######## cpu_register_file ########
cpu_register_file/cell_classes.png
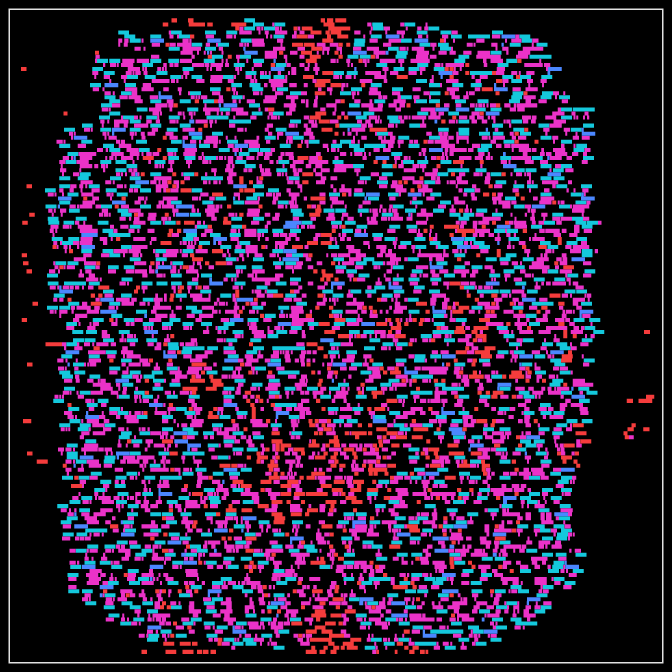

`config.mk`:
```
export PLATFORM = sky130hd
export DESIGN_NAME = cpu_register_file
export DESIGN_NICKNAME = d
export VERILOG_FILES = /design/src/rtl/cpu_register_file.sv
export SDC_FILE = /design/constraint.sdc
export NUM_CORES = 2
export LEC_CHECK = 0
export CAP_MARGIN = 20
export CORE_MARGIN = 5
export CORE_UTILIZATION = 30
export CTS_BUF_LIST = sky130_fd_sc_hd__clkbuf_16
export DETAILED_ROUTE_END_ITERATION = 12
export PLACE_DENSITY_LB_ADDON = 0.12
export SYNTH_ARGS = -nofsm -noshare
export SYNTH_HDL_FRONTEND = slang
export SYNTH_SLANG_ARGS = --single-unit
```
`constraint.sdc`:
```
create_clock -name clk -period 3.75 [get_ports clk]
set_input_delay 0.75 -clock clk [delete_from_list [all_inputs] [get_ports clk]]
set_output_delay 0.75 -clock clk [all_outputs]
set_load 0.05 [all_outputs]
```
`src/rtl/cpu_register_file.sv`:
```
`default_nettype none
// ============================================================================
// Module      : cpu_register_file
// Description : 2**ADDR_WIDTH x DATA_WIDTH register file, two async read ports,
//               one sync write port with same-cycle write-to-read forwarding.
// Revision    : 1.0 - initial release
// ============================================================================
module cpu_register_file #(
    parameter int DATA_WIDTH = 32,
    parameter int ADDR_WIDTH = 5
) (
    input  logic                  clk,
    input  logic                  rst_n,
    input  logic [ADDR_WIDTH-1:0] read_address_0,
    input  logic [ADDR_WIDTH-1:0] read_address_1,
    input  logic [ADDR_WIDTH-1:0] write_address_0,
    input  logic                  write_en,
    input  logic [DATA_WIDTH-1:0] write_data,
    output logic [DATA_WIDTH-1:0] read_data_0,
    output logic [DATA_WIDTH-1:0] read_data_1
);

    localparam int C_NUM_REGS = 2 ** ADDR_WIDTH;

    logic [DATA_WIDTH-1:0] r_regs [C_NUM_REGS];
    logic                  w_wr_live;

    // A write is live only outside reset; address 0 is never a valid target.
    assign w_wr_live = write_en && rst_n && (write_address_0 != '0);

    always_ff @(posedge clk) begin
        if (!rst_n) begin
            r_regs <= '{default: '0};
        end else if (w_wr_live) begin
            r_regs[write_address_0] <= write_data;
        end
    end

    always_comb begin
        read_data_0 = r_regs[read_address_0];
        if (read_address_0 == '0) begin
            read_data_0 = '0;
        end else if (w_wr_live && (write_address_0 == read_address_0)) begin
            read_data_0 = write_data;
        end
    end

    always_comb begin
        read_data_1 = r_regs[read_address_1];
        if (read_address_1 == '0) begin
            read_data_1 = '0;
        end else if (w_wr_live && (write_address_0 == read_address_1)) begin
            read_data_1 = write_data;
        end
    end

endmodule
`default_nettype wire

```
######## alu_sequencer ########
--- config.mk ---
export PLATFORM = sky130hd
export DESIGN_NAME = alu_sequencer
export DESIGN_NICKNAME = d
export VERILOG_FILES = /design/src/rtl/alu_pkg.sv /design/src/rtl/fulladd4.sv /design/src/rtl/inverter4.sv /design/src/rtl/alu_sequencer.sv
export SDC_FILE = /design/constraint.sdc
export NUM_CORES = 1
export LEC_CHECK = 0
export CAP_MARGIN = 15
export CORE_AREA = 2 2 56 58
export CTS_CLUSTER_DIAMETER = 150
export DETAILED_ROUTE_END_ITERATION = 6
export DIE_AREA = 0 0 58 60
export MAX_ROUTING_LAYER = met4
export PLACE_DENSITY_LB_ADDON = 0.05
export SKIP_LAST_GASP = 1
export SYNTH_ARGS = -nofsm -noshare
export SYNTH_HDL_FRONTEND = slang
export SYNTH_HIERARCHICAL = 1
export SYNTH_SLANG_ARGS = --single-unit
--- constraint.sdc ---
create_clock -name clk -period 4.7 [get_ports clk]
set_input_delay 0.705 -clock clk [delete_from_list [all_inputs] [get_ports clk]]
set_output_delay 0.705 -clock clk [all_outputs]
set_load 0.01 [all_outputs]
--- src/rtl/alu_pkg.sv ---
// Shared definitions for the ALU sequencer: operation codes, FSM states and
// the multiply partial-product helper.
package alu_pkg;

    localparam int W = 4;

    typedef enum logic [1:0] {
        OP_ADD = 2'b00,
        OP_SUB = 2'b01,
        OP_NOT = 2'b10,
        OP_MUL = 2'b11
    } op_e;

    typedef enum logic [3:0] {
        S_IDLE,
        S_ADD1,
        S_SUB1,
        S_SUB2,
        S_NOT1,
        S_MUL0,
        S_MUL1,
        S_MUL2,
        S_MUL3,
        S_DONE
    } state_e;

    // First working state entered on accept for each operation.
    function automatic state_e first_state(input op_e op);
        case (op)
            OP_ADD:  return S_ADD1;
            OP_SUB:  return S_SUB1;
            OP_NOT:  return S_NOT1;
            default: return S_MUL0;
        endcase
    endfunction

    // Shift-and-add term for one multiplier bit, truncated to W bits.
    function automatic logic [W-1:0] mul_addend(input logic [W-1:0] a,
                                                input logic           b_bit,
                                                input logic [1:0]     shift);
        return b_bit ? (a << shift) : '0;
    endfunction

endpackage

--- src/rtl/fulladd4.sv ---
// 4-bit ripple adder with carry in/out; the single shared adder of the sequencer.
module fulladd4 (
    input  logic [3:0] x,
    input  logic [3:0] y,
    input  logic       cin,
    output logic [3:0] sum,
    output logic       cout
);
    assign {cout, sum} = {1'b0, x} + {1'b0, y} + {4'b0000, cin};
endmodule

--- src/rtl/inverter4.sv ---
// 4-bit bitwise inverter; the single shared inverter of the sequencer.
module inverter4 (
    input  logic [3:0] a,
    output logic [3:0] y
);
    assign y = ~a;
endmodule

--- src/rtl/alu_sequencer.sv ---
// Multi-cycle 4-bit ALU: ADD/NOT in one pass, SUB in two, MUL by shift-and-add
// over four passes, all through one shared adder and one shared inverter.
module alu_sequencer
    import alu_pkg::*;
(
    input  logic         clk,
    input  logic         rst,
    input  logic         start,
    input  logic [1:0]   op,
    input  logic [W-1:0] a,
    input  logic [W-1:0] b,
    output logic         busy,
    output logic         done,
    output logic [W-1:0] result
);

    state_e       state, next_state;
    logic [W-1:0] a_q, b_q, acc_q, result_q;

    logic [W-1:0] add_x, add_y, add_sum;
    logic         add_cin, add_cout_unused;
    logic [W-1:0] inv_in, inv_out;

    fulladd4 u_add (
        .x    (add_x),
        .y    (add_y),
        .cin  (add_cin),
        .sum  (add_sum),
        .cout (add_cout_unused)
    );

    inverter4 u_inv (
        .a (inv_in),
        .y (inv_out)
    );

    assign inv_in = (state == S_NOT1) ? a_q : b_q;

    // NOTE: every output of a combinational block gets a default first so no
    // path leaves it unassigned, which would otherwise infer a latch.
    always_comb begin
        next_state = state;
        add_x      = '0;
        add_y      = '0;
        add_cin    = 1'b0;
        unique case (state)
            S_IDLE, S_DONE: begin
                if (start)
                    next_state = first_state(op_e'(op));
                else if (state == S_DONE)
                    next_state = S_IDLE;
            end
            S_ADD1: begin
                add_x      = a_q;
                add_y      = b_q;
                next_state = S_DONE;
            end
            S_SUB1: begin
                add_x      = a_q;
                add_y      = inv_out;
                next_state = S_SUB2;
            end
            S_SUB2: begin
                add_x      = acc_q;
                add_cin    = 1'b1;
                next_state = S_DONE;
            end
            S_NOT1: next_state = S_DONE;
            S_MUL0: begin
                add_x      = acc_q;
                add_y      = mul_addend(a_q, b_q[0], 2'd0);
                next_state = S_MUL1;
            end
            S_MUL1: begin
                add_x      = acc_q;
                add_y      = mul_addend(a_q, b_q[1], 2'd1);
                next_state = S_MUL2;
            end
            S_MUL2: begin
                add_x      = acc_q;
                add_y      = mul_addend(a_q, b_q[2], 2'd2);
                next_state = S_MUL3;
            end
            S_MUL3: begin
                add_x      = acc_q;
                add_y      = mul_addend(a_q, b_q[3], 2'd3);
                next_state = S_DONE;
            end
            default: next_state = S_IDLE;
        endcase
    end

    // NOTE: clocked state uses non-blocking assignments so every register
    // samples pre-edge values regardless of statement order.
    always_ff @(posedge clk) begin
        if (rst) begin
            state    <= S_IDLE;
            a_q      <= '0;
            b_q      <= '0;
            acc_q    <= '0;
            result_q <= '0;
        end else begin
            state <= next_state;
            unique case (state)
                S_IDLE, S_DONE: begin
                    if (start) begin
                        a_q   <= a;
                        b_q   <= b;
                        acc_q <= '0;
                    end
                end
                S_ADD1, S_SUB2: result_q <= add_sum;
                S_NOT1:         result_q <= inv_out;
                // acc_q doubles as the SUB partial sum and the MUL accumulator.
                S_SUB1, S_MUL0, S_MUL1, S_MUL2: acc_q <= add_sum;
                S_MUL3: begin
                    acc_q    <= add_sum;
                    result_q <= add_sum;
                end
                default: ;
            endcase
        end
    end

    assign busy   = (state != S_IDLE);
    assign done   = (state == S_DONE);
    assign result = result_q;

endmodule

alu_sequencer/port_nets.png
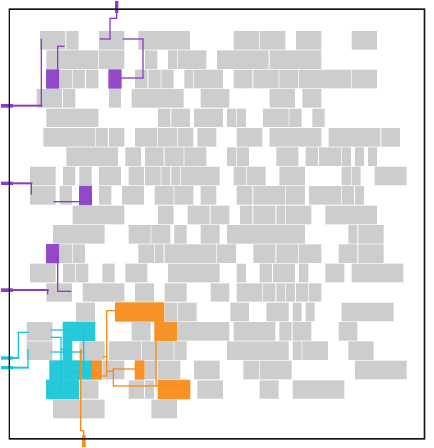
b: shown in purple, bits 4, direction input, end cells 4, wire 58.6 um. start: shown in orange, bits 1, direction input, end cells 5, wire 51.3 um. op: shown in cyan, bits 2, direction input, end cells 5, wire 35.5 um.
I/O Buffers: 18
Ports: 19

==> reports/qor.yml, alu_sequencer <==
power.density_mw_per_mm2: 412
cts.sinks: 20
power_leader: "combinational cells"
pg_comb_mw: 0.371
n_clock_buffer: 3
r2r-start: "state[1]$_SDFFE_PP0P_"
ctsHtreeMaxLevel: 1
finalClockSkew_ns: 0.00540
dr_wl_met2_um: 1890
grt_pass1_wl_um: 6770
cp.required_ns: 4.92
clkPwrFrac: 0.192
cap_violations: 0
core_mm2: 0.00290
outcome: "finished clean"
grt_max_degree: 28
numCtsBuffers: 3
dieWidth_um: 58
cts-resized-gates: 0
min_delay_path_depth: 2
relSlewSlack: 0.374
use_met3: 0.0325
critPathArrivalTime_ns: 3.54
rows: 20
grt_remaining_overflow: 0
intPower_mw: 0.454
post_cts_buffers: 0
rsz0062_at_grt: "false"
hold-path-endpoint: "b_q[3]$_SDFFE_PP0P_"
r2r_setup_slack_ns: 1.38
finalSetupViolCount: 0
fin_nets: 222
dpl_cell_area_mm2: 0.00178
grt_use_met1: 0.338
final_common_cell: "dfxtp_1"
dieArea_mm2: 0.00348
worst-path-max-fanout: 25
nNonClkBuffers: 22
finalHoldViolCount: 0
route.detailed.wl_per_inst_um: 16.7
seq_share: 0.218
flop-count: 20
dp_slack_ns: 1.44
tapCellCount: 33
antenna_found_initial: 0
comb_area_frac: 0.590
worst-slew-pin-transition_ns: 0.937
wl_um: 3880
seqCellArea_um2: 400
[alu_sequencer: worst max-delay path, cell delays in order, from the launching register on]
cell and delay, ns:
dfxtp_1 0.96, nor4b_2 0.12, buf_4 0.21, mux2_2 0.27, inv_1 0.07, a21oi_1 0.06
o31ai_1 0.33, fa_1 0.28, inv_1 0.06, fa_1 0.37, xnor2_1 0.19, a21oi_1 0.06
a211oi_1 0.23
[alu_sequencer: sequential cells by signal (all words and copies together), names as in the netlist]
| name | count |
|---|---|
| b_q | 4 |
| a_q | 4 |
| result | 4 |
| state | 4 |
| acc_q | 4 |
cpu_register_file/port_nets.png
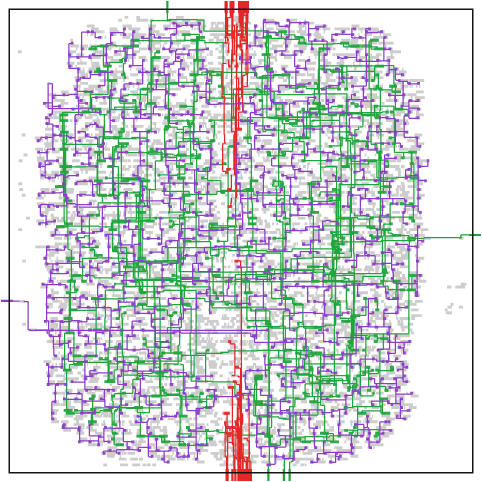
read_address_0: shown in green, bits 5, direction input, end cells 507, wire 18900 um. rst_n: shown in purple, bits 1, direction input, end cells 1027, wire 12200 um. read_data_1: shown in red, bits 32, direction output, end cells 32, wire 2560 um.

## Picture notes: cpu_register_file/cell_classes.png
all other logic: shown in magenta, cells 4574, share of their area 50%. flip-flops: shown in cyan, cells 1024, share of their area 31%. other buffers and delay cells: shown in red, cells 766, share of their area 13%. clock drivers and dummy loads: shown in blue, cells 215, share of their area 5.6%.
final core utilization: 0.376
Design Area, Final: 0.0686 mm2
row cnt: 157

==> reports/qor.yml, cpu_register_file <==
cp-end-kind: "primary output"
ir_drop_mv: 0.351
worstRegToRegCells: 2
fin_crit_ns: 3.79
num-nonclk-inverters: 4
ys_sh_xor: 0.00159
finalSetupViolCount: 2
route.vias.total: 50747
hold-path-endpoint: "r_regs[106]$_SDFFE_PN0P_"
path_buffers: 3
dieArea_mm2: 0.192
dieHeight_um: 438
drt-initial-drc-count: 5385
outcome: "complete, but fails checks"
pg_seq_mw: 11.0
dieWidth_um: 438
cp.required_ns: 3.00
violations: "setup timing"
grt_max_degree: 207
cap_violations: 0
hold_class: "reg -> reg"
syn_nets: 6311
min_from: "r_regs[106]$_SDFFE_PN0P_"
largest_reg_flops: 1024
setup_slack_ns: -0.0422
biggestCellCategory: "multi-input combinational cells"
portBuffers: 113
final_common_cell: "nand2_1"
clk_share: 0.0540
fp_util: 0.301
vias_per_cell: 5.66
power_leader: "clock"
## cpu_register_file: metrics by stage
step | setup slack, ns | hold slack, ns | utilization | TNS, ns | cell area [um2]
final | -0.0422 | 0.475 | 0.376 | -0.0632 | 68600
after global placement | -0.543 | 0.461 | 0.349 | -17.58 | 63700
after detailed placement | -0.534 | 0.467 | 0.349 | -17.93 | 63700
after floorplan | -0.129 | 0.443 | - | -0.836 | 55200
after CTS | -0.0309 | 0.479 | 0.373 | -0.0450 | 68200
after global routing | -0.0472 | 0.494 | 0.376 | -0.0677 | 68600

==> notes/layouts.md <==
Pictures saved along the way, in no particular order.

Clock wiring as the flow saved it.
picture 1
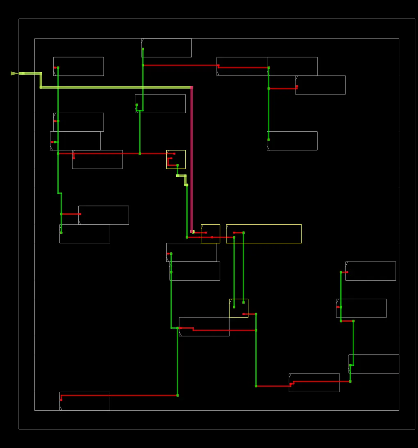
picture 2
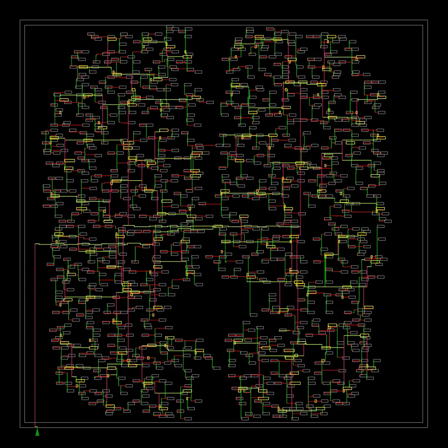
| from | picture |
|---|---|
| alu_sequencer | picture 1 |
| cpu_register_file | picture 2 |


######## bcd_to_binary ########
bcd_to_binary/clock_map.png
The bar under the picture is 20 um long.
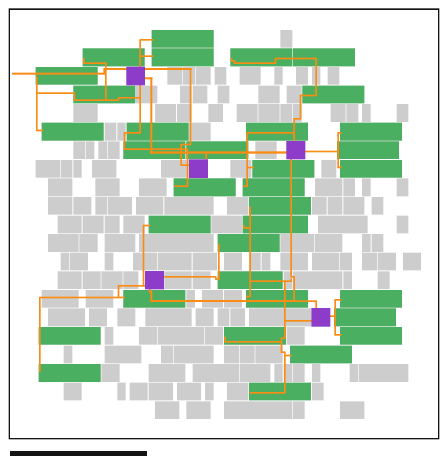

===== config.mk =====
export PLATFORM = sky130hd
export DESIGN_NAME = bcd_to_binary
export DESIGN_NICKNAME = d
export VERILOG_FILES = /design/src/rtl/bcd_to_binary.sv
export SDC_FILE = /design/constraint.sdc
export NUM_CORES = 1
export LEC_CHECK = 0
export ABC_AREA = 0
export CAP_MARGIN = 10
export CORE_MARGIN = 2
export CORE_UTILIZATION = 45
export DETAILED_ROUTE_END_ITERATION = 10
export GPL_ROUTABILITY_DRIVEN = 1
export PLACE_DENSITY_LB_ADDON = 0.2
export SLEW_MARGIN = 30
export SYNTH_ARGS = -nofsm -noshare
export SYNTH_HDL_FRONTEND = slang
export SYNTH_SLANG_ARGS = --single-unit

===== constraint.sdc =====
create_clock -name clock -period 1.15 [get_ports clock]
set_input_delay 0.23 -clock clock [delete_from_list [all_inputs] [get_ports clock]]
set_output_delay 0.23 -clock clock [all_outputs]
set_load 0.01 [all_outputs]

===== src/rtl/bcd_to_binary.sv =====
// Sequential BCD-to-binary converter using reverse double-dabble.
// One shift-right-and-correct step per clock; start/completed handshake.
module bcd_to_binary #(
    parameter int unsigned DIGITS    = 2,
    parameter int unsigned BIN_WIDTH = 8
) (
    input  logic                   clock,
    input  logic                   reset,
    input  logic                   start,
    input  logic [4*DIGITS-1:0]    bcd,
    output logic [BIN_WIDTH-1:0]   binary,
    output logic                   completed,
    output logic                   busy,
    output logic                   error
);

    localparam int unsigned BCD_W = 4 * DIGITS;
    localparam int unsigned SR_W  = BCD_W + BIN_WIDTH;
    localparam int unsigned CNT_W = $clog2(BIN_WIDTH + 1);

    typedef enum logic [1:0] {
        IDLE  = 2'd0,
        SHIFT = 2'd1,
        DONE  = 2'd2
    } state_t;

    state_t                 state_q, state_d;
    logic [SR_W-1:0]        sreg_q, sreg_d;
    logic [CNT_W-1:0]       cnt_q, cnt_d;
    logic                   invalid_q, invalid_d;
    logic [BIN_WIDTH-1:0]   binary_q, binary_d;
    logic                   completed_q, completed_d;
    logic                   busy_q, busy_d;
    logic                   error_q, error_d;

    logic                   bcd_bad;
    logic [SR_W-1:0]        shifted;
    logic [SR_W-1:0]        step;

    // Any nibble above 9 makes the whole input invalid.
    always_comb begin
        bcd_bad = 1'b0;
        for (int i = 0; i < int'(DIGITS); i++) begin
            if (bcd[4*i +: 4] > 4'd9) begin
                bcd_bad = 1'b1;
            end
        end
    end

    // One reverse double-dabble iteration: shift right, then correct digits >= 8.
    always_comb begin
        shifted = sreg_q >> 1;
        step    = shifted;
        for (int i = 0; i < int'(DIGITS); i++) begin
            if (shifted[BIN_WIDTH + 4*i +: 4] >= 4'd8) begin
                step[BIN_WIDTH + 4*i +: 4] = shifted[BIN_WIDTH + 4*i +: 4] - 4'd3;
            end
        end
    end

    always_comb begin
        state_d     = state_q;
        sreg_d      = sreg_q;
        cnt_d       = cnt_q;
        invalid_d   = invalid_q;
        binary_d    = binary_q;
        completed_d = 1'b0;
        busy_d      = busy_q;
        error_d     = error_q;

        unique case (state_q)
            IDLE: begin
                busy_d = 1'b0;
                if (start) begin
                    sreg_d    = {bcd, {BIN_WIDTH{1'b0}}};
                    cnt_d     = CNT_W'(BIN_WIDTH);
                    busy_d    = 1'b1;
                    invalid_d = bcd_bad;
                    state_d   = bcd_bad ? DONE : SHIFT;
                end
            end
            SHIFT: begin
                sreg_d = step;
                cnt_d  = cnt_q - CNT_W'(1);
                if (cnt_q == CNT_W'(1)) begin
                    state_d = DONE;
                end
            end
            DONE: begin
                completed_d = 1'b1;
                binary_d    = invalid_q ? '0 : sreg_q[BIN_WIDTH-1:0];
                error_d     = invalid_q;
                busy_d      = 1'b1;
                state_d     = IDLE;
            end
            default: begin
                state_d = IDLE;
            end
        endcase
    end

    always_ff @(posedge clock or posedge reset) begin
        if (reset) begin
            state_q     <= IDLE;
            sreg_q      <= '0;
            cnt_q       <= '0;
            invalid_q   <= 1'b0;
            binary_q    <= '0;
            completed_q <= 1'b0;
            busy_q      <= 1'b0;
            error_q     <= 1'b0;
        end else begin
            state_q     <= state_d;
            sreg_q      <= sreg_d;
            cnt_q       <= cnt_d;
            invalid_q   <= invalid_d;
            binary_q    <= binary_d;
            completed_q <= completed_d;
            busy_q      <= busy_d;
            error_q     <= error_d;
        end
    end

    assign binary    = binary_q;
    assign completed = completed_q;
    assign busy      = busy_q;
    assign error     = error_q;

endmodule

######## cache_arbiter_flat ########
File: config.mk
export PLATFORM = sky130hd
export DESIGN_NAME = cache_arbiter_flat
export DESIGN_NICKNAME = d
export VERILOG_FILES = /design/src/rtl/cache_arb_pkg.sv /design/src/rtl/cache_arbiter_if.sv /design/src/rtl/cache_arbiter.sv /design/src/flat_wrapper.sv
export SDC_FILE = /design/constraint.sdc
export NUM_CORES = 1
export LEC_CHECK = 0
export CORE_AREA = 2 2 542 544
export DETAILED_ROUTE_END_ITERATION = 10
export DIE_AREA = 0 0 544 546
export GPL_TIMING_DRIVEN = 0
export HOLD_SLACK_MARGIN = 0.1
export PLACE_DENSITY = 0.3
export SLEW_MARGIN = 40
export SYNTH_ARGS = -nofsm -noshare
export SYNTH_HDL_FRONTEND = slang
export SYNTH_SLANG_ARGS = --single-unit
File: constraint.sdc
create_clock -name clk -period 3.1 [get_ports clk]
set_clock_uncertainty 0.05 [all_clocks]
set_input_delay 0.465 -clock clk [delete_from_list [all_inputs] [get_ports clk]]
set_output_delay 0.465 -clock clk [all_outputs]
set_load 0.005 [all_outputs]
File: src/rtl/cache_arb_pkg.sv
// Shared types and default widths for the I/D cache-to-L2 arbiter.
package cache_arb_pkg;

  localparam int ADDR_W_DEF = 32;
  localparam int LINE_W_DEF = 256;

  typedef enum logic [1:0] {
    IDLE    = 2'd0,
    SERVE_I = 2'd1,
    SERVE_D = 2'd2
  } arb_state_e;

  typedef enum logic {
    GRANT_I = 1'b0,
    GRANT_D = 1'b1
  } grant_e;

endpackage

File: src/rtl/cache_arbiter_if.sv
// I-side, D-side and downstream memory buses of the cache arbiter.
interface cache_arbiter_if
  import cache_arb_pkg::*;
#(
  parameter int ADDR_W = ADDR_W_DEF,
  parameter int LINE_W = LINE_W_DEF
);

  logic              i_mem_read;
  logic [ADDR_W-1:0] i_mem_address;
  logic [LINE_W-1:0] i_mem_rdata;
  logic              i_mem_resp;

  logic              d_mem_read;
  logic              d_mem_write;
  logic [ADDR_W-1:0] d_mem_address;
  logic [LINE_W-1:0] d_mem_wdata;
  logic [LINE_W-1:0] d_mem_rdata;
  logic              d_mem_resp;

  logic              l2_mem_read;
  logic              l2_mem_write;
  logic [ADDR_W-1:0] l2_mem_address;
  logic [LINE_W-1:0] l2_mem_wdata;
  logic [LINE_W-1:0] l2_mem_rdata;
  logic              l2_mem_resp;

  // The arbiter is the slave of both caches and the master of L2.
  modport slave (
    input  i_mem_read, i_mem_address, d_mem_read, d_mem_write,
    input  d_mem_address, d_mem_wdata, l2_mem_rdata, l2_mem_resp,
    output i_mem_rdata, i_mem_resp, d_mem_rdata, d_mem_resp,
    output l2_mem_read, l2_mem_write, l2_mem_address, l2_mem_wdata
  );

  modport master (
    output i_mem_read, i_mem_address, d_mem_read, d_mem_write,
    output d_mem_address, d_mem_wdata, l2_mem_rdata, l2_mem_resp,
    input  i_mem_rdata, i_mem_resp, d_mem_rdata, d_mem_resp,
    input  l2_mem_read, l2_mem_write, l2_mem_address, l2_mem_wdata
  );

endinterface

File: src/rtl/cache_arbiter.sv
// Arbitrates I-cache and D-cache line requests onto one downstream port.
// Define CACHE_ARB_ROUND_ROBIN_EN for round-robin; default is fixed D priority.
module cache_arbiter
  import cache_arb_pkg::*;
#(
  parameter int ADDR_W = ADDR_W_DEF,
  parameter int LINE_W = LINE_W_DEF
) (
  input logic             clk,
  input logic             rst,
  cache_arbiter_if.slave  bus
);

  arb_state_e        state_q, state_d;
  logic              i_req, d_req, d_wins;
  logic              l2_read, l2_write, i_resp, d_resp;
  logic [ADDR_W-1:0] l2_addr;
  logic [LINE_W-1:0] line_rdata;

  assign i_req = bus.i_mem_read;
  assign d_req = bus.d_mem_read | bus.d_mem_write;

  // NOTE: sequential state uses non-blocking assignments so every flop samples pre-edge values.
  always_ff @(posedge clk or negedge rst) begin
    if (!rst) state_q <= IDLE;
    else      state_q <= state_d;
  end

`ifdef CACHE_ARB_ROUND_ROBIN_EN
  grant_e last_grant_q, last_grant_d;

  always_ff @(posedge clk or negedge rst) begin
    if (!rst) last_grant_q <= GRANT_I;
    else      last_grant_q <= last_grant_d;
  end

  always_comb begin
    last_grant_d = last_grant_q;
    if (state_q == IDLE && state_d == SERVE_D) last_grant_d = GRANT_D;
    else if (state_q == IDLE && state_d == SERVE_I) last_grant_d = GRANT_I;
  end

  assign d_wins = (last_grant_q == GRANT_I);
`else
  assign d_wins = 1'b1;
`endif

  // NOTE: every combinational output is defaulted first so no path can infer a latch.
  always_comb begin
    state_d  = state_q;
    l2_read  = 1'b0;
    l2_write = 1'b0;
    l2_addr  = bus.i_mem_address;
    i_resp   = 1'b0;
    d_resp   = 1'b0;
    unique case (state_q)
      IDLE: begin
        if (i_req && d_req) state_d = d_wins ? SERVE_D : SERVE_I;
        else if (d_req)     state_d = SERVE_D;
        else if (i_req)     state_d = SERVE_I;
      end
      SERVE_I: begin
        l2_read = 1'b1;
        i_resp  = bus.l2_mem_resp;
        if (bus.l2_mem_resp) state_d = IDLE;
      end
      SERVE_D: begin
        // A simultaneous read and write-back resolves to the write.
        l2_write = bus.d_mem_write;
        l2_read  = bus.d_mem_read & ~bus.d_mem_write;
        l2_addr  = bus.d_mem_address;
        d_resp   = bus.l2_mem_resp;
        if (bus.l2_mem_resp) state_d = IDLE;
      end
      default: state_d = IDLE;
    endcase
  end

  assign line_rdata         = bus.l2_mem_rdata;
  assign bus.i_mem_rdata    = line_rdata;
  assign bus.d_mem_rdata    = line_rdata;
  assign bus.i_mem_resp     = i_resp;
  assign bus.d_mem_resp     = d_resp;
  assign bus.l2_mem_read    = l2_read;
  assign bus.l2_mem_write   = l2_write;
  assign bus.l2_mem_address = l2_addr;
  assign bus.l2_mem_wdata   = bus.d_mem_wdata;

endmodule

File: src/flat_wrapper.sv
// flat-port wrapper written by rule: the top's interface ports become plain ports
module cache_arbiter_flat import cache_arb_pkg::*;
#(
  parameter int ADDR_W = ADDR_W_DEF,
  parameter int LINE_W = LINE_W_DEF
)
  (clk, rst, bus_i_mem_read, bus_i_mem_address, bus_d_mem_read, bus_d_mem_write, bus_d_mem_address, bus_d_mem_wdata, bus_l2_mem_rdata, bus_l2_mem_resp, bus_i_mem_rdata, bus_i_mem_resp, bus_d_mem_rdata, bus_d_mem_resp, bus_l2_mem_read, bus_l2_mem_write, bus_l2_mem_address, bus_l2_mem_wdata);
  cache_arbiter_if #(.ADDR_W(ADDR_W), .LINE_W(LINE_W)) bus_i ();
  input logic clk;
  input logic rst;
  input wire logic [$bits(bus_i.i_mem_read)-1:0] bus_i_mem_read;
  input wire logic [$bits(bus_i.i_mem_address)-1:0] bus_i_mem_address;
  input wire logic [$bits(bus_i.d_mem_read)-1:0] bus_d_mem_read;
  input wire logic [$bits(bus_i.d_mem_write)-1:0] bus_d_mem_write;
  input wire logic [$bits(bus_i.d_mem_address)-1:0] bus_d_mem_address;
  input wire logic [$bits(bus_i.d_mem_wdata)-1:0] bus_d_mem_wdata;
  input wire logic [$bits(bus_i.l2_mem_rdata)-1:0] bus_l2_mem_rdata;
  input wire logic [$bits(bus_i.l2_mem_resp)-1:0] bus_l2_mem_resp;
  output wire logic [$bits(bus_i.i_mem_rdata)-1:0] bus_i_mem_rdata;
  output wire logic [$bits(bus_i.i_mem_resp)-1:0] bus_i_mem_resp;
  output wire logic [$bits(bus_i.d_mem_rdata)-1:0] bus_d_mem_rdata;
  output wire logic [$bits(bus_i.d_mem_resp)-1:0] bus_d_mem_resp;
  output wire logic [$bits(bus_i.l2_mem_read)-1:0] bus_l2_mem_read;
  output wire logic [$bits(bus_i.l2_mem_write)-1:0] bus_l2_mem_write;
  output wire logic [$bits(bus_i.l2_mem_address)-1:0] bus_l2_mem_address;
  output wire logic [$bits(bus_i.l2_mem_wdata)-1:0] bus_l2_mem_wdata;
  assign bus_i.i_mem_read = bus_i_mem_read;
  assign bus_i.i_mem_address = bus_i_mem_address;
  assign bus_i.d_mem_read = bus_d_mem_read;
  assign bus_i.d_mem_write = bus_d_mem_write;
  assign bus_i.d_mem_address = bus_d_mem_address;
  assign bus_i.d_mem_wdata = bus_d_mem_wdata;
  assign bus_i.l2_mem_rdata = bus_l2_mem_rdata;
  assign bus_i.l2_mem_resp = bus_l2_mem_resp;
  assign bus_i_mem_rdata = bus_i.i_mem_rdata;
  assign bus_i_mem_resp = bus_i.i_mem_resp;
  assign bus_d_mem_rdata = bus_i.d_mem_rdata;
  assign bus_d_mem_resp = bus_i.d_mem_resp;
  assign bus_l2_mem_read = bus_i.l2_mem_read;
  assign bus_l2_mem_write = bus_i.l2_mem_write;
  assign bus_l2_mem_address = bus_i.l2_mem_address;
  assign bus_l2_mem_wdata = bus_i.l2_mem_wdata;
  cache_arbiter #(.ADDR_W(ADDR_W), .LINE_W(LINE_W)) u_core (.clk(clk), .rst(rst), .bus(bus_i));
endmodule
######## packet_serializer ########
**config.mk**
```make
export PLATFORM = sky130hd
export DESIGN_NAME = packet_serializer
export DESIGN_NICKNAME = d
export VERILOG_FILES = /design/src/rtl/packet_serializer.sv
export SDC_FILE = /design/constraint.sdc
export NUM_CORES = 1
export LEC_CHECK = 0
export CAP_MARGIN = 20
export CORE_MARGIN = 2
export CORE_UTILIZATION = 50
export CTS_BUF_LIST = sky130_fd_sc_hd__clkbuf_16
export CTS_CLUSTER_SIZE = 30
export DETAILED_ROUTE_END_ITERATION = 10
export PLACE_DENSITY = 0.79
export SLEW_MARGIN = 20
export SYNTH_ARGS = -nofsm -noshare
export SYNTH_HDL_FRONTEND = slang
export SYNTH_SLANG_ARGS = --single-unit
```
**constraint.sdc**
```tcl
create_clock -name i_clock -period 6.3 [get_ports i_clock]
set_input_delay 0.63 -clock i_clock [delete_from_list [all_inputs] [get_ports i_clock]]
set_output_delay 0.63 -clock i_clock [all_outputs]
set_load 0.01 [all_outputs]
```
**src/rtl/packet_serializer.sv**
```systemverilog
// FIFO-fed serializer: start bit, 8 data bits LSB first, optional even parity, stop bit.
// Define SERIALIZER_PARITY_EN to insert the parity bit (11-bit frames instead of 10).
module packet_serializer #(
  parameter int CLKS_PER_BIT = 4
) (
  input  logic       i_clock,
  input  logic       i_reset_n,
  input  logic       i_enable,
  input  logic [7:0] i_packet,
  input  logic       i_empty,
  input  logic       i_wn,
  output logic       o_rn,
  output logic       o_tx,
  output logic       o_busy,
  output logic       o_done,
  output logic [7:0] o_count
);

  typedef enum logic [2:0] {
    IDLE   = 3'd0,
    WAIT   = 3'd1,
    START  = 3'd2,
    DATA   = 3'd3,
`ifdef SERIALIZER_PARITY_EN
    PARITY = 3'd4,
`endif
    STOP   = 3'd5
  } state_t;

  localparam logic [7:0] RELOAD = 8'(CLKS_PER_BIT - 1);

  state_t     state;
  logic [7:0] shreg;
  logic [7:0] timer;
  logic [2:0] idx;
  logic       bit_end;
`ifdef SERIALIZER_PARITY_EN
  logic       par;
`endif

  // Read is gated by reset so the FIFO never sees a strobe while we are held.
  assign o_rn    = (state == IDLE) & i_enable & ~i_empty & ~i_wn & i_reset_n;
  assign o_busy  = (state != IDLE);
  assign bit_end = (timer == 8'd0);

  always_ff @(posedge i_clock or negedge i_reset_n) begin
    if (!i_reset_n) begin
      state   <= IDLE;
      o_tx    <= 1'b1;
      o_done  <= 1'b0;
      o_count <= 8'd0;
      shreg   <= 8'd0;
      timer   <= 8'd0;
      idx     <= 3'd0;
`ifdef SERIALIZER_PARITY_EN
      par     <= 1'b0;
`endif
    end else begin
      o_done <= 1'b0;
      if (state != IDLE && state != WAIT)
        timer <= bit_end ? RELOAD : timer - 8'd1;
      case (state)
        IDLE: if (o_rn) state <= WAIT;
        WAIT: begin
          // FIFO data is valid now, one cycle after the read strobe.
          shreg <= i_packet;
`ifdef SERIALIZER_PARITY_EN
          par   <= ^i_packet;
`endif
          o_tx  <= 1'b0;
          timer <= RELOAD;
          state <= START;
        end
        START: if (bit_end) begin
          o_tx  <= shreg[0];
          shreg <= {1'b0, shreg[7:1]};
          idx   <= 3'd0;
          state <= DATA;
        end
        DATA: if (bit_end) begin
          if (idx == 3'd7) begin
`ifdef SERIALIZER_PARITY_EN
            o_tx  <= par;
            state <= PARITY;
`else
            o_tx  <= 1'b1;
            state <= STOP;
`endif
          end else begin
            o_tx  <= shreg[0];
            shreg <= {1'b0, shreg[7:1]};
            idx   <= idx + 3'd1;
          end
        end
`ifdef SERIALIZER_PARITY_EN
        PARITY: if (bit_end) begin
          o_tx  <= 1'b1;
          state <= STOP;
        end
`endif
        STOP: if (bit_end) begin
          state   <= IDLE;
          o_done  <= 1'b1;
          o_count <= o_count + 8'd1;
        end
        default: state <= IDLE;
      endcase
    end
  end

endmodule

```
######## lock_controller ########
==> config.mk <==
export PLATFORM = sky130hd
export DESIGN_NAME = lock_controller
export DESIGN_NICKNAME = d
export VERILOG_FILES = /design/src/rtl/lock_controller.sv
export SDC_FILE = /design/constraint.sdc
export NUM_CORES = 1
export LEC_CHECK = 0
export CORE_MARGIN = 2
export CORE_UTILIZATION = 47
export CTS_CLUSTER_SIZE = 14
export DETAILED_ROUTE_END_ITERATION = 8
export PLACE_DENSITY_LB_ADDON = 0.08
export SYNTH_ARGS = -nofsm -noshare
export SYNTH_HDL_FRONTEND = slang
export SYNTH_SLANG_ARGS = --single-unit
==> constraint.sdc <==
create_clock -name hwclk -period 6.32 [get_ports hwclk]
set_clock_uncertainty 0.05 [all_clocks]
set_input_delay 0.948 -clock hwclk [delete_from_list [all_inputs] [get_ports hwclk]]
set_output_delay 0.948 -clock hwclk [all_outputs]
set_load 0.03 [all_outputs]
==> src/rtl/lock_controller.sv <==
// Keypad lock sequencer: gathers digits, checks them against the stored code, and
// handles the blink handshake, unlock hold, failure counting and lockout.
`default_nettype none

module lock_controller #(
    parameter int          CODE_LEN       = 4,
    parameter logic [31:0] CODE           = 32'h00001234,
    parameter int          MAX_TRIES      = 3,
    parameter logic [23:0] UNLOCK_CYCLES  = 24'd12000000,
    parameter logic [27:0] LOCKOUT_CYCLES = 28'd120000000,
    parameter logic [27:0] ENTRY_TIMEOUT  = 28'd60000000
) (
    input  logic       hwclk,
    input  logic       rst,
    input  logic       key_valid,
    input  logic [3:0] key_code,
    input  logic       blink_done,
    output logic       blink_start,
    output logic       blink_type,
    output logic       unlocked,
    output logic       locked_out,
    output logic [3:0] digit_count,
    output logic [3:0] fail_count
);

    localparam int          BUF_W       = 4 * CODE_LEN;
    localparam logic [3:0]  CODE_LEN_W  = 4'(CODE_LEN);
    localparam logic [3:0]  MAX_TRIES_W = 4'(MAX_TRIES);
    localparam logic [27:0] UNLOCK_LAST = {4'd0, UNLOCK_CYCLES} - 28'd1;
    localparam logic [27:0] LOCKOUT_LAST = LOCKOUT_CYCLES - 28'd1;
    localparam logic [27:0] ENTRY_LAST  = ENTRY_TIMEOUT - 28'd1;

    typedef enum logic [2:0] {
        S_IDLE    = 3'd0,
        S_ENTRY   = 3'd1,
        S_CHECK   = 3'd2,
        S_GRANT   = 3'd3,
        S_DENY    = 3'd4,
        S_LOCKOUT = 3'd5
    } state_t;

    state_t             state, state_n;
    logic [BUF_W-1:0]   digit_buf, digit_buf_n;
    logic [3:0]         digit_count_n, fail_count_n;
    logic [27:0]        timer, timer_n;
    logic               blink_start_n;
    logic               is_digit;

    assign is_digit = key_valid && (key_code != 4'd0) && (key_code <= 4'd9);

    always_ff @(posedge hwclk or posedge rst) begin
        if (rst) begin
            state       <= S_IDLE;
            digit_buf   <= '0;
            digit_count <= 4'd0;
            fail_count  <= 4'd0;
            timer       <= 28'd0;
            blink_start <= 1'b0;
        end else begin
            state       <= state_n;
            digit_buf   <= digit_buf_n;
            digit_count <= digit_count_n;
            fail_count  <= fail_count_n;
            timer       <= timer_n;
            blink_start <= blink_start_n;
        end
    end

    always_comb begin
        state_n       = state;
        digit_buf_n   = digit_buf;
        digit_count_n = digit_count;
        fail_count_n  = fail_count;
        timer_n       = timer;
        blink_start_n = blink_start && !blink_done;
        unlocked      = 1'b0;
        locked_out    = 1'b0;
        blink_type    = 1'b0;

        case (state)
            S_IDLE: begin
                timer_n = 28'd0;
                if (is_digit) begin
                    digit_buf_n   = BUF_W'({digit_buf, key_code});
                    digit_count_n = 4'd1;
                    state_n       = (CODE_LEN == 1) ? S_CHECK : S_ENTRY;
                end
            end
            S_ENTRY: begin
                // A full buffer waits one cycle here so CHECK follows the last digit by one edge.
                if (digit_count == CODE_LEN_W) begin
                    state_n = S_CHECK;
                    timer_n = 28'd0;
                end else if (is_digit) begin
                    digit_buf_n   = BUF_W'({digit_buf, key_code});
                    digit_count_n = digit_count + 4'd1;
                    timer_n       = 28'd0;
                end else if (timer == ENTRY_LAST) begin
                    digit_buf_n   = '0;
                    digit_count_n = 4'd0;
                    timer_n       = 28'd0;
                    state_n       = S_IDLE;
                end else begin
                    timer_n = timer + 28'd1;
                end
            end
            S_CHECK: begin
                digit_count_n = 4'd0;
                digit_buf_n   = '0;
                timer_n       = 28'd0;
                blink_start_n = 1'b1;
                if (digit_buf == CODE[BUF_W-1:0]) begin
                    fail_count_n = 4'd0;
                    state_n      = S_GRANT;
                end else begin
                    fail_count_n = (fail_count == 4'hF) ? 4'hF : fail_count + 4'd1;
                    state_n      = S_DENY;
                end
            end
            S_GRANT: begin
                unlocked   = 1'b1;
                blink_type = 1'b1;
                if ((!blink_start || blink_done) && (timer == UNLOCK_LAST)) begin
                    timer_n = 28'd0;
                    state_n = S_IDLE;
                end else if (timer != UNLOCK_LAST) begin
                    timer_n = timer + 28'd1;
                end
            end
            S_DENY: begin
                timer_n = 28'd0;
                if (!blink_start || blink_done) begin
                    state_n = (fail_count >= MAX_TRIES_W) ? S_LOCKOUT : S_IDLE;
                end
            end
            S_LOCKOUT: begin
                locked_out = 1'b1;
                if (timer == LOCKOUT_LAST) begin
                    timer_n      = 28'd0;
                    fail_count_n = 4'd0;
                    state_n      = S_IDLE;
                end else begin
                    timer_n = timer + 28'd1;
                end
            end
            default: begin
                state_n = S_IDLE;
            end
        endcase
    end

endmodule

`default_nettype wire

######## seg7_scan_driver ########
==> src/rtl/seg7_pkg.sv <==
// seg7_pkg: segment table, blank pattern and anode helper shared by the
// seg7_scan_driver files.
package seg7_pkg;

  localparam int MAX_DIGITS = 8;

  localparam logic [6:0] SEG_BLANK = 7'h7F;

  // Active-low {a,b,c,d,e,f,g} pattern for each hex value.
  localparam logic [6:0] SEG_TABLE [16] = '{
    7'h01, 7'h4F, 7'h12, 7'h06, 7'h4C, 7'h24, 7'h20, 7'h0F,
    7'h00, 7'h04, 7'h08, 7'h60, 7'h31, 7'h42, 7'h30, 7'h38
  };

  function automatic logic [MAX_DIGITS-1:0] an_pattern(input logic [2:0] idx, input logic off);
    return off ? '1 : ~(MAX_DIGITS'(1) << idx);
  endfunction

endpackage

==> src/rtl/seg7_decode.sv <==
// seg7_decode: combinational hex nibble to active-low 7-segment pattern.
module seg7_decode
  import seg7_pkg::*;
(
  input  logic [3:0] i_nib,
  output logic [6:0] o_seg
);

  assign o_seg = SEG_TABLE[i_nib];

endmodule

==> src/rtl/seg7_scan_driver.sv <==
// seg7_scan_driver: time-multiplexed hex display driver with frame-synchronous load.
// Optional SEG7_LEADING_ZERO_BLANK_EN darkens digits above the top non-zero nibble.
module seg7_scan_driver
  import seg7_pkg::*;
#(
  parameter int DIGITS   = 4,
  parameter int PRESCALE = 50000
) (
  input  logic                  clk,
  input  logic                  rst_n,
  input  logic [4*DIGITS-1:0]   data_in,
  input  logic [DIGITS-1:0]     dp_in,
  input  logic [DIGITS-1:0]     blank_in,
  input  logic                  load,
  output logic                  load_pending,
  output logic                  load_ack,
  output logic [6:0]            seg,
  output logic                  dp,
  output logic [DIGITS-1:0]     an
);

  localparam int CW = $clog2(PRESCALE);
  localparam int IW = (DIGITS > 1) ? $clog2(DIGITS) : 1;

  logic [CW-1:0]          r_cnt;
  logic [IW-1:0]          r_idx;
  logic [DIGITS-1:0][3:0] r_sh_data, r_disp_data;
  logic [DIGITS-1:0]      r_sh_dp, r_sh_blank, r_disp_dp, r_disp_blank;
  logic                   r_pending, r_ack;
  logic [6:0]             r_seg;
  logic                   r_dp;
  logic [DIGITS-1:0]      r_an;

  logic                   w_tick, w_frame, w_commit, w_blank;
  logic [DIGITS-1:0][3:0] w_data_in;
  logic [DIGITS-1:0]      w_lz;
  logic [3:0]             w_nib;
  logic [6:0]             w_seg;
  logic [MAX_DIGITS-1:0]  w_an;

  assign w_data_in = data_in;
  assign w_tick    = r_cnt == CW'(PRESCALE - 1);
  assign w_frame   = w_tick && (r_idx == IW'(DIGITS - 1));
  assign w_commit  = w_frame && (r_pending || load);

`ifdef SEG7_LEADING_ZERO_BLANK_EN
  logic w_zero;
  // Walk down from the top digit; digit 0 is never auto-blanked.
  always_comb begin
    w_lz   = '0;
    w_zero = 1'b1;
    for (int i = DIGITS - 1; i > 0; i--) begin
      w_zero  = w_zero && (r_disp_data[i] == 4'h0);
      w_lz[i] = w_zero;
    end
  end
`else
  assign w_lz = '0;
`endif

  assign w_nib   = r_disp_data[r_idx];
  assign w_blank = r_disp_blank[r_idx] || w_lz[r_idx];
  assign w_an    = an_pattern(3'(r_idx), r_cnt == '0);

  seg7_decode u_decode (
    .i_nib (w_nib),
    .o_seg (w_seg)
  );

  always_ff @(posedge clk or negedge rst_n) begin
    if (!rst_n) begin
      r_cnt        <= '0;
      r_idx        <= '0;
      r_sh_data    <= '0;
      r_sh_dp      <= '0;
      r_sh_blank   <= '0;
      r_disp_data  <= '0;
      r_disp_dp    <= '0;
      r_disp_blank <= '0;
      r_pending    <= 1'b0;
      r_ack        <= 1'b0;
    end else begin
      r_cnt <= w_tick ? '0 : r_cnt + CW'(1);
      if (w_tick)
        r_idx <= (r_idx == IW'(DIGITS - 1)) ? '0 : r_idx + IW'(1);
      r_ack <= w_commit;
      if (w_commit) begin
        r_disp_data  <= load ? w_data_in : r_sh_data;
        r_disp_dp    <= load ? dp_in     : r_sh_dp;
        r_disp_blank <= load ? blank_in  : r_sh_blank;
        r_pending    <= 1'b0;
      end else if (load) begin
        r_sh_data    <= w_data_in;
        r_sh_dp      <= dp_in;
        r_sh_blank   <= blank_in;
        r_pending    <= 1'b1;
      end
    end
  end

  // Pins lag the scan state by one cycle; an auto-blanked digit keeps its dp.
  always_ff @(posedge clk or negedge rst_n) begin
    if (!rst_n) begin
      r_seg <= SEG_BLANK;
      r_dp  <= 1'b1;
      r_an  <= '1;
    end else begin
      r_seg <= w_blank ? SEG_BLANK : w_seg;
      r_dp  <= r_disp_blank[r_idx] ? 1'b1 : ~r_disp_dp[r_idx];
      r_an  <= w_an[DIGITS-1:0];
    end
  end

  assign seg          = r_seg;
  assign dp           = r_dp;
  assign an           = r_an;
  assign load_ack     = r_ack;
  assign load_pending = r_pending;

endmodule

==> config.mk <==
export PLATFORM = sky130hd
export DESIGN_NAME = seg7_scan_driver
export DESIGN_NICKNAME = d
export VERILOG_FILES = /design/src/rtl/seg7_pkg.sv /design/src/rtl/seg7_decode.sv /design/src/rtl/seg7_scan_driver.sv
export SDC_FILE = /design/constraint.sdc
export NUM_CORES = 1
export LEC_CHECK = 0
export ABC_AREA = 1
export CAP_MARGIN = 20
export CELL_PAD_IN_SITES_DETAIL_PLACEMENT = 1
export CELL_PAD_IN_SITES_GLOBAL_PLACEMENT = 1
export CORE_ASPECT_RATIO = 0.8
export CORE_MARGIN = 4
export CORE_UTILIZATION = 40
export CTS_CLUSTER_SIZE = 28
export DETAILED_ROUTE_END_ITERATION = 8
export HOLD_SLACK_MARGIN = 0.06
export PLACE_DENSITY_LB_ADDON = 0.1
export SYNTH_ARGS = -nofsm -noshare
export SYNTH_HDL_FRONTEND = slang
export SYNTH_SLANG_ARGS = --single-unit
==> constraint.sdc <==
create_clock -name clk -period 2.45 [get_ports clk]
set_clock_uncertainty 0.15 [all_clocks]
set_input_delay 0.49 -clock clk [delete_from_list [all_inputs] [get_ports clk]]
set_output_delay 0.49 -clock clk [all_outputs]
set_load 0.02 [all_outputs]

## Gallery

Clock wiring as the flow saved it.
(a)
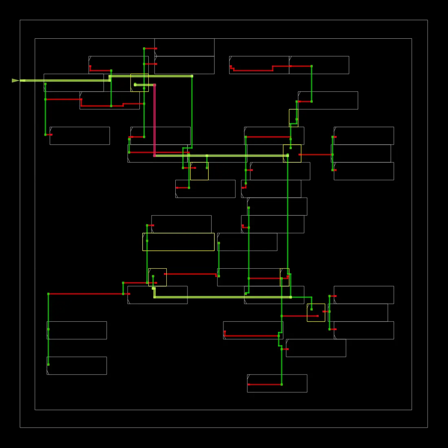
(b)
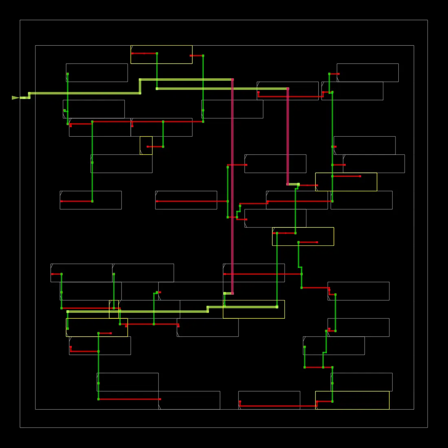
(c)
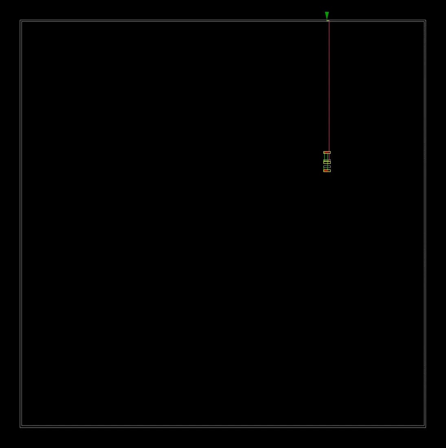
(d)
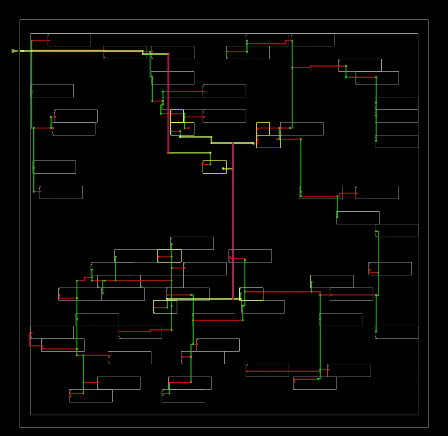
(e)
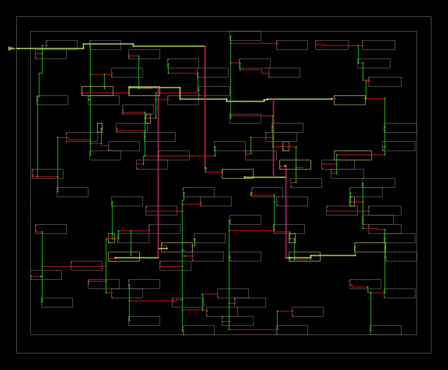
| from | picture |
|---|---|
| bcd_to_binary | (a) |
| lock_controller | (d) |
| seg7_scan_driver | (e) |
| cache_arbiter_flat | (c) |
| packet_serializer | (b) |
The one with the fewest sequential cells is (c).
The one with the most sequential cells is (e).

lock_controller/registers.png
Other sequential cells in the stronger gray, the rest of the logic in the fainter gray.
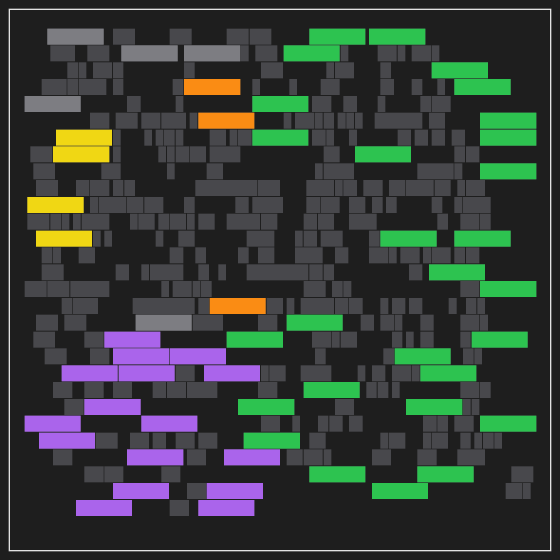
digit_count: shown in yellow, sequential cells 4. state: shown in orange, sequential cells 3. timer: shown in green, sequential cells 28. digit_buf: shown in purple, sequential cells 16, where south-west.

lock_controller/gate_families.png
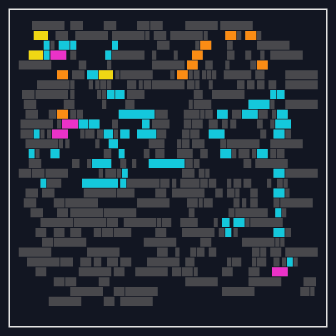
adder and majority cells: shown in magenta, cells 4, most used ha_1. multiplexers: shown in yellow, cells 3, most used mux2_2. inverting AOI/OAI gates: shown in cyan, cells 46, most used a21oi_1. XOR/XNOR gates: shown in orange, cells 9, most used xor2_1.

==> reports/qor.yml, lock_controller <==
power.density_mw_per_mm2: 300
drcViolationCount: 0
hpwl_um: 4660
largest_reg_flops: 28
comb_area_mm2: 0.00170
top_register: "timer"
busiest_layer: "met2"
cp-start-kind: "register"
async_flop_share: 1.00
topRoutingLayerUsed: "met4"
crit_slowest_cell: "clkdlybuf4s50_1"
core_mm2: 0.00676
bufAreaShareNonClock: 0.0599
dpl_cell_area_mm2: 0.00345
grt_remaining_overflow: 0
antenna-diode-count: 0
comb_cells: 244
fp_util: 0.482
portBuffers: 19
intPower_mw: 0.666
cts-resized-gates: 0
cap_violations: 0
crit_chain: "nand2_1 > or2_2 > inv_1 > clkdlybuf4s50_1"
cts_hold_buf: 0
cts.sinks: 56
ys_cells: 332
outcome: "finished clean"
num-nonclk-inverters: 11
==> lock_controller: cells by family (layout without fill, tap and decap cells) <==
group                    Yosys count  in the layout  share of synthesized area
flip-flops                        56             56                      0.430
AND-OR/OR-AND                     81             81                      0.218
AND/OR/NAND/NOR                  147            147                      0.253
multiplexers                       3              3                     0.0104
buffers and inverters             32             41                     0.0484
adder cells (fa/ha/maj)            4              4                     0.0154
XOR/XNOR                           9              9                     0.0242
==> lock_controller: critical path, delay by kind of cell (launching register included) <==
kind	cells	cell delay, ns
buffers and inverters	2	0.75
flip-flops	1	0.65
AND/OR/NAND/NOR	2	0.40
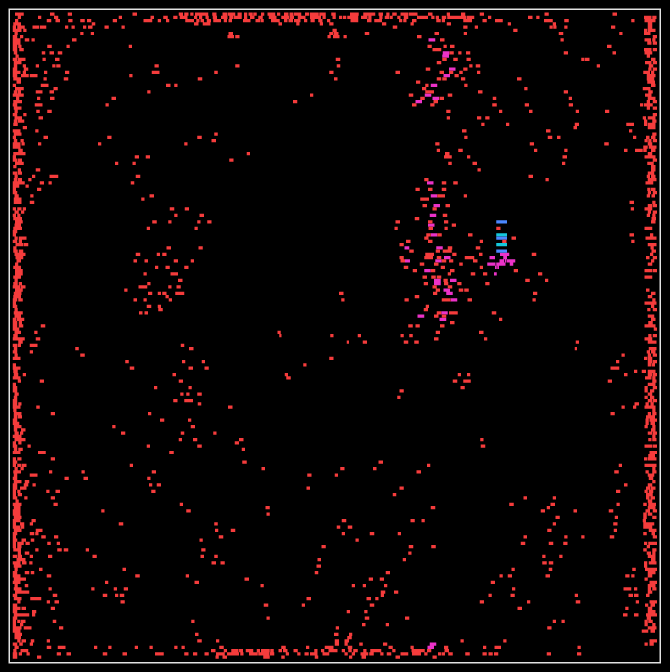
cache_arbiter_flat/cell_classes.png
cells driving clock nets: shown in blue, cells 3, share of their area 0.49%. other buffers and delay cells: shown in red, cells 1645, share of their area 95%. all other logic: shown in magenta, cells 53, share of their area 4.0%. flip-flops: shown in cyan, cells 2, share of their area 0.33%.

==> reports/qor.yml, cache_arbiter_flat <==
post_cts_buffers: 0
synth-edff-count: 0
grt_pass1_vias: 9130
top_register: "u_core.state_q"
gp_congestion: 1.11
relSlewSlack: 0.512
crit_path_end: "bus_l2_mem_address[10]"
ys_chip_area_mm2: 0.00650
crit_chain: "inv_1 > ha_1 > buf_6 > buf_12 > mux2_4 > clkdlybuf4s50_1"
async_flop_share: 1.00
syn_nets: 1413
area_delta_synth_final_pct: 214
total_power_mw: 4.31
cts_tree: "built"
final_area_mm2: 0.0204
ys.flops: 2
rsz0062_at_grt: "false"
ys_seq_frac: 0.00770
cap_violations: 0
comb_area_frac: 0.0294
startpoint: "u_core.state_q[0]$_DFFE_PN0P_"
outcome: "finished clean"
largest_reg_flops: 2
crit_slowest_cell: "clkdlybuf4s50_1"
top_regs: "u_core.state_q: 2 flops"
grt_max_degree: 11
finalSetupViolCount: 0
wl_um: 169000
numCtsBuffers: 3
tapCellCount: 3919
r2r_setup_slack_ns: 1.71
first_pass_iters: 4
dieArea_mm2: 0.297
[cache_arbiter_flat: kinds of logic (layout without fill, tap and decap cells)]
kind of cell,count (synthesis),count (layout),synth area share
buffers and inverters,775,1651,0.900
multiplexers,32,32,0.0728
AND/OR/NAND/NOR,8,8,0.00655
AND-OR/OR-AND,6,6,0.00520
adder cells (fa/ha/maj),4,4,0.00770
flip-flops,2,2,0.00770
other,0,73,0
[cache_arbiter_flat: per-layer routing]
metal  up-vias  part of all wire  track usage
met5         -            0.0034     0.000812
met4        86             0.027       0.0234
met3       216              0.14       0.0593
met2      1123              0.45        0.176
met1      3990              0.39        0.122
li1       3595                 -            -
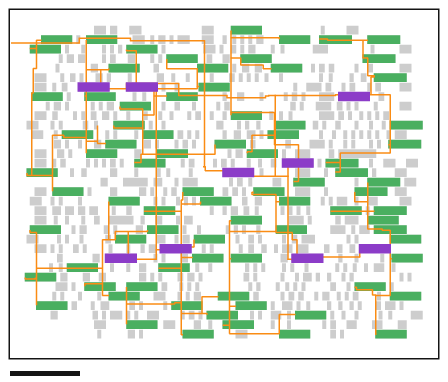
seg7_scan_driver/clock_map.png
The bar under the picture is 20 um long.
cells driving clock nets: shown in purple, count 9. clock wires: shown in orange, length 1190 um. flip-flops: shown in green, count 80.
Position of the flops: widely spread.
Clk pwr share: 0.460
clk latency late pin: 0.34 ns
Clk power: 1.32 mW

seg7_scan_driver/cell_classes.png
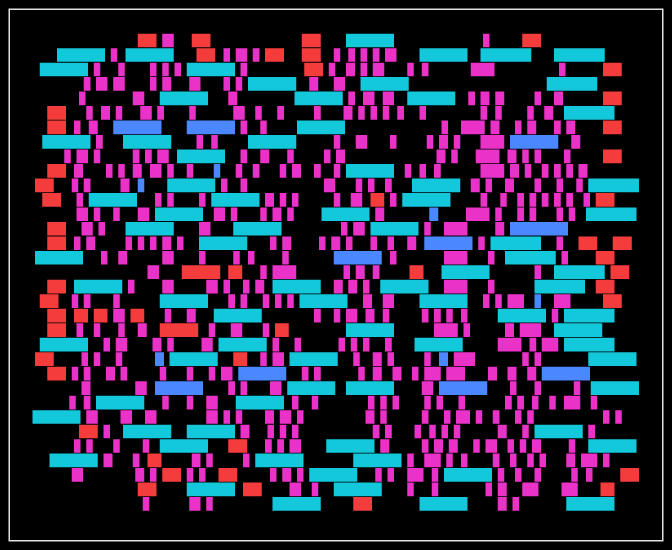
other buffers and delay cells: shown in red, cells 52, share of their area 11%. flip-flops: shown in cyan, cells 80, share of their area 41%. all other logic: shown in magenta, cells 440, share of their area 42%. clock drivers and dummy loads: shown in blue, cells 16, share of their area 5.8%.

==> reports/qor.yml, seg7_scan_driver <==
rsz0062_at_grt: "false"
power.density_mw_per_mm2: 567
grt_max_degree: 50
use_met3: 0.0455
ys_sh_adder: 0.0358
dr_wl_met2_um: 5320
cts.reportedPaths.clkPinSlew_ns: 0.06
vias_per_cell: 5.11
grtUsageMet2: 0.334
relSlewSlack: 0.623
total_power_mw: 2.86
cp-start-kind: "register"
startpoint: "r_cnt[0]$_DFF_PN0_"
synth-main-ff-cell: "dfrtp_1"
topCellsByArea: "dfrtp_1, nand2_1, dfstp_2"
seqCellArea_mm2: 0.00202
fp_util: 0.409
simple_gate_share: 0.338
drcViolationCount: 0
wl_um: 11400
largest_area_cell: "dfrtp_1"
bufAreaShareNonClock: 0.102
route.met3.wl_um: 414
antenna_found_initial: 0
syn_area_mm2: 0.00419
crit_path_end: "r_disp_data[1]$_DFFE_PN0P_"
criticalPathCategory: "reg -> reg"
ir_drop_mv: 0.360
drt-initial-drc-count: 180
dieArea_mm2: 0.0122
clockBufferDepth: 2
hold_class: "reg -> reg"
period_used_share: 0.881
mux_area_frac: 0
syn_nets: 588
topRoutingLayerUsed: "met4"
outcome: "finished clean"
syn_inst: 549
[seg7_scan_driver: critical path, delay by kind of cell, from the launching register on]
family,cells,cell delay [ns]
buf+inv,1,0.41
fa+ha+maj,1,0.22
simple gates,6,0.90
flops,1,0.40
[seg7_scan_driver: flip-flops by register name, indices dropped and copies added (netlist names)]
name	cells
seg	7
dp	1
r_disp_dp	4
r_sh_dp	4
r_disp_data	16
load_pending	1
an	4
r_idx	2
load_ack	1
r_cnt	16
r_sh_data	16
r_sh_blank	4
r_disp_blank	4
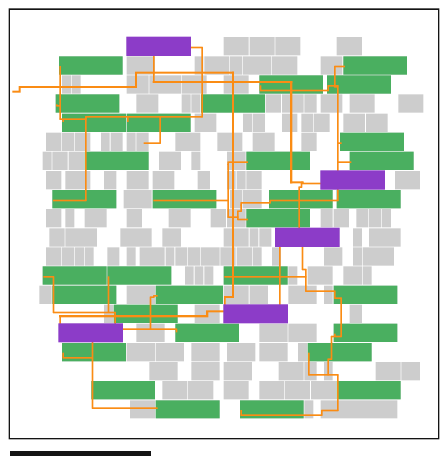
packet_serializer/clock_map.png
The bar under the picture is 20 um long.
clock wires: shown in orange, length 449 um. flip-flops: shown in green, count 32. cells driving clock nets: shown in purple, count 5.
Position of the flops: widely spread.
Setup Skew: 0.00409 ns
clk latency late pin: 0.28 ns
Clk pwr share: 0.324
Clk power: 0.267 mW

==> reports/qor.yml, packet_serializer <==
grtUsageMet2: 0.341
async_flop_share: 1.00
route.met3.wl_um: 128
cpPeakStageDelay_ns: 0.54
yosysWarningCount: 0
topRoutingLayerUsed: "met4"
outcome: "finished clean"
most-common-layout-cells: "dfrtp_1, clkdlybuf4s50_1, nand2_1"
total_power_mw: 0.824
dpl_cell_area_mm2: 0.00190
fin_nets: 200
hold_class: "reg -> reg"
nNonClkBuffers: 25
top_logic_kind: "simple AND/OR/NAND/NOR gates"
worst-slew-pin-transition_ns: 0.805
topCellsByArea: "dfrtp_1, mux2_2, nand2_1"
criticalPathCategory: "in -> out"
synth_area_per_cell_um2: 10.5
worst-path-max-fanout: 33
m1WireLength_um: 1420
first_pass_iters: 4
min_delay_path_depth: 2
power_leader: "sequential cells"
hold-path-endpoint: "o_tx$_DFFE_PN1P_"
largest_area_cell: "dfrtp_1"
core_mm2: 0.00308
report.final.slew_viol_count: 0
dieWidth_um: 60.9
ys_sh_adder: 0.0386
comb_area_frac: 0.377
relSlewSlack: 0.463
p_sw_mw: 0.254
portBuffers: 24
final_layout_size_suffix_gt1_frac: 0.153
grt_use_met1: 0.252
mux_area_frac: 0.110
grt_max_degree: 34
dp_slack_ns: 3.36
crit_slowest_cell: "clkdlybuf4s50_1"
cpMostUsedCell: "clkdlybuf4s50_1"
finalHoldViolCount: 0
final_cells: 227
nFillCells: 245
hold_ws_ns: 0.473
finalSetupViolCount: 0
post_cts_buffers: 0
grt_use_total: 0.211
flop-count: 32
area_delta_synth_final_pct: 27.6
pg_seq_mw: 0.298
r2r-start: "timer[0]$_DFFE_PN0P_"
synth_cell_type_count: 38
comb_area_um2: 779
wl_um: 3180
drt-initial-drc-count: 36
route.vias.total: 1212
top_cell: "dfrtp_1"
seqPwrFrac: 0.361
gp_congestion: 0.825
final_antenna_net_count: 0
r2r_setup_slack_ns: 4.01
synth-main-ff-cell: "dfrtp_1"
warning_count: 27
dr_wl_met2_um: 1590
critPathArrivalTime_ns: 2.28
dp.cells: 219
syn_area_mm2: 0.00162
## packet_serializer: critical path, delay by kind of cell
kind	cells	cell delay (ns)
buf+inv	3	1.35
simple gates	2	0.28
## packet_serializer: cells by family (layout without fill, tap and decap cells)
logic type / after synthesis / after routing
AOI/OAI and AO/OA: 22 / 22
xor gates and xnor gates: 9 / 9
adders and majority gates: 5 / 5
buffers and inverters: 10 / 38
DFF: 32 / 32
muxes: 16 / 16
and+or+nand+nor: 61 / 61
## packet_serializer: registers in the layout, indices dropped and copies added (netlist names)
name / count
o_count: 8
shreg: 8
timer: 8
idx: 3
state: 3
o_done: 1
o_tx: 1
bcd_to_binary/cell_classes.png
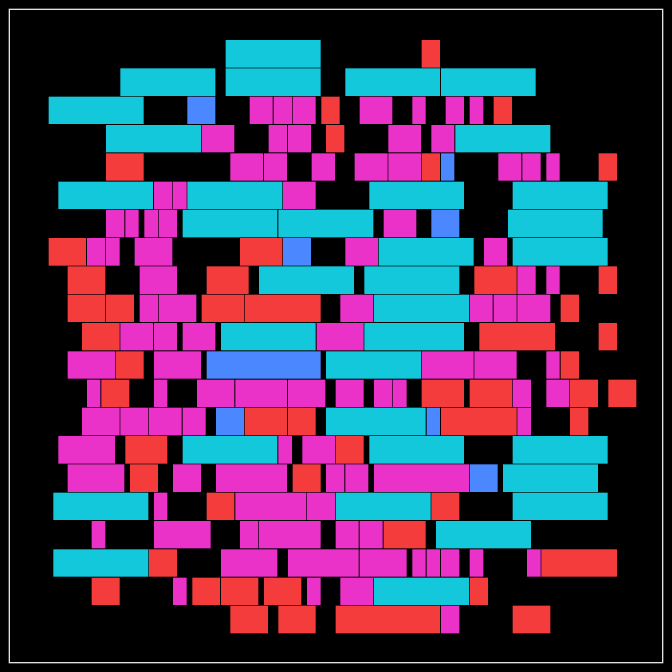
flip-flops: shown in cyan, cells 34, share of their area 40%. all other logic: shown in magenta, cells 96, share of their area 35%. clock drivers and dummy loads: shown in blue, cells 8, share of their area 3.5%. other buffers and delay cells: shown in red, cells 50, share of their area 22%.
Design Area, Final: 0.00220 mm2
row cnt: 21
Core Region: 0.00331 mm2
final core utilization: 0.664
sequential cell area share: 0.388

About bcd_to_binary/clock_map.png:
clock wires: shown in orange, length 383 um. flip-flops: shown in green, count 34. cells driving clock nets: shown in purple, count 5.
Position of the flops: widely spread. There are 6 routed clock nets.

==> reports/qor.yml, bcd_to_binary <==
outcome: "complete, but fails checks"
violations: "setup timing"
fin_nets: 202
intPower_mw: 3.58
power.density_mw_per_mm2: 2470
cts_root_buffer: "clkbuf_4"
vias_per_cell: 4.99
tapCellCount: 46
seqCellArea_um2: 853
relSlewSlack: 0.728
first_pass_iters: 4
dieArea_mm2: 0.00393
pg_clk_mw: 0.836
nNonClkBuffers: 50
compound_area_frac: 0.175
power_leader: "combinational cells"
worst-slew-pin-transition_ns: 0.404
finalSetupViolCount: 20
crit_chain: "and2b_4 > a31oi_1 > o31ai_1"
route.detailed.wl_per_inst_um: 14.0
setup_slack_ns: -0.0783
fin_crit_ns: 1.23
antenna_found_initial: 0
worstRegToRegCells: 3
flop-count: 34
mux_area_frac: 0.0331
m1WireLength_um: 1410
crit_cells: 3
seqPwrFrac: 0.359
tns_ns: -1.07
use_met3: 0.0577
gp_congestion: 0.811
portBuffers: 21
io_pins: 22
dr_wl_met2_um: 1690
synth-main-ff-cell: "dfrtp_1"
dp.cells: 214
-- bcd_to_binary: state kept, by name, summed over array words and instances (netlist names) --
register and count:
invalid_q 1, state_q 2, binary 8, busy 1, sreg_q 16, completed 1
error 1, cnt_q 4
-- bcd_to_binary: per-stage QoR --
step	setup slack, ns	cell area, um2	total power, mW	utilization	hold slack, ns
CTS	-0.120	2060	5.07	0.623	0.232
finish	-0.0783	2200	5.44	0.664	0.233
global route	-0.140	2200	5.85	0.664	0.222
global placement	-0.322	1930	3.84	0.582	0.461
detailed placement	-0.335	1930	3.91	0.582	0.469
floorplan	-0.00909	1550	3.13	-	0.345

######## block_data_memory_flat ########
block_data_memory_flat/cell_classes.png
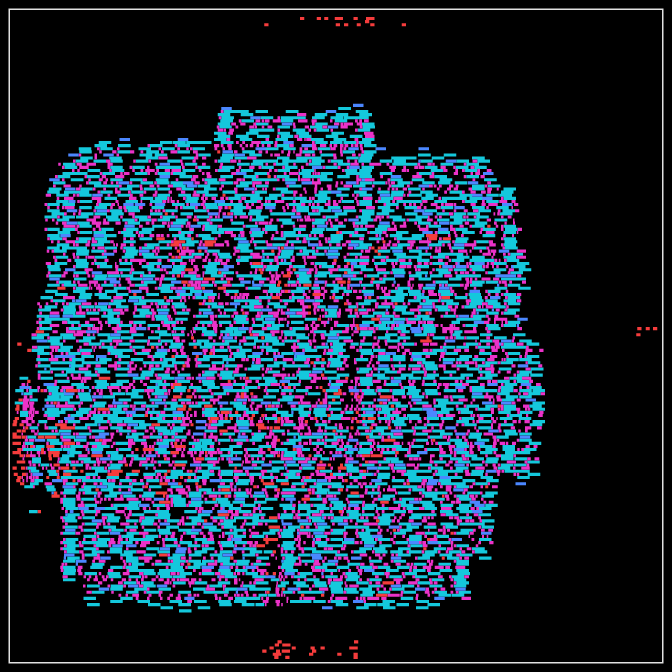

File: config.mk
export PLATFORM = sky130hd
export DESIGN_NAME = block_data_memory_flat
export DESIGN_NICKNAME = d
export VERILOG_FILES = /design/src/rtl/block_data_memory_if.sv /design/src/rtl/block_data_memory.sv /design/src/flat_wrapper.sv
export SDC_FILE = /design/constraint.sdc
export NUM_CORES = 2
export LEC_CHECK = 0
export CAP_MARGIN = 40
export CORE_MARGIN = 2
export CORE_UTILIZATION = 30
export CTS_CLUSTER_SIZE = 8
export DETAILED_ROUTE_END_ITERATION = 7
export GPL_TIMING_DRIVEN = 1
export SYNTH_ARGS = -nofsm -noshare
export SYNTH_HDL_FRONTEND = slang
export SYNTH_SLANG_ARGS = --single-unit
File: constraint.sdc
create_clock -name CLK -period 6.36 [get_ports CLK]
set_input_delay 1.272 -clock CLK [delete_from_list [all_inputs] [get_ports CLK]]
set_output_delay 1.272 -clock CLK [all_outputs]
set_load 0.02 [all_outputs]
File: src/rtl/block_data_memory_if.sv
// Data-cache <-> block memory request/response bundle: one block per request, MEMBUSY as the only flow control.
interface block_data_memory_if;
    logic        MEMREAD;
    logic        MEMWRITE;
    logic [5:0]  MEMADDRESS;
    logic [31:0] MEMWRITEDATA;
    logic [31:0] MEMREADDATA;
    logic        MEMBUSY;

    modport master (
        output MEMREAD, MEMWRITE, MEMADDRESS, MEMWRITEDATA,
        input  MEMREADDATA, MEMBUSY
    );

    modport slave (
        input  MEMREAD, MEMWRITE, MEMADDRESS, MEMWRITEDATA,
        output MEMREADDATA, MEMBUSY
    );
endinterface

File: src/rtl/block_data_memory.sv
// 64 x 32-bit block store behind a fixed-latency IDLE/ACCESS/DONE sequencer; LATENCY+1 edges from accept to DONE.
// MEMBUSY is the only backpressure: high while a request is being accepted or serviced, low for the single DONE cycle.
module block_data_memory #(
    parameter int LATENCY = 5
) (
    input logic                  CLK,
    input logic                  RESET,
    block_data_memory_if.slave   bus
);
    localparam int CNT_W = $clog2(LATENCY) + 1;
    localparam logic [CNT_W-1:0] LAST = CNT_W'(LATENCY - 1);

    typedef enum logic [1:0] {
        IDLE   = 2'd0,
        ACCESS = 2'd1,
        DONE   = 2'd2
    } state_t;

    state_t            state_q;
    state_t            state_d;
    logic [CNT_W-1:0]  cnt_q;
    logic              op_wr_q;
    logic [5:0]        addr_q;
    logic [31:0]       data_q;
    logic [31:0]       rdata_q;
    logic [31:0]       mem_q [64];
    logic              accept;
    logic              busy;

    assign accept = bus.MEMREAD | bus.MEMWRITE;

    always_ff @(posedge CLK) begin
        if (RESET) begin
            state_q <= IDLE;
        end else begin
            state_q <= state_d;
        end
    end

    // DONE always returns to IDLE so a held request costs one IDLE cycle before re-acceptance.
    always_comb begin
        state_d = state_q;
        busy    = 1'b0;
        case (state_q)
            IDLE: begin
                if (accept) begin
                    busy    = 1'b1;
                    state_d = ACCESS;
                end
            end
            ACCESS: begin
                busy = 1'b1;
                if (cnt_q == LAST) begin
                    state_d = DONE;
                end
            end
            DONE:    state_d = IDLE;
            default: state_d = IDLE;
        endcase
    end

    always_ff @(posedge CLK) begin
        if (RESET) begin
            cnt_q   <= '0;
            op_wr_q <= 1'b0;
            addr_q  <= '0;
            data_q  <= '0;
            rdata_q <= '0;
            for (int i = 0; i < 64; i++) begin
                mem_q[i] <= '0;
            end
        end else begin
            case (state_q)
                IDLE: begin
                    if (accept) begin
                        cnt_q   <= '0;
                        op_wr_q <= bus.MEMWRITE;
                        addr_q  <= bus.MEMADDRESS;
                        data_q  <= bus.MEMWRITEDATA;
                    end
                end
                ACCESS: begin
                    cnt_q <= cnt_q + CNT_W'(1);
                    if (cnt_q == LAST) begin
                        if (op_wr_q) begin
                            mem_q[addr_q] <= data_q;
                        end else begin
                            rdata_q <= mem_q[addr_q];
                        end
                    end
                end
                default: ;
            endcase
        end
    end

    assign bus.MEMBUSY     = busy;
    assign bus.MEMREADDATA = rdata_q;
endmodule

File: src/flat_wrapper.sv
// flat-port wrapper written by rule: the top's interface ports become plain ports
module block_data_memory_flat 
#(
    parameter int LATENCY = 5
)
  (CLK, RESET, bus_MEMREAD, bus_MEMWRITE, bus_MEMADDRESS, bus_MEMWRITEDATA, bus_MEMREADDATA, bus_MEMBUSY);
  block_data_memory_if bus_i ();
  input logic CLK;
  input logic RESET;
  input wire logic [$bits(bus_i.MEMREAD)-1:0] bus_MEMREAD;
  input wire logic [$bits(bus_i.MEMWRITE)-1:0] bus_MEMWRITE;
  input wire logic [$bits(bus_i.MEMADDRESS)-1:0] bus_MEMADDRESS;
  input wire logic [$bits(bus_i.MEMWRITEDATA)-1:0] bus_MEMWRITEDATA;
  output wire logic [$bits(bus_i.MEMREADDATA)-1:0] bus_MEMREADDATA;
  output wire logic [$bits(bus_i.MEMBUSY)-1:0] bus_MEMBUSY;
  assign bus_i.MEMREAD = bus_MEMREAD;
  assign bus_i.MEMWRITE = bus_MEMWRITE;
  assign bus_i.MEMADDRESS = bus_MEMADDRESS;
  assign bus_i.MEMWRITEDATA = bus_MEMWRITEDATA;
  assign bus_MEMREADDATA = bus_i.MEMREADDATA;
  assign bus_MEMBUSY = bus_i.MEMBUSY;
  block_data_memory #(.LATENCY(LATENCY)) u_core (.CLK(CLK), .RESET(RESET), .bus(bus_i));
endmodule
######## spi_master_mc ########
<file path="src/rtl/spi_master_mc.sv">
// Multi-chip-select SPI master with programmable SCLK divider, CPOL, framed setup/hold and
// delayed IO-update strobe. Optional MISO capture is built when SPI_READBACK_EN is defined.
module spi_master_mc #(
  parameter int unsigned MAXWIDTH    = 128,
  parameter int unsigned NCS         = 4,
  parameter int unsigned CSW         = 2,
  parameter int unsigned DIVW        = 8,
  parameter int unsigned UPDATEDELAY = 0
) (
  input  logic                iClk,
  input  logic                iRst,
  input  logic                iTrig,
  input  logic [CSW-1:0]      iCsSel,
  input  logic [7:0]          iDataWidth,
  input  logic [MAXWIDTH-1:0] iData,
  input  logic [DIVW-1:0]     iClkDiv,
  input  logic                iCpol,
  input  logic                iAutoUpdate,
  input  logic                iUpdate,
  input  logic                iMiso,
  output logic                oSclk,
  output logic                oMosi,
  output logic [NCS-1:0]      oCSn,
  output logic                oUpdate,
  output logic                oReady,
  output logic [MAXWIDTH-1:0] oRdData,
  output logic                oRdValid
);

  typedef enum logic [2:0] {StIdle, StSetup, StShift, StHold, StWait} state_e;

  localparam int unsigned MaxN     = (MAXWIDTH > 255) ? 255 : MAXWIDTH;
  localparam logic [7:0]  MaxNB    = 8'(MaxN);
  localparam logic [3:0]  WaitInit = (UPDATEDELAY > 0) ? 4'(UPDATEDELAY - 1) : 4'd0;

  state_e              state_q, state_d;
  logic [DIVW-1:0]     cnt_q, cnt_d;
  logic [DIVW-1:0]     div_q, div_d;
  logic [7:0]          bit_q, bit_d;
  logic [3:0]          wcnt_q, wcnt_d;
  logic [MAXWIDTH-1:0] shreg_q, shreg_d;
  logic                cpol_q, cpol_d;
  logic                sclk_q, sclk_d;
  logic                mosi_q, mosi_d;
  logic [NCS-1:0]      csn_q, csn_d;
  logic                upd_q, upd_d;
  logic                accept, lead_edge, done;

  always_ff @(posedge iClk) begin
    if (iRst) begin
      state_q <= StIdle;
      cnt_q   <= '0;
      div_q   <= '0;
      bit_q   <= '0;
      wcnt_q  <= '0;
      shreg_q <= '0;
      cpol_q  <= 1'b0;
      sclk_q  <= 1'b0;
      mosi_q  <= 1'b0;
      csn_q   <= '1;
      upd_q   <= 1'b0;
    end else begin
      state_q <= state_d;
      cnt_q   <= cnt_d;
      div_q   <= div_d;
      bit_q   <= bit_d;
      wcnt_q  <= wcnt_d;
      shreg_q <= shreg_d;
      cpol_q  <= cpol_d;
      sclk_q  <= sclk_d;
      mosi_q  <= mosi_d;
      csn_q   <= csn_d;
      upd_q   <= upd_d;
    end
  end

  always_comb begin
    state_d   = state_q;
    cnt_d     = cnt_q;
    div_d     = div_q;
    bit_d     = bit_q;
    wcnt_d    = wcnt_q;
    shreg_d   = shreg_q;
    cpol_d    = cpol_q;
    sclk_d    = sclk_q;
    mosi_d    = mosi_q;
    csn_d     = csn_q;
    accept    = 1'b0;
    lead_edge = 1'b0;
    done      = 1'b0;
    unique case (state_q)
      StIdle: begin
        if (iTrig && (iDataWidth != 8'd0)) begin
          accept  = 1'b1;
          state_d = StSetup;
          shreg_d = iData;
          bit_d   = (iDataWidth > MaxNB) ? MaxNB : iDataWidth;
          div_d   = iClkDiv;
          cnt_d   = iClkDiv;
          cpol_d  = iCpol;
          sclk_d  = iCpol;
          mosi_d  = iData[MAXWIDTH-1];
          // An out-of-range select leaves every line high.
          for (int unsigned i = 0; i < NCS; i++) begin
            csn_d[i] = (32'(iCsSel) != i);
          end
        end
      end
      StSetup: begin
        if (cnt_q != '0) begin
          cnt_d = cnt_q - DIVW'(1);
        end else begin
          cnt_d     = div_q;
          state_d   = StShift;
          sclk_d    = ~cpol_q;
          lead_edge = 1'b1;
        end
      end
      StShift: begin
        if (cnt_q != '0) begin
          cnt_d = cnt_q - DIVW'(1);
        end else begin
          cnt_d = div_q;
          if (sclk_q != cpol_q) begin
            sclk_d  = cpol_q;
            shreg_d = shreg_q << 1;
            bit_d   = bit_q - 8'd1;
            // Nothing follows the last bit, so park MOSI low for its idle half.
            mosi_d  = (bit_q == 8'd1) ? 1'b0 : shreg_q[MAXWIDTH-2];
          end else if (bit_q == 8'd0) begin
            state_d = StHold;
            mosi_d  = 1'b0;
          end else begin
            sclk_d    = ~cpol_q;
            lead_edge = 1'b1;
          end
        end
      end
      StHold: begin
        if (cnt_q != '0) begin
          cnt_d = cnt_q - DIVW'(1);
        end else begin
          csn_d = '1;
          if (UPDATEDELAY > 0) begin
            state_d = StWait;
            wcnt_d  = WaitInit;
          end else begin
            state_d = StIdle;
            done    = 1'b1;
          end
        end
      end
      StWait: begin
        if (wcnt_q != 4'd0) begin
          wcnt_d = wcnt_q - 4'd1;
        end else begin
          state_d = StIdle;
          done    = 1'b1;
        end
      end
      default: state_d = StIdle;
    endcase
    upd_d = done;
  end

  assign oSclk   = sclk_q;
  assign oMosi   = mosi_q;
  assign oCSn    = csn_q;
  assign oReady  = (state_q == StIdle);
  assign oUpdate = iAutoUpdate ? upd_q : (iUpdate & oReady);

`ifdef SPI_READBACK_EN
  logic [MAXWIDTH-1:0] cap_q, rd_data_q;
  logic                rd_valid_q;

  always_ff @(posedge iClk) begin
    if (iRst) begin
      cap_q      <= '0;
      rd_data_q  <= '0;
      rd_valid_q <= 1'b0;
    end else begin
      rd_valid_q <= done;
      if (accept) begin
        cap_q <= '0;
      end else if (lead_edge) begin
        cap_q <= {cap_q[MAXWIDTH-2:0], iMiso};
      end
      // Exactly N bits were shifted in after the clear, so they are already right-aligned.
      if (done) begin
        rd_data_q <= cap_q;
      end
    end
  end

  assign oRdData  = rd_data_q;
  assign oRdValid = rd_valid_q;
`else
  logic unused_rb;
  assign unused_rb = ^{iMiso, accept, lead_edge};
  assign oRdData   = '0;
  assign oRdValid  = 1'b0;
`endif

endmodule

</file>
<file path="config.mk">
export PLATFORM = sky130hd
export DESIGN_NAME = spi_master_mc
export DESIGN_NICKNAME = d
export VERILOG_FILES = /design/src/rtl/spi_master_mc.sv
export SDC_FILE = /design/constraint.sdc
export NUM_CORES = 1
export LEC_CHECK = 0
export ABC_AREA = 1
export CORE_UTILIZATION = 43
export CTS_CLUSTER_DIAMETER = 30
export DETAILED_ROUTE_END_ITERATION = 10
export PLACE_DENSITY = 0.86
export SETUP_SLACK_MARGIN = 0.4
export SYNTH_ARGS = -nofsm -noshare
export SYNTH_HDL_FRONTEND = slang
export SYNTH_SLANG_ARGS = --single-unit
</file>
<file path="constraint.sdc">
create_clock -name iClk -period 1.66 [get_ports iClk]
set_input_delay 0.249 -clock iClk [delete_from_list [all_inputs] [get_ports iClk]]
set_output_delay 0.249 -clock iClk [all_outputs]
set_load 0.005 [all_outputs]
</file>
######## mpa_dbg_burst_ctrl_flat ########
<file path="src/rtl/mpa_dbg_burst_ctrl_if.sv">
// Bundle of the host command/stream signals and the core debug port seen by
// mpa_dbg_burst_ctrl. The slave modport is the controller's view, the master
// modport is the host/core side. With MPA_DBG_CKSUM_EN defined the bundle also
// carries the running burst checksum.
interface mpa_dbg_burst_ctrl_if #(
  parameter int unsigned DATA_WIDTH    = 32,
  parameter int unsigned ADDRESS_WIDTH = 32,
  parameter int unsigned LEN_WIDTH     = 8
);
  // Command channel
  logic                     cmd_valid;
  logic                     cmd_ready;
  logic                     cmd_write;
  logic [1:0]               cmd_func;
  logic [ADDRESS_WIDTH-1:0] cmd_addr;
  logic [LEN_WIDTH-1:0]     cmd_len;
  // Write and read data streams
  logic [DATA_WIDTH-1:0]    wr_data;
  logic                     wr_valid;
  logic                     wr_ready;
  logic [DATA_WIDTH-1:0]    rd_data;
  logic                     rd_valid;
  logic                     rd_ready;
  // Core debug port
  logic                     dbg_mem_debug;
  logic [1:0]               dbg_func;
  logic [ADDRESS_WIDTH-1:0] dbg_addr;
  logic [DATA_WIDTH-1:0]    dbg_din;
  logic                     dbg_we;
  logic                     dbg_re;
  logic [DATA_WIDTH-1:0]    dbg_dout;
  // Status
  logic                     busy;
  logic                     done;
  logic                     err;
`ifdef MPA_DBG_CKSUM_EN
  logic [DATA_WIDTH-1:0]    cksum;
`endif

  modport slave (
    input  cmd_valid, cmd_write, cmd_func, cmd_addr, cmd_len,
    input  wr_data, wr_valid, rd_ready, dbg_dout,
    output cmd_ready, wr_ready, rd_data, rd_valid,
    output dbg_mem_debug, dbg_func, dbg_addr, dbg_din, dbg_we, dbg_re,
    output busy, done, err
`ifdef MPA_DBG_CKSUM_EN
    , output cksum
`endif
  );

  modport master (
    output cmd_valid, cmd_write, cmd_func, cmd_addr, cmd_len,
    output wr_data, wr_valid, rd_ready, dbg_dout,
    input  cmd_ready, wr_ready, rd_data, rd_valid,
    input  dbg_mem_debug, dbg_func, dbg_addr, dbg_din, dbg_we, dbg_re,
    input  busy, done, err
`ifdef MPA_DBG_CKSUM_EN
    , input cksum
`endif
  );
endinterface

</file>
<file path="src/rtl/mpa_dbg_burst_ctrl.sv">
// Burst sequencer for the mpa_mips_32 memory debug port. Takes one command
// (target memory, start address, word count, direction), range-checks it and
// then runs the whole burst, streaming write words in and read words out over
// valid/ready handshakes.
// Optional feature: define MPA_DBG_CKSUM_EN to add a modulo-2^DATA_WIDTH sum of
// all words transferred in the current burst (bus.cksum).
module mpa_dbg_burst_ctrl #(
  parameter int unsigned DATA_WIDTH    = 32,
  parameter int unsigned ADDRESS_WIDTH = 32,
  parameter int unsigned LEN_WIDTH     = 8,
  parameter int unsigned IM_CAPACITY   = 32,
  parameter int unsigned DM_CAPACITY   = 32,
  parameter int unsigned MR_CAPACITY   = 32
) (
  input logic              CLK,
  input logic              HW_RST,
  mpa_dbg_burst_ctrl_if.slave bus
);

  // IM/DM are byte addressed, MR is word indexed.
  localparam int unsigned ByteStride = DATA_WIDTH / 8;

  typedef enum logic [2:0] {
    StIdle,
    StWrWait,
    StWrIssue,
    StRdIssue,
    StRdCap,
    StRdOut,
    StDone
  } state_e;

  state_e                   state_q;
  logic [1:0]               func_q;
  logic [ADDRESS_WIDTH-1:0] addr_q;
  logic [ADDRESS_WIDTH-1:0] stride_q;
  logic [LEN_WIDTH-1:0]     remaining_q;
  logic [DATA_WIDTH-1:0]    din_q;
  logic [DATA_WIDTH-1:0]    rd_data_q;
  logic                     we_q;
  logic                     re_q;
  logic                     rd_valid_q;
  logic                     wr_ready_q;
  logic                     cmd_ready_q;
  logic                     busy_q;
  logic                     done_q;
  logic                     err_q;
  logic                     mem_debug_q;
`ifdef MPA_DBG_CKSUM_EN
  logic [DATA_WIDTH-1:0]    cksum_q;
`endif

  // Decode of the offered command: word index, stride and capacity check.
  logic [ADDRESS_WIDTH-1:0] word_idx;
  logic [ADDRESS_WIDTH-1:0] stride_sel;
  logic [ADDRESS_WIDTH:0]   cap_sel;
  logic [ADDRESS_WIDTH:0]   end_idx;
  logic                     range_err;

  // Range check of the offered command against the selected memory depth.
  always_comb begin
    word_idx   = bus.cmd_addr / ADDRESS_WIDTH'(ByteStride);
    stride_sel = ADDRESS_WIDTH'(ByteStride);
    cap_sel    = '0;
    case (bus.cmd_func)
      2'd1: cap_sel = (ADDRESS_WIDTH+1)'(IM_CAPACITY);
      2'd2: cap_sel = (ADDRESS_WIDTH+1)'(DM_CAPACITY);
      2'd3: begin
        cap_sel    = (ADDRESS_WIDTH+1)'(MR_CAPACITY);
        word_idx   = bus.cmd_addr;
        stride_sel = ADDRESS_WIDTH'(1);
      end
      default: cap_sel = '0;
    endcase
    // One extra bit so index + len cannot wrap and sneak past the check.
    end_idx   = {1'b0, word_idx} + (ADDRESS_WIDTH+1)'(bus.cmd_len);
    range_err = (bus.cmd_func == 2'd0) || (end_idx > cap_sel);
  end

  // Burst sequencer with all outputs registered alongside the state.
  always_ff @(posedge CLK or posedge HW_RST) begin
    if (HW_RST) begin
      state_q     <= StIdle;
      func_q      <= 2'd0;
      addr_q      <= '0;
      stride_q    <= '0;
      remaining_q <= '0;
      din_q       <= '0;
      rd_data_q   <= '0;
      we_q        <= 1'b0;
      re_q        <= 1'b0;
      rd_valid_q  <= 1'b0;
      wr_ready_q  <= 1'b0;
      cmd_ready_q <= 1'b1;
      busy_q      <= 1'b0;
      done_q      <= 1'b0;
      err_q       <= 1'b0;
      mem_debug_q <= 1'b0;
`ifdef MPA_DBG_CKSUM_EN
      cksum_q     <= '0;
`endif
    end else begin
      case (state_q)
        StIdle: begin
          if (bus.cmd_valid) begin
            func_q      <= bus.cmd_func;
            addr_q      <= bus.cmd_addr;
            stride_q    <= stride_sel;
            remaining_q <= bus.cmd_len;
            err_q       <= 1'b0;
            cmd_ready_q <= 1'b0;
            busy_q      <= 1'b1;
            mem_debug_q <= 1'b1;
`ifdef MPA_DBG_CKSUM_EN
            cksum_q     <= '0;
`endif
            if (range_err) begin
              // Rejected command: report and finish without touching the port.
              err_q   <= 1'b1;
              done_q  <= 1'b1;
              state_q <= StDone;
            end else if (bus.cmd_len == '0) begin
              done_q  <= 1'b1;
              state_q <= StDone;
            end else if (bus.cmd_write) begin
              wr_ready_q <= 1'b1;
              state_q    <= StWrWait;
            end else begin
              re_q    <= 1'b1;
              state_q <= StRdIssue;
            end
          end
        end

        StWrWait: begin
          if (bus.wr_valid) begin
            wr_ready_q <= 1'b0;
            din_q      <= bus.wr_data;
            we_q       <= 1'b1;
            state_q    <= StWrIssue;
          end
        end

        StWrIssue: begin
          we_q        <= 1'b0;
          remaining_q <= remaining_q - LEN_WIDTH'(1);
          addr_q      <= addr_q + stride_q;
`ifdef MPA_DBG_CKSUM_EN
          cksum_q     <= cksum_q + din_q;
`endif
          if (remaining_q != LEN_WIDTH'(1)) begin
            wr_ready_q <= 1'b1;
            state_q    <= StWrWait;
          end else begin
            done_q  <= 1'b1;
            state_q <= StDone;
          end
        end

        // dbg_re was raised on entry; hold it and the address one more cycle.
        StRdIssue: begin
          state_q <= StRdCap;
        end

        StRdCap: begin
          re_q       <= 1'b0;
          rd_data_q  <= bus.dbg_dout;
          rd_valid_q <= 1'b1;
`ifdef MPA_DBG_CKSUM_EN
          cksum_q    <= cksum_q + bus.dbg_dout;
`endif
          state_q    <= StRdOut;
        end

        StRdOut: begin
          if (bus.rd_ready) begin
            rd_valid_q  <= 1'b0;
            remaining_q <= remaining_q - LEN_WIDTH'(1);
            addr_q      <= addr_q + stride_q;
            if (remaining_q != LEN_WIDTH'(1)) begin
              re_q    <= 1'b1;
              state_q <= StRdIssue;
            end else begin
              done_q  <= 1'b1;
              state_q <= StDone;
            end
          end
        end

        // Single done pulse, then return the port to its quiet idle values.
        StDone: begin
          done_q      <= 1'b0;
          busy_q      <= 1'b0;
          mem_debug_q <= 1'b0;
          func_q      <= 2'd0;
          addr_q      <= '0;
          din_q       <= '0;
          rd_data_q   <= '0;
          cmd_ready_q <= 1'b1;
          state_q     <= StIdle;
        end

        default: begin
          we_q        <= 1'b0;
          re_q        <= 1'b0;
          rd_valid_q  <= 1'b0;
          wr_ready_q  <= 1'b0;
          done_q      <= 1'b0;
          busy_q      <= 1'b0;
          mem_debug_q <= 1'b0;
          func_q      <= 2'd0;
          cmd_ready_q <= 1'b1;
          state_q     <= StIdle;
        end
      endcase
    end
  end

  assign bus.cmd_ready     = cmd_ready_q;
  assign bus.wr_ready      = wr_ready_q;
  assign bus.rd_data       = rd_data_q;
  assign bus.rd_valid      = rd_valid_q;
  assign bus.dbg_mem_debug = mem_debug_q;
  assign bus.dbg_func      = func_q;
  assign bus.dbg_addr      = addr_q;
  assign bus.dbg_din       = din_q;
  assign bus.dbg_we        = we_q;
  assign bus.dbg_re        = re_q;
  assign bus.busy          = busy_q;
  assign bus.done          = done_q;
  assign bus.err           = err_q;
`ifdef MPA_DBG_CKSUM_EN
  assign bus.cksum         = cksum_q;
`endif

endmodule

</file>
<file path="src/flat_wrapper.sv">
// flat-port wrapper written by rule: the top's interface ports become plain ports
module mpa_dbg_burst_ctrl_flat 
#(
  parameter int unsigned DATA_WIDTH    = 32,
  parameter int unsigned ADDRESS_WIDTH = 32,
  parameter int unsigned LEN_WIDTH     = 8,
  parameter int unsigned IM_CAPACITY   = 32,
  parameter int unsigned DM_CAPACITY   = 32,
  parameter int unsigned MR_CAPACITY   = 32
)
  (CLK, HW_RST, bus_cmd_valid, bus_cmd_write, bus_cmd_func, bus_cmd_addr, bus_cmd_len, bus_wr_data, bus_wr_valid, bus_rd_ready, bus_dbg_dout, bus_cmd_ready, bus_wr_ready, bus_rd_data, bus_rd_valid, bus_dbg_mem_debug, bus_dbg_func, bus_dbg_addr, bus_dbg_din, bus_dbg_we, bus_dbg_re, bus_busy, bus_done, bus_err);
  mpa_dbg_burst_ctrl_if #(.DATA_WIDTH(DATA_WIDTH), .ADDRESS_WIDTH(ADDRESS_WIDTH), .LEN_WIDTH(LEN_WIDTH)) bus_i ();
  input logic CLK;
  input logic HW_RST;
  input wire logic [$bits(bus_i.cmd_valid)-1:0] bus_cmd_valid;
  input wire logic [$bits(bus_i.cmd_write)-1:0] bus_cmd_write;
  input wire logic [$bits(bus_i.cmd_func)-1:0] bus_cmd_func;
  input wire logic [$bits(bus_i.cmd_addr)-1:0] bus_cmd_addr;
  input wire logic [$bits(bus_i.cmd_len)-1:0] bus_cmd_len;
  input wire logic [$bits(bus_i.wr_data)-1:0] bus_wr_data;
  input wire logic [$bits(bus_i.wr_valid)-1:0] bus_wr_valid;
  input wire logic [$bits(bus_i.rd_ready)-1:0] bus_rd_ready;
  input wire logic [$bits(bus_i.dbg_dout)-1:0] bus_dbg_dout;
  output wire logic [$bits(bus_i.cmd_ready)-1:0] bus_cmd_ready;
  output wire logic [$bits(bus_i.wr_ready)-1:0] bus_wr_ready;
  output wire logic [$bits(bus_i.rd_data)-1:0] bus_rd_data;
  output wire logic [$bits(bus_i.rd_valid)-1:0] bus_rd_valid;
  output wire logic [$bits(bus_i.dbg_mem_debug)-1:0] bus_dbg_mem_debug;
  output wire logic [$bits(bus_i.dbg_func)-1:0] bus_dbg_func;
  output wire logic [$bits(bus_i.dbg_addr)-1:0] bus_dbg_addr;
  output wire logic [$bits(bus_i.dbg_din)-1:0] bus_dbg_din;
  output wire logic [$bits(bus_i.dbg_we)-1:0] bus_dbg_we;
  output wire logic [$bits(bus_i.dbg_re)-1:0] bus_dbg_re;
  output wire logic [$bits(bus_i.busy)-1:0] bus_busy;
  output wire logic [$bits(bus_i.done)-1:0] bus_done;
  output wire logic [$bits(bus_i.err)-1:0] bus_err;
  assign bus_i.cmd_valid = bus_cmd_valid;
  assign bus_i.cmd_write = bus_cmd_write;
  assign bus_i.cmd_func = bus_cmd_func;
  assign bus_i.cmd_addr = bus_cmd_addr;
  assign bus_i.cmd_len = bus_cmd_len;
  assign bus_i.wr_data = bus_wr_data;
  assign bus_i.wr_valid = bus_wr_valid;
  assign bus_i.rd_ready = bus_rd_ready;
  assign bus_i.dbg_dout = bus_dbg_dout;
  assign bus_cmd_ready = bus_i.cmd_ready;
  assign bus_wr_ready = bus_i.wr_ready;
  assign bus_rd_data = bus_i.rd_data;
  assign bus_rd_valid = bus_i.rd_valid;
  assign bus_dbg_mem_debug = bus_i.dbg_mem_debug;
  assign bus_dbg_func = bus_i.dbg_func;
  assign bus_dbg_addr = bus_i.dbg_addr;
  assign bus_dbg_din = bus_i.dbg_din;
  assign bus_dbg_we = bus_i.dbg_we;
  assign bus_dbg_re = bus_i.dbg_re;
  assign bus_busy = bus_i.busy;
  assign bus_done = bus_i.done;
  assign bus_err = bus_i.err;
  mpa_dbg_burst_ctrl #(.DATA_WIDTH(DATA_WIDTH), .ADDRESS_WIDTH(ADDRESS_WIDTH), .LEN_WIDTH(LEN_WIDTH), .IM_CAPACITY(IM_CAPACITY), .DM_CAPACITY(DM_CAPACITY), .MR_CAPACITY(MR_CAPACITY)) u_core (.CLK(CLK), .HW_RST(HW_RST), .bus(bus_i));
endmodule
</file>
<file path="config.mk">
export PLATFORM = sky130hd
export DESIGN_NAME = mpa_dbg_burst_ctrl_flat
export DESIGN_NICKNAME = d
export VERILOG_FILES = /design/src/rtl/mpa_dbg_burst_ctrl_if.sv /design/src/rtl/mpa_dbg_burst_ctrl.sv /design/src/flat_wrapper.sv
export SDC_FILE = /design/constraint.sdc
export NUM_CORES = 1
export LEC_CHECK = 0
export ABC_AREA = 1
export CORE_ASPECT_RATIO = 0.75
export CORE_MARGIN = 4
export CORE_UTILIZATION = 45
export CTS_CLUSTER_SIZE = 20
export DETAILED_ROUTE_END_ITERATION = 16
export PLACE_DENSITY = 0.89
export SETUP_SLACK_MARGIN = 0.15
export SLEW_MARGIN = 25
export SYNTH_ARGS = -nofsm -noshare
export SYNTH_HDL_FRONTEND = slang
export SYNTH_SLANG_ARGS = --single-unit
</file>
<file path="constraint.sdc">
create_clock -name CLK -period 4.1 [get_ports CLK]
set_input_delay 0.82 -clock CLK [delete_from_list [all_inputs] [get_ports CLK]]
set_output_delay 0.82 -clock CLK [all_outputs]
set_load 0.02 [all_outputs]
</file>
######## gpio_pad_filter ########
===== config.mk =====
export PLATFORM = sky130hd
export DESIGN_NAME = gpio_pad_filter
export DESIGN_NICKNAME = d
export VERILOG_FILES = /design/src/rtl/gpio_pad_filter.sv
export SDC_FILE = /design/constraint.sdc
export NUM_CORES = 1
export LEC_CHECK = 0
export ABC_CLOCK_PERIOD_IN_PS = 3800
export CAP_MARGIN = 30
export CORE_MARGIN = 8
export CORE_UTILIZATION = 48
export DETAILED_ROUTE_END_ITERATION = 6
export MAX_ROUTING_LAYER = met4
export PLACE_DENSITY = 0.93
export SLEW_MARGIN = 10
export SYNTH_ARGS = -nofsm -noshare
export SYNTH_HDL_FRONTEND = slang
export SYNTH_SLANG_ARGS = --single-unit

===== constraint.sdc =====
create_clock -name clk_i -period 3.8 [get_ports clk_i]
set_input_delay 0.57 -clock clk_i [delete_from_list [all_inputs] [get_ports clk_i]]
set_output_delay 0.57 -clock clk_i [all_outputs]
set_load 0.02 [all_outputs]

===== src/rtl/gpio_pad_filter.sv =====
// Pad-ring GPIO conditioning: synchronises and glitch-filters inbound pads, with edge pulses.
// Outbound pad data/enables are held as inputs until a post-reset ramp window has elapsed.
module gpio_pad_filter #(
  parameter int unsigned Width        = 32,
  parameter int unsigned SyncStages   = 2,
  parameter int unsigned FilterCycles = 4,
  parameter int unsigned RampCycles   = 16
) (
  input  logic             clk_i,
  input  logic             rst_ni,
  input  logic [Width-1:0] pad_din_i,
  input  logic [Width-1:0] filt_en_i,
  output logic [Width-1:0] gpio_i_o,
  output logic [Width-1:0] edge_rise_o,
  output logic [Width-1:0] edge_fall_o,
  input  logic [Width-1:0] gpio_o_i,
  input  logic [Width-1:0] gpio_en_i,
  output logic [Width-1:0] pad_dout_o,
  output logic [Width-1:0] pad_oen_o,
  output logic [Width-1:0] pad_ie_o,
  output logic             ramp_done_o
);

  localparam int unsigned CntW  = (FilterCycles > 1) ? $clog2(FilterCycles) : 1;
  localparam int unsigned RampW = $clog2(RampCycles + 1);
  localparam logic [CntW-1:0]  CntMax  = CntW'(FilterCycles - 1);
  localparam logic [RampW-1:0] RampEnd = RampW'(RampCycles);

  logic [SyncStages-1:0][Width-1:0] sync_q, sync_d;
  logic [Width-1:0][CntW-1:0]       cnt_q, cnt_d;
  logic [Width-1:0]                 s;
  logic [Width-1:0]                 f_q, f_d;
  logic [Width-1:0]                 rise_q, rise_d;
  logic [Width-1:0]                 fall_q, fall_d;
  logic [RampW-1:0]                 ramp_cnt_q, ramp_cnt_d;
  logic                             ramp_done_q, ramp_done_d;
  logic [Width-1:0]                 dout_q, dout_d;
  logic [Width-1:0]                 oen_q, oen_d;

  // Shift chain: stage 0 captures the raw pad, the last stage feeds the filter.
  always_comb begin
    sync_d = {sync_q[SyncStages-2:0], pad_din_i};
    s      = sync_q[SyncStages-1];
  end

  // Per-bit stability filter; a bypassed bit follows s directly with its counter cleared.
  always_comb begin
    f_d   = f_q;
    cnt_d = cnt_q;
    for (int b = 0; b < Width; b++) begin
      if (!filt_en_i[b] || (s[b] == f_q[b])) begin
        f_d[b]   = s[b];
        cnt_d[b] = '0;
      end else if (cnt_q[b] == CntMax) begin
        f_d[b]   = s[b];
        cnt_d[b] = '0;
      end else begin
        cnt_d[b] = cnt_q[b] + CntW'(1);
      end
    end
    rise_d = f_d & ~f_q;
    fall_d = ~f_d & f_q;
  end

  // Ramp counter saturates at RampCycles; done is looked ahead so it rises with the count.
  always_comb begin
    ramp_cnt_d  = (ramp_cnt_q == RampEnd) ? ramp_cnt_q : ramp_cnt_q + RampW'(1);
    ramp_done_d = ramp_done_q | (ramp_cnt_d == RampEnd);
    dout_d      = ramp_done_q ? gpio_o_i : '0;
    oen_d       = ramp_done_q ? ~gpio_en_i : '1;
  end

  always_ff @(posedge clk_i or negedge rst_ni) begin
    if (!rst_ni) begin
      sync_q      <= '0;
      cnt_q       <= '0;
      f_q         <= '0;
      rise_q      <= '0;
      fall_q      <= '0;
      ramp_cnt_q  <= '0;
      ramp_done_q <= 1'b0;
      dout_q      <= '0;
      oen_q       <= '1;
    end else begin
      sync_q      <= sync_d;
      cnt_q       <= cnt_d;
      f_q         <= f_d;
      rise_q      <= rise_d;
      fall_q      <= fall_d;
      ramp_cnt_q  <= ramp_cnt_d;
      ramp_done_q <= ramp_done_d;
      dout_q      <= dout_d;
      oen_q       <= oen_d;
    end
  end

  assign gpio_i_o    = f_q;
  assign edge_rise_o = rise_q;
  assign edge_fall_o = fall_q;
  assign pad_dout_o  = dout_q;
  assign pad_oen_o   = oen_q;
  assign pad_ie_o    = ~oen_q;
  assign ramp_done_o = ramp_done_q;

endmodule



==> screenshots <==
Cell classes on the final placement.
shot_01.png
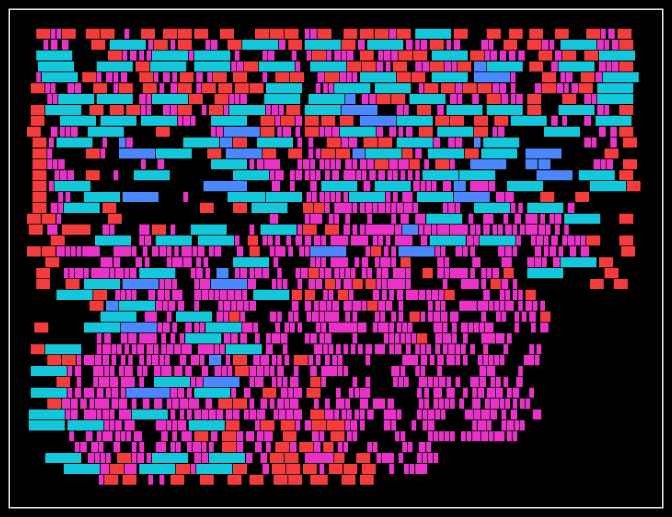
shot_02.png
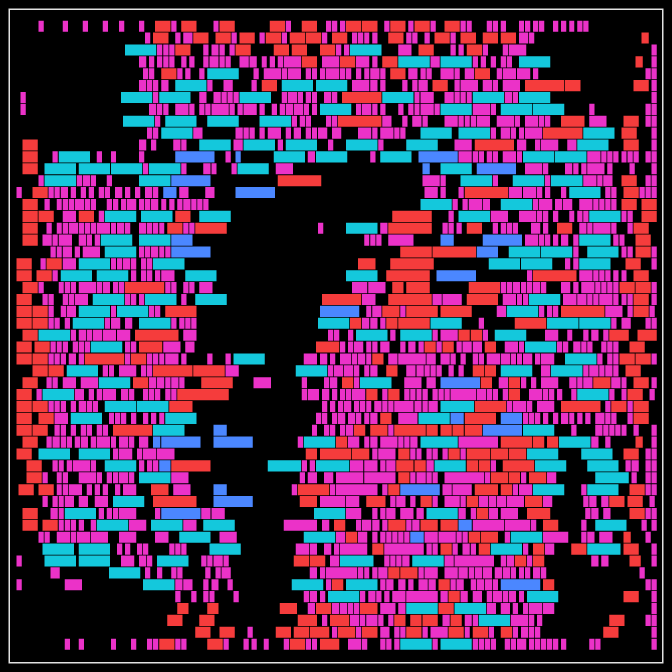
shot_03.png
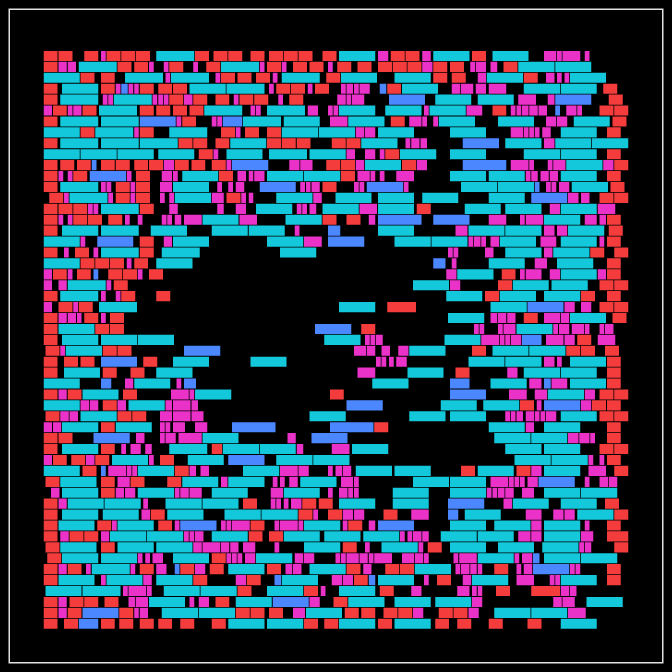
shot_01.png comes from mpa_dbg_burst_ctrl_flat.
shot_02.png comes from spi_master_mc.
shot_03.png comes from gpio_pad_filter.

gpio_pad_filter/clock_map.png
The bar under the picture is 50 um long.
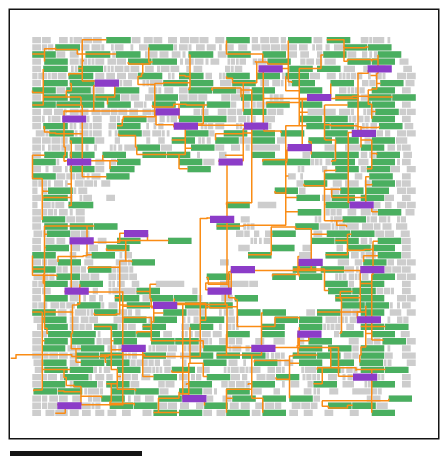
cells driving clock nets: shown in purple, count 29. clock wires: shown in orange, length 3280 um. flip-flops: shown in green, count 294.
Position of the flops: widely spread. There are 30 routed clock nets.
clk latency late pin: 0.54 ns
Setup Skew: 0.0165 ns
Clk pwr share: 0.400
Clk power: 2.94 mW

==> reports/qor.yml, gpio_pad_filter <==
synth-main-ff-cell: "dfrtp_1"
grtUsageMet2: 0.366
vias_per_cell: 4.81
criticalPathCategory: "reg -> out"
rsz0062_at_grt: "false"
async_flop_share: 1.00
fp_util: 0.489
tns_ns: 0
hpwl_um: 19500
final_area_mm2: 0.0149
cap_violations: 0
cts.reportedPaths.clkPinSlew_ns: 0.06
top_cells_by_count: "dfrtp_1, nand2_1, nor3b_1"
ys_cells: 779
final_cells: 1427
post_cts_buffers: 0
num-nonclk-inverters: 36
tapCellCount: 275
dieHeight_um: 162
clockBufferDepth: 3
pg_seq_mw: 3.48
grt_pass1_wl_um: 41300
startpoint: "ramp_done_o$_DFF_PN0_"
mux_area_frac: 0.00657
dpl_cell_area_mm2: 0.0139
grt_pass1_vias: 7781
largest_reg_flops: 64
cpPeakStageDelay_ns: 0.72
top_cell: "dfrtp_1"
cp.required_ns: 3.23
total_power_mw: 7.36
busiest_layer: "met2"
power_leader: "sequential cells"
ys_sh_adder: 0.0413
cp-end-kind: "primary output"
most-common-layout-cells: "clkdlybuf4s50_1, dfrtp_1, nand2_1"
comb_area_frac: 0.183
synth_area_per_cell_um2: 13.2
outcome: "finished clean"
pg_comb_mw: 0.934
crit_slowest_cell: "clkdlybuf4s50_1"
cts_tree: "built"
path_buffers: 2
seqPwrFrac: 0.473
grt_max_degree: 119
worst-slew-pin-transition_ns: 0.627
warning_count: 29
[gpio_pad_filter: worst paths after layout]
check | end | cells past startpoint
setup / recovery | ramp_done_o | 2
hold reg to reg | s[30]$_DFF_PN0_ | 0
hold / removal | gpio_i_o[12]$_DFF_PN0_ | 1
min in group clk_i | s[30]$_DFF_PN0_ | 0
max in group asynchronous | cnt_q[23]$_DFF_PN0_ | 2
setup reg to reg | ramp_done_o$_DFF_PN0_ | 5
[gpio_pad_filter: layer usage]
metal  share of wire  up-vias
li1                -     3187
met1            0.35     3352
met2            0.52      267
met3           0.090       63
met4           0.036        0
met5               0        -
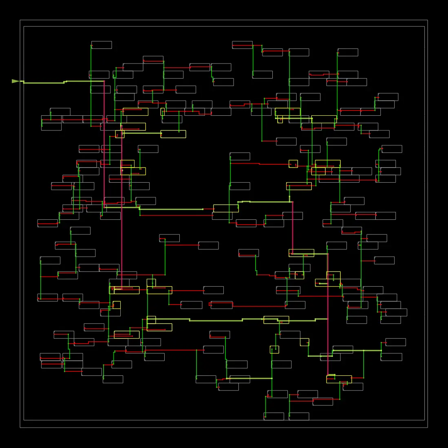
spi_master_mc/final_clocks.png
Num CTS Buffers: 17
CLK BUF: 21
Num Clock Sinks: 161
Setup Skew: 0.0116 ns
registers: 161

spi_master_mc/clock_map.png
The bar under the picture is 50 um long.
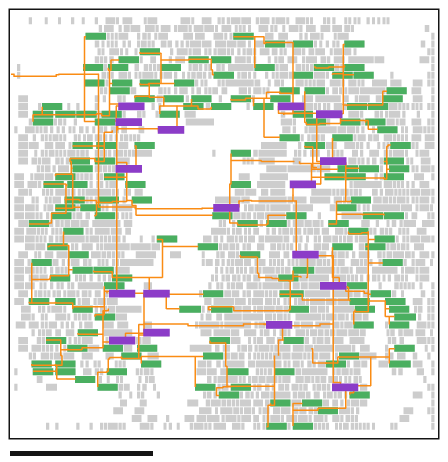
cells driving clock nets: shown in purple, count 17. flip-flops: shown in green, count 161. clock wires: shown in orange, length 2120 um.
Position of the flops: widely spread.
Clk pwr share: 0.138
clk latency late pin: 0.43 ns

==> reports/qor.yml, spi_master_mc <==
r2r-start: "cnt_q[4]$_SDFFE_PP0P_"
ys_seq_frac: 0.346
fin_crit_ns: 1.97
ys.flops: 161
busiest_layer: "met2"
cp.required_ns: 1.97
relSlewSlack: 0.564
compound_area_frac: 0.111
r2r_setup_slack_ns: -0.31
crit_slowest_cell: "dfxtp_1"
finalHoldViolCount: 0
regToRegEndpoint: "bit_q[0]$_SDFFE_PP0P_"
cts_tree: "built"
grt_pass1_vias: 8562
crit_family: "simple AND/OR/NAND/NOR gates"
dr_wl_met2_um: 14400
ys_cells: 1461
intPower_mw: 15.3
syn_inst: 1461
grt_max_degree: 105
synth-edff-count: 0
final_common_cell: "nand2_1"
comb_cells: 1172
finalSetupViolCount: 148
drt-initial-drc-count: 664
hpwl_um: 15600
outcome: "complete, but fails checks"
seq_share: 0.236
ctsHtreeMaxLevel: 4
first_pass_iters: 5
fmax_mhz: 507
wl_um: 29900
startpoint: "cnt_q[4]$_SDFFE_PP0P_"
path_buffers: 4
gp_congestion: 0.861
drcViolationCount: 0
vias_per_cell: 5.06
violations: "setup timing"
fp_util: 0.441
hold-path-endpoint: "cnt_q[3]$_SDFFE_PP0P_"
cap_violations: 0
grt_use_total: 0.222
syn_area_mm2: 0.00932
route.met3.wl_um: 2470
setup_slack_ns: -0.314
combPwrFrac: 0.632
m1WireLength_um: 11800
worst-slew-pin-transition_ns: 0.654
nNonClkBuffers: 289
critPathArrivalTime_ns: 2.29
spi_master_mc: flip-flops by register name, summed over array words and instances, names as in the netlist:
register	cells
oCSn	4
oSclk	1
bit_q	8
shreg_q	127
cnt_q	8
state_q	2
oMosi	1
cpol_q	1
div_q	8
upd_q	1
spi_master_mc: repair_timing:
action                     CTS  global route
setup endpoints to repair  168           167
cloned                       8            17
buffers inserted            23            26
pin swaps                   14            57
gates resized               78           256
block_data_memory_flat/registers.png
Other sequential cells in the stronger gray, the rest of the logic in the fainter gray.
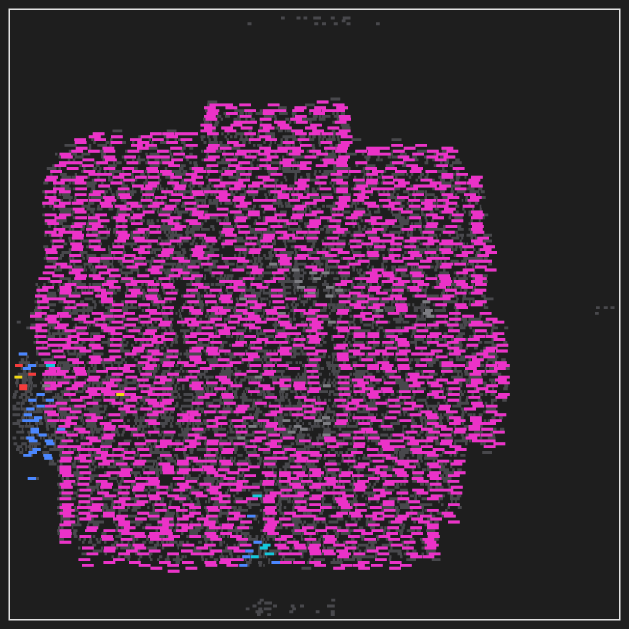
u_core.cnt_q: shown in red, sequential cells 4, where west. u_core.data_q: shown in blue, sequential cells 32. u_core.mem_q: shown in magenta, sequential cells 2048. u_core.addr_q: shown in cyan, sequential cells 6, where south. u_core.state_q: shown in yellow, sequential cells 2.
Another 33 sequential cells are not colored.

## Picture notes: block_data_memory_flat/cell_classes.png
other buffers and delay cells: shown in red, cells 366, share of their area 3.9%. all other logic: shown in magenta, cells 4127, share of their area 29%. clock drivers and dummy loads: shown in blue, cells 421, share of their area 8.0%. flip-flops: shown in cyan, cells 2125, share of their area 59%.

==> reports/qor.yml, block_data_memory_flat <==
crit_chain: "buf_4 > nor2b_4 > buf_4 > a22oi_1 > a31oi_1 > o21ai_0 > o31a_1"
outcome: "finished clean"
warning_count: 28
dieArea_mm2: 0.327
clk_share: 0.0760
comb_cells: 4121
compound_area_frac: 0.0697
startpoint: "u_core.addr_q[0]$_SDFFE_PP0P_"
final_cells: 11354
top_cell: "and2_1"
synth-edff-count: 2048
finalClockSkew_ns: 0.0588
crit_slowest_cell: "nor2b_4"
path_buffers: 2
top_register: "u_core.mem_q"
post_cts_buffers: 0
cap_violations: 0
clkPwrFrac: 0.441
ys.flops: 2125
cts_tree: "built"
dp_slack_ns: 1.28
numCtsBuffers: 315
first_pass_iters: 8
comb_area_mm2: 0.0304
io_pins: 75
cp.required_ns: 7.16
total_power_mw: 33.9
portBuffers: 74
yosysTopAreaCellShare: 0.636
fin_nets: 6979
antenna-diode-count: 10
biggestCellCategory: "sequential cells"
worstRegToRegCells: 7
n_clock_buffer: 415
criticalPathCategory: "reg -> reg"
vias_per_cell: 5.43
hold_ws_ns: 0.450
## block_data_memory_flat: worst reg2reg max path, cell delays in order (launching register included)
cell and delay [ns]:
dfxtp_4 0.62, buf_4 0.76, nor2b_4 0.95, buf_4 0.62, a22oi_1 0.15, a31oi_1 0.71
o21ai_0 0.32, o31a_1 0.31
## block_data_memory_flat: layer usage
metal  wire length, um  share of wire  global-route usage  vias to the layer above
met4             21800          0.064               0.114                       12
met2            152000           0.44               0.311                     3973
li1                  -              -                   -                    25368
met1            129000           0.38               0.264                    31464
met3             37900           0.11              0.0486                      861
met5                86        0.00025                   0                        -
mpa_dbg_burst_ctrl_flat/registers.png
Other sequential cells in the stronger gray, the rest of the logic in the fainter gray.
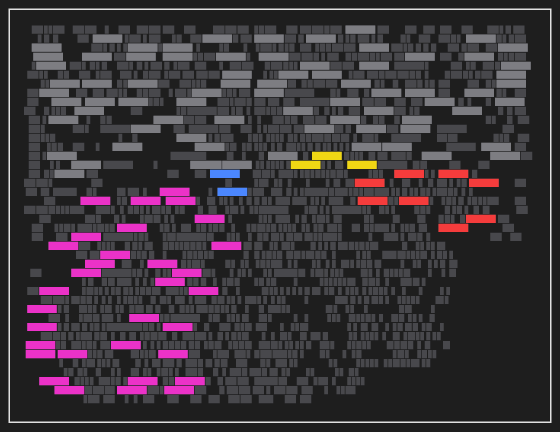
u_core.state_q: shown in yellow, sequential cells 3. u_core.stride_q: shown in blue, sequential cells 2. u_core.bus.dbg_addr: shown in magenta, sequential cells 32. u_core.remaining_q: shown in red, sequential cells 8, where east.
Another 74 sequential cells are not colored.
Seq. cell area: 0.00298 mm2
sequential cell area share: 0.267
final core utilization: 0.633
Seq. pwr: 2.20 mW

==> reports/qor.yml, mpa_dbg_burst_ctrl_flat <==
outcome: "finished clean"
cts_hold_buf: 0
dr_wl_met2_um: 12400
cp-start-kind: "primary input"
ctsHtreeMaxLevel: 4
combPwrFrac: 0.541
topRoutingLayerUsed: "met4"
yosysTopAreaCellShare: 0.364
hold-path-endpoint: "u_core.bus.wr_ready$_DFFE_PP0P_"
hold_ws_ns: 0.477
route.vias.total: 9173
finalClockSkew_ns: 0.00925
route.met3.wl_um: 2570
grt_pass1_wl_um: 43600
compound_area_frac: 0.100
drt-initial-drc-count: 1118
syn_inst: 1206
criticalPathCategory: "in -> reg"
busiest_layer: "met2"
fin_nets: 1549
period_used_share: 0.907
syn_area_mm2: 0.00811
ir_drop_mv: 0.361
power_leader: "combinational cells"
most-common-layout-cells: "nand2_1, clkdlybuf4s50_1, nand3_1"
final_antenna_net_count: 0
dieWidth_um: 163
final_cells: 1677
fp_util: 0.459
worstRegToRegCells: 11
min_delay_path_depth: 2
antenna_found_initial: 0
syn_nets: 1333
p_sw_mw: 3.74
first_pass_iters: 6
r2r-start: "u_core.state_q[2]$_DFFE_PP0P_"
ys_chip_area_mm2: 0.00811
gp_congestion: 0.992
core_mm2: 0.0177
route.detailed.wl_per_inst_um: 16.5
synth_cell_type_count: 53
cts_tree: "built"
ys_sh_adder: 0.0241
dp_slack_ns: -0.129
min_from: "u_core.bus.wr_ready$_DFFE_PP0P_"
==> mpa_dbg_burst_ctrl_flat: final cells by class <==
type | count | area, um2 | share of cell area
Multi-Input combinational cell | 919 | 4440 | 0.397
Sequential cell | 119 | 2980 | 0.267
Timing Repair Buffer | 247 | 2420 | 0.216
Inverter | 118 | 447 | 0.0400
Clock buffer | 17 | 425 | 0.0381
Tap cell | 242 | 303 | 0.0271
Clock inverter | 15 | 168 | 0.0150


==> screenshots <==
Clock network drawn from the DEF.
Plate I
The bar under the picture is 20 um long.
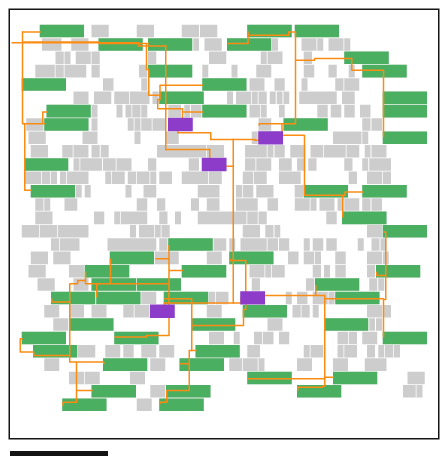
Plate II
The bar under the picture is 200 um long.
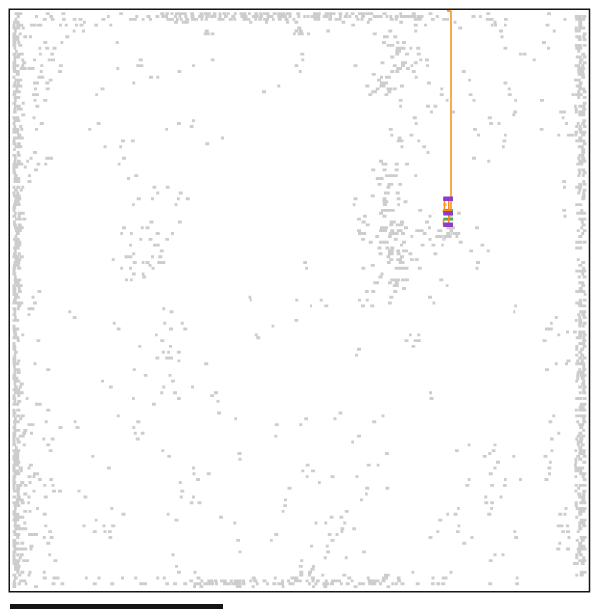
Plate III
The bar under the picture is 20 um long.
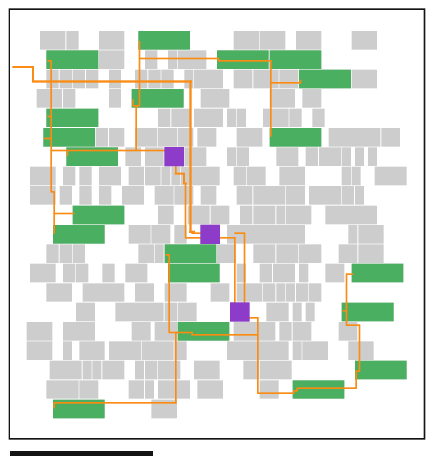
Plate IV
The bar under the picture is 100 um long.
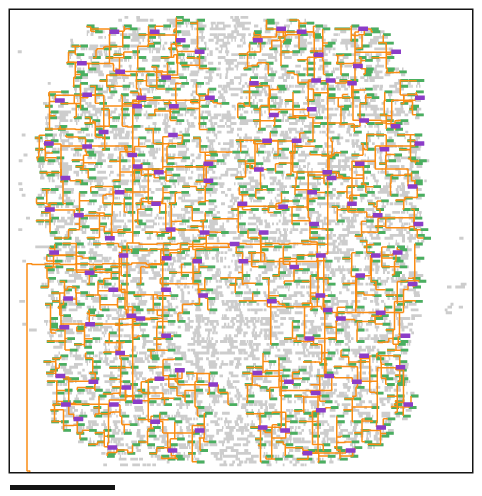
Plate V
The bar under the picture is 50 um long.
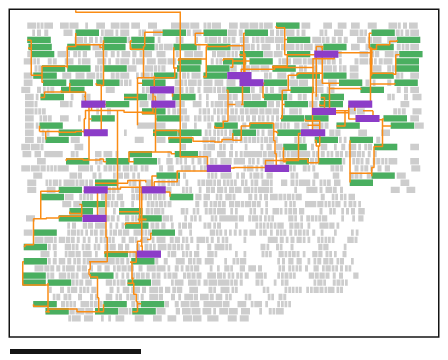
Plate VI
The bar under the picture is 200 um long.
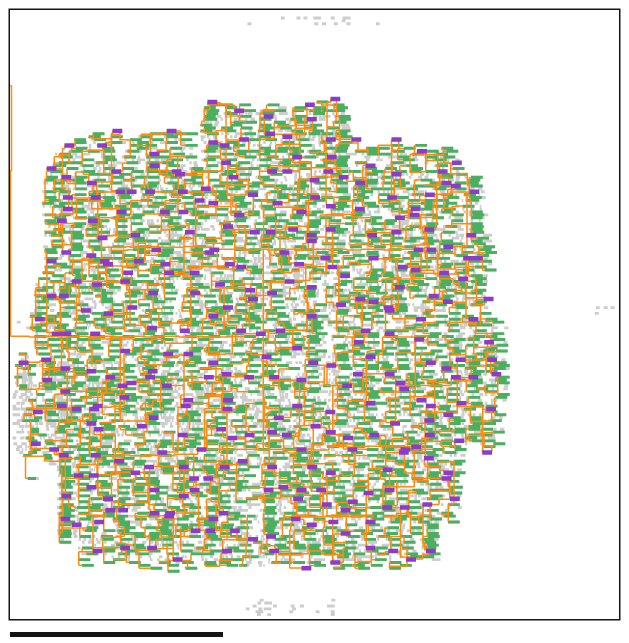
alu_sequencer: Plate III
mpa_dbg_burst_ctrl_flat: Plate V
cpu_register_file: Plate IV
block_data_memory_flat: Plate VI
cache_arbiter_flat: Plate II
lock_controller: Plate I
- smallest die: Plate III

Key to Plate IV:
clock wires: shown in orange, length 16300 um. cells driving clock nets: shown in purple, count 121. flip-flops: shown in green, count 1024.
Position of the flops: widely spread. There are 122 routed clock nets.


==> gallery <==
Cell classes on the final placement.
image #1
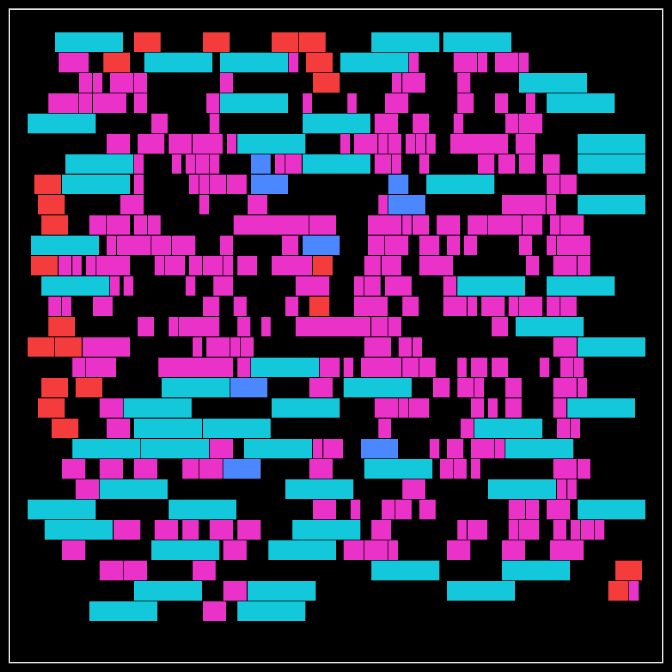
image #2
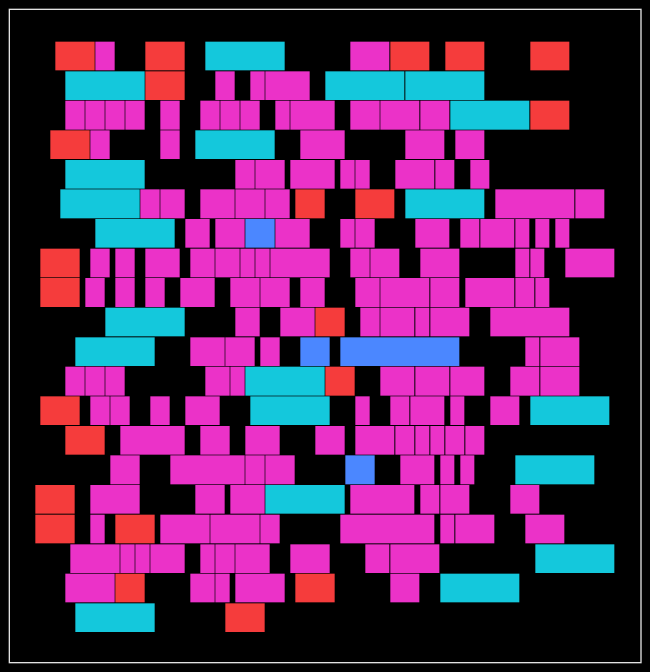
image #3
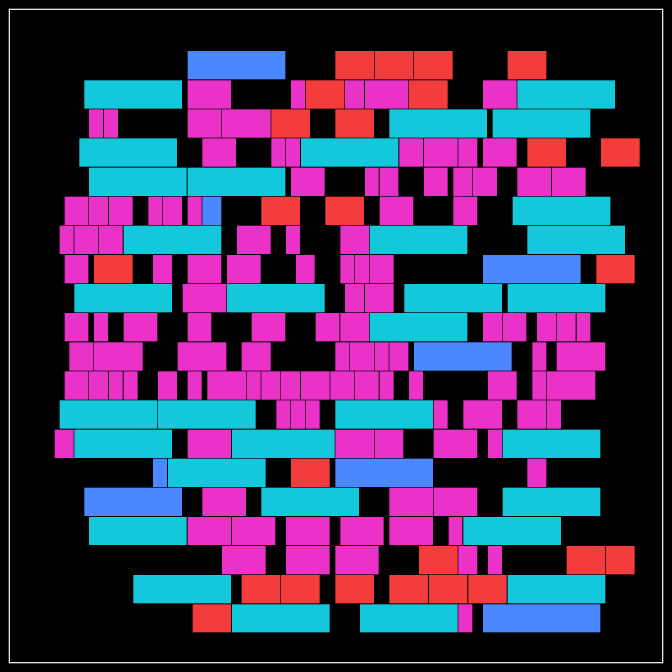
image #2: alu_sequencer
image #1: lock_controller
image #3: packet_serializer

Power figures rest on the tool's default switching activity, not on a simulated workload.
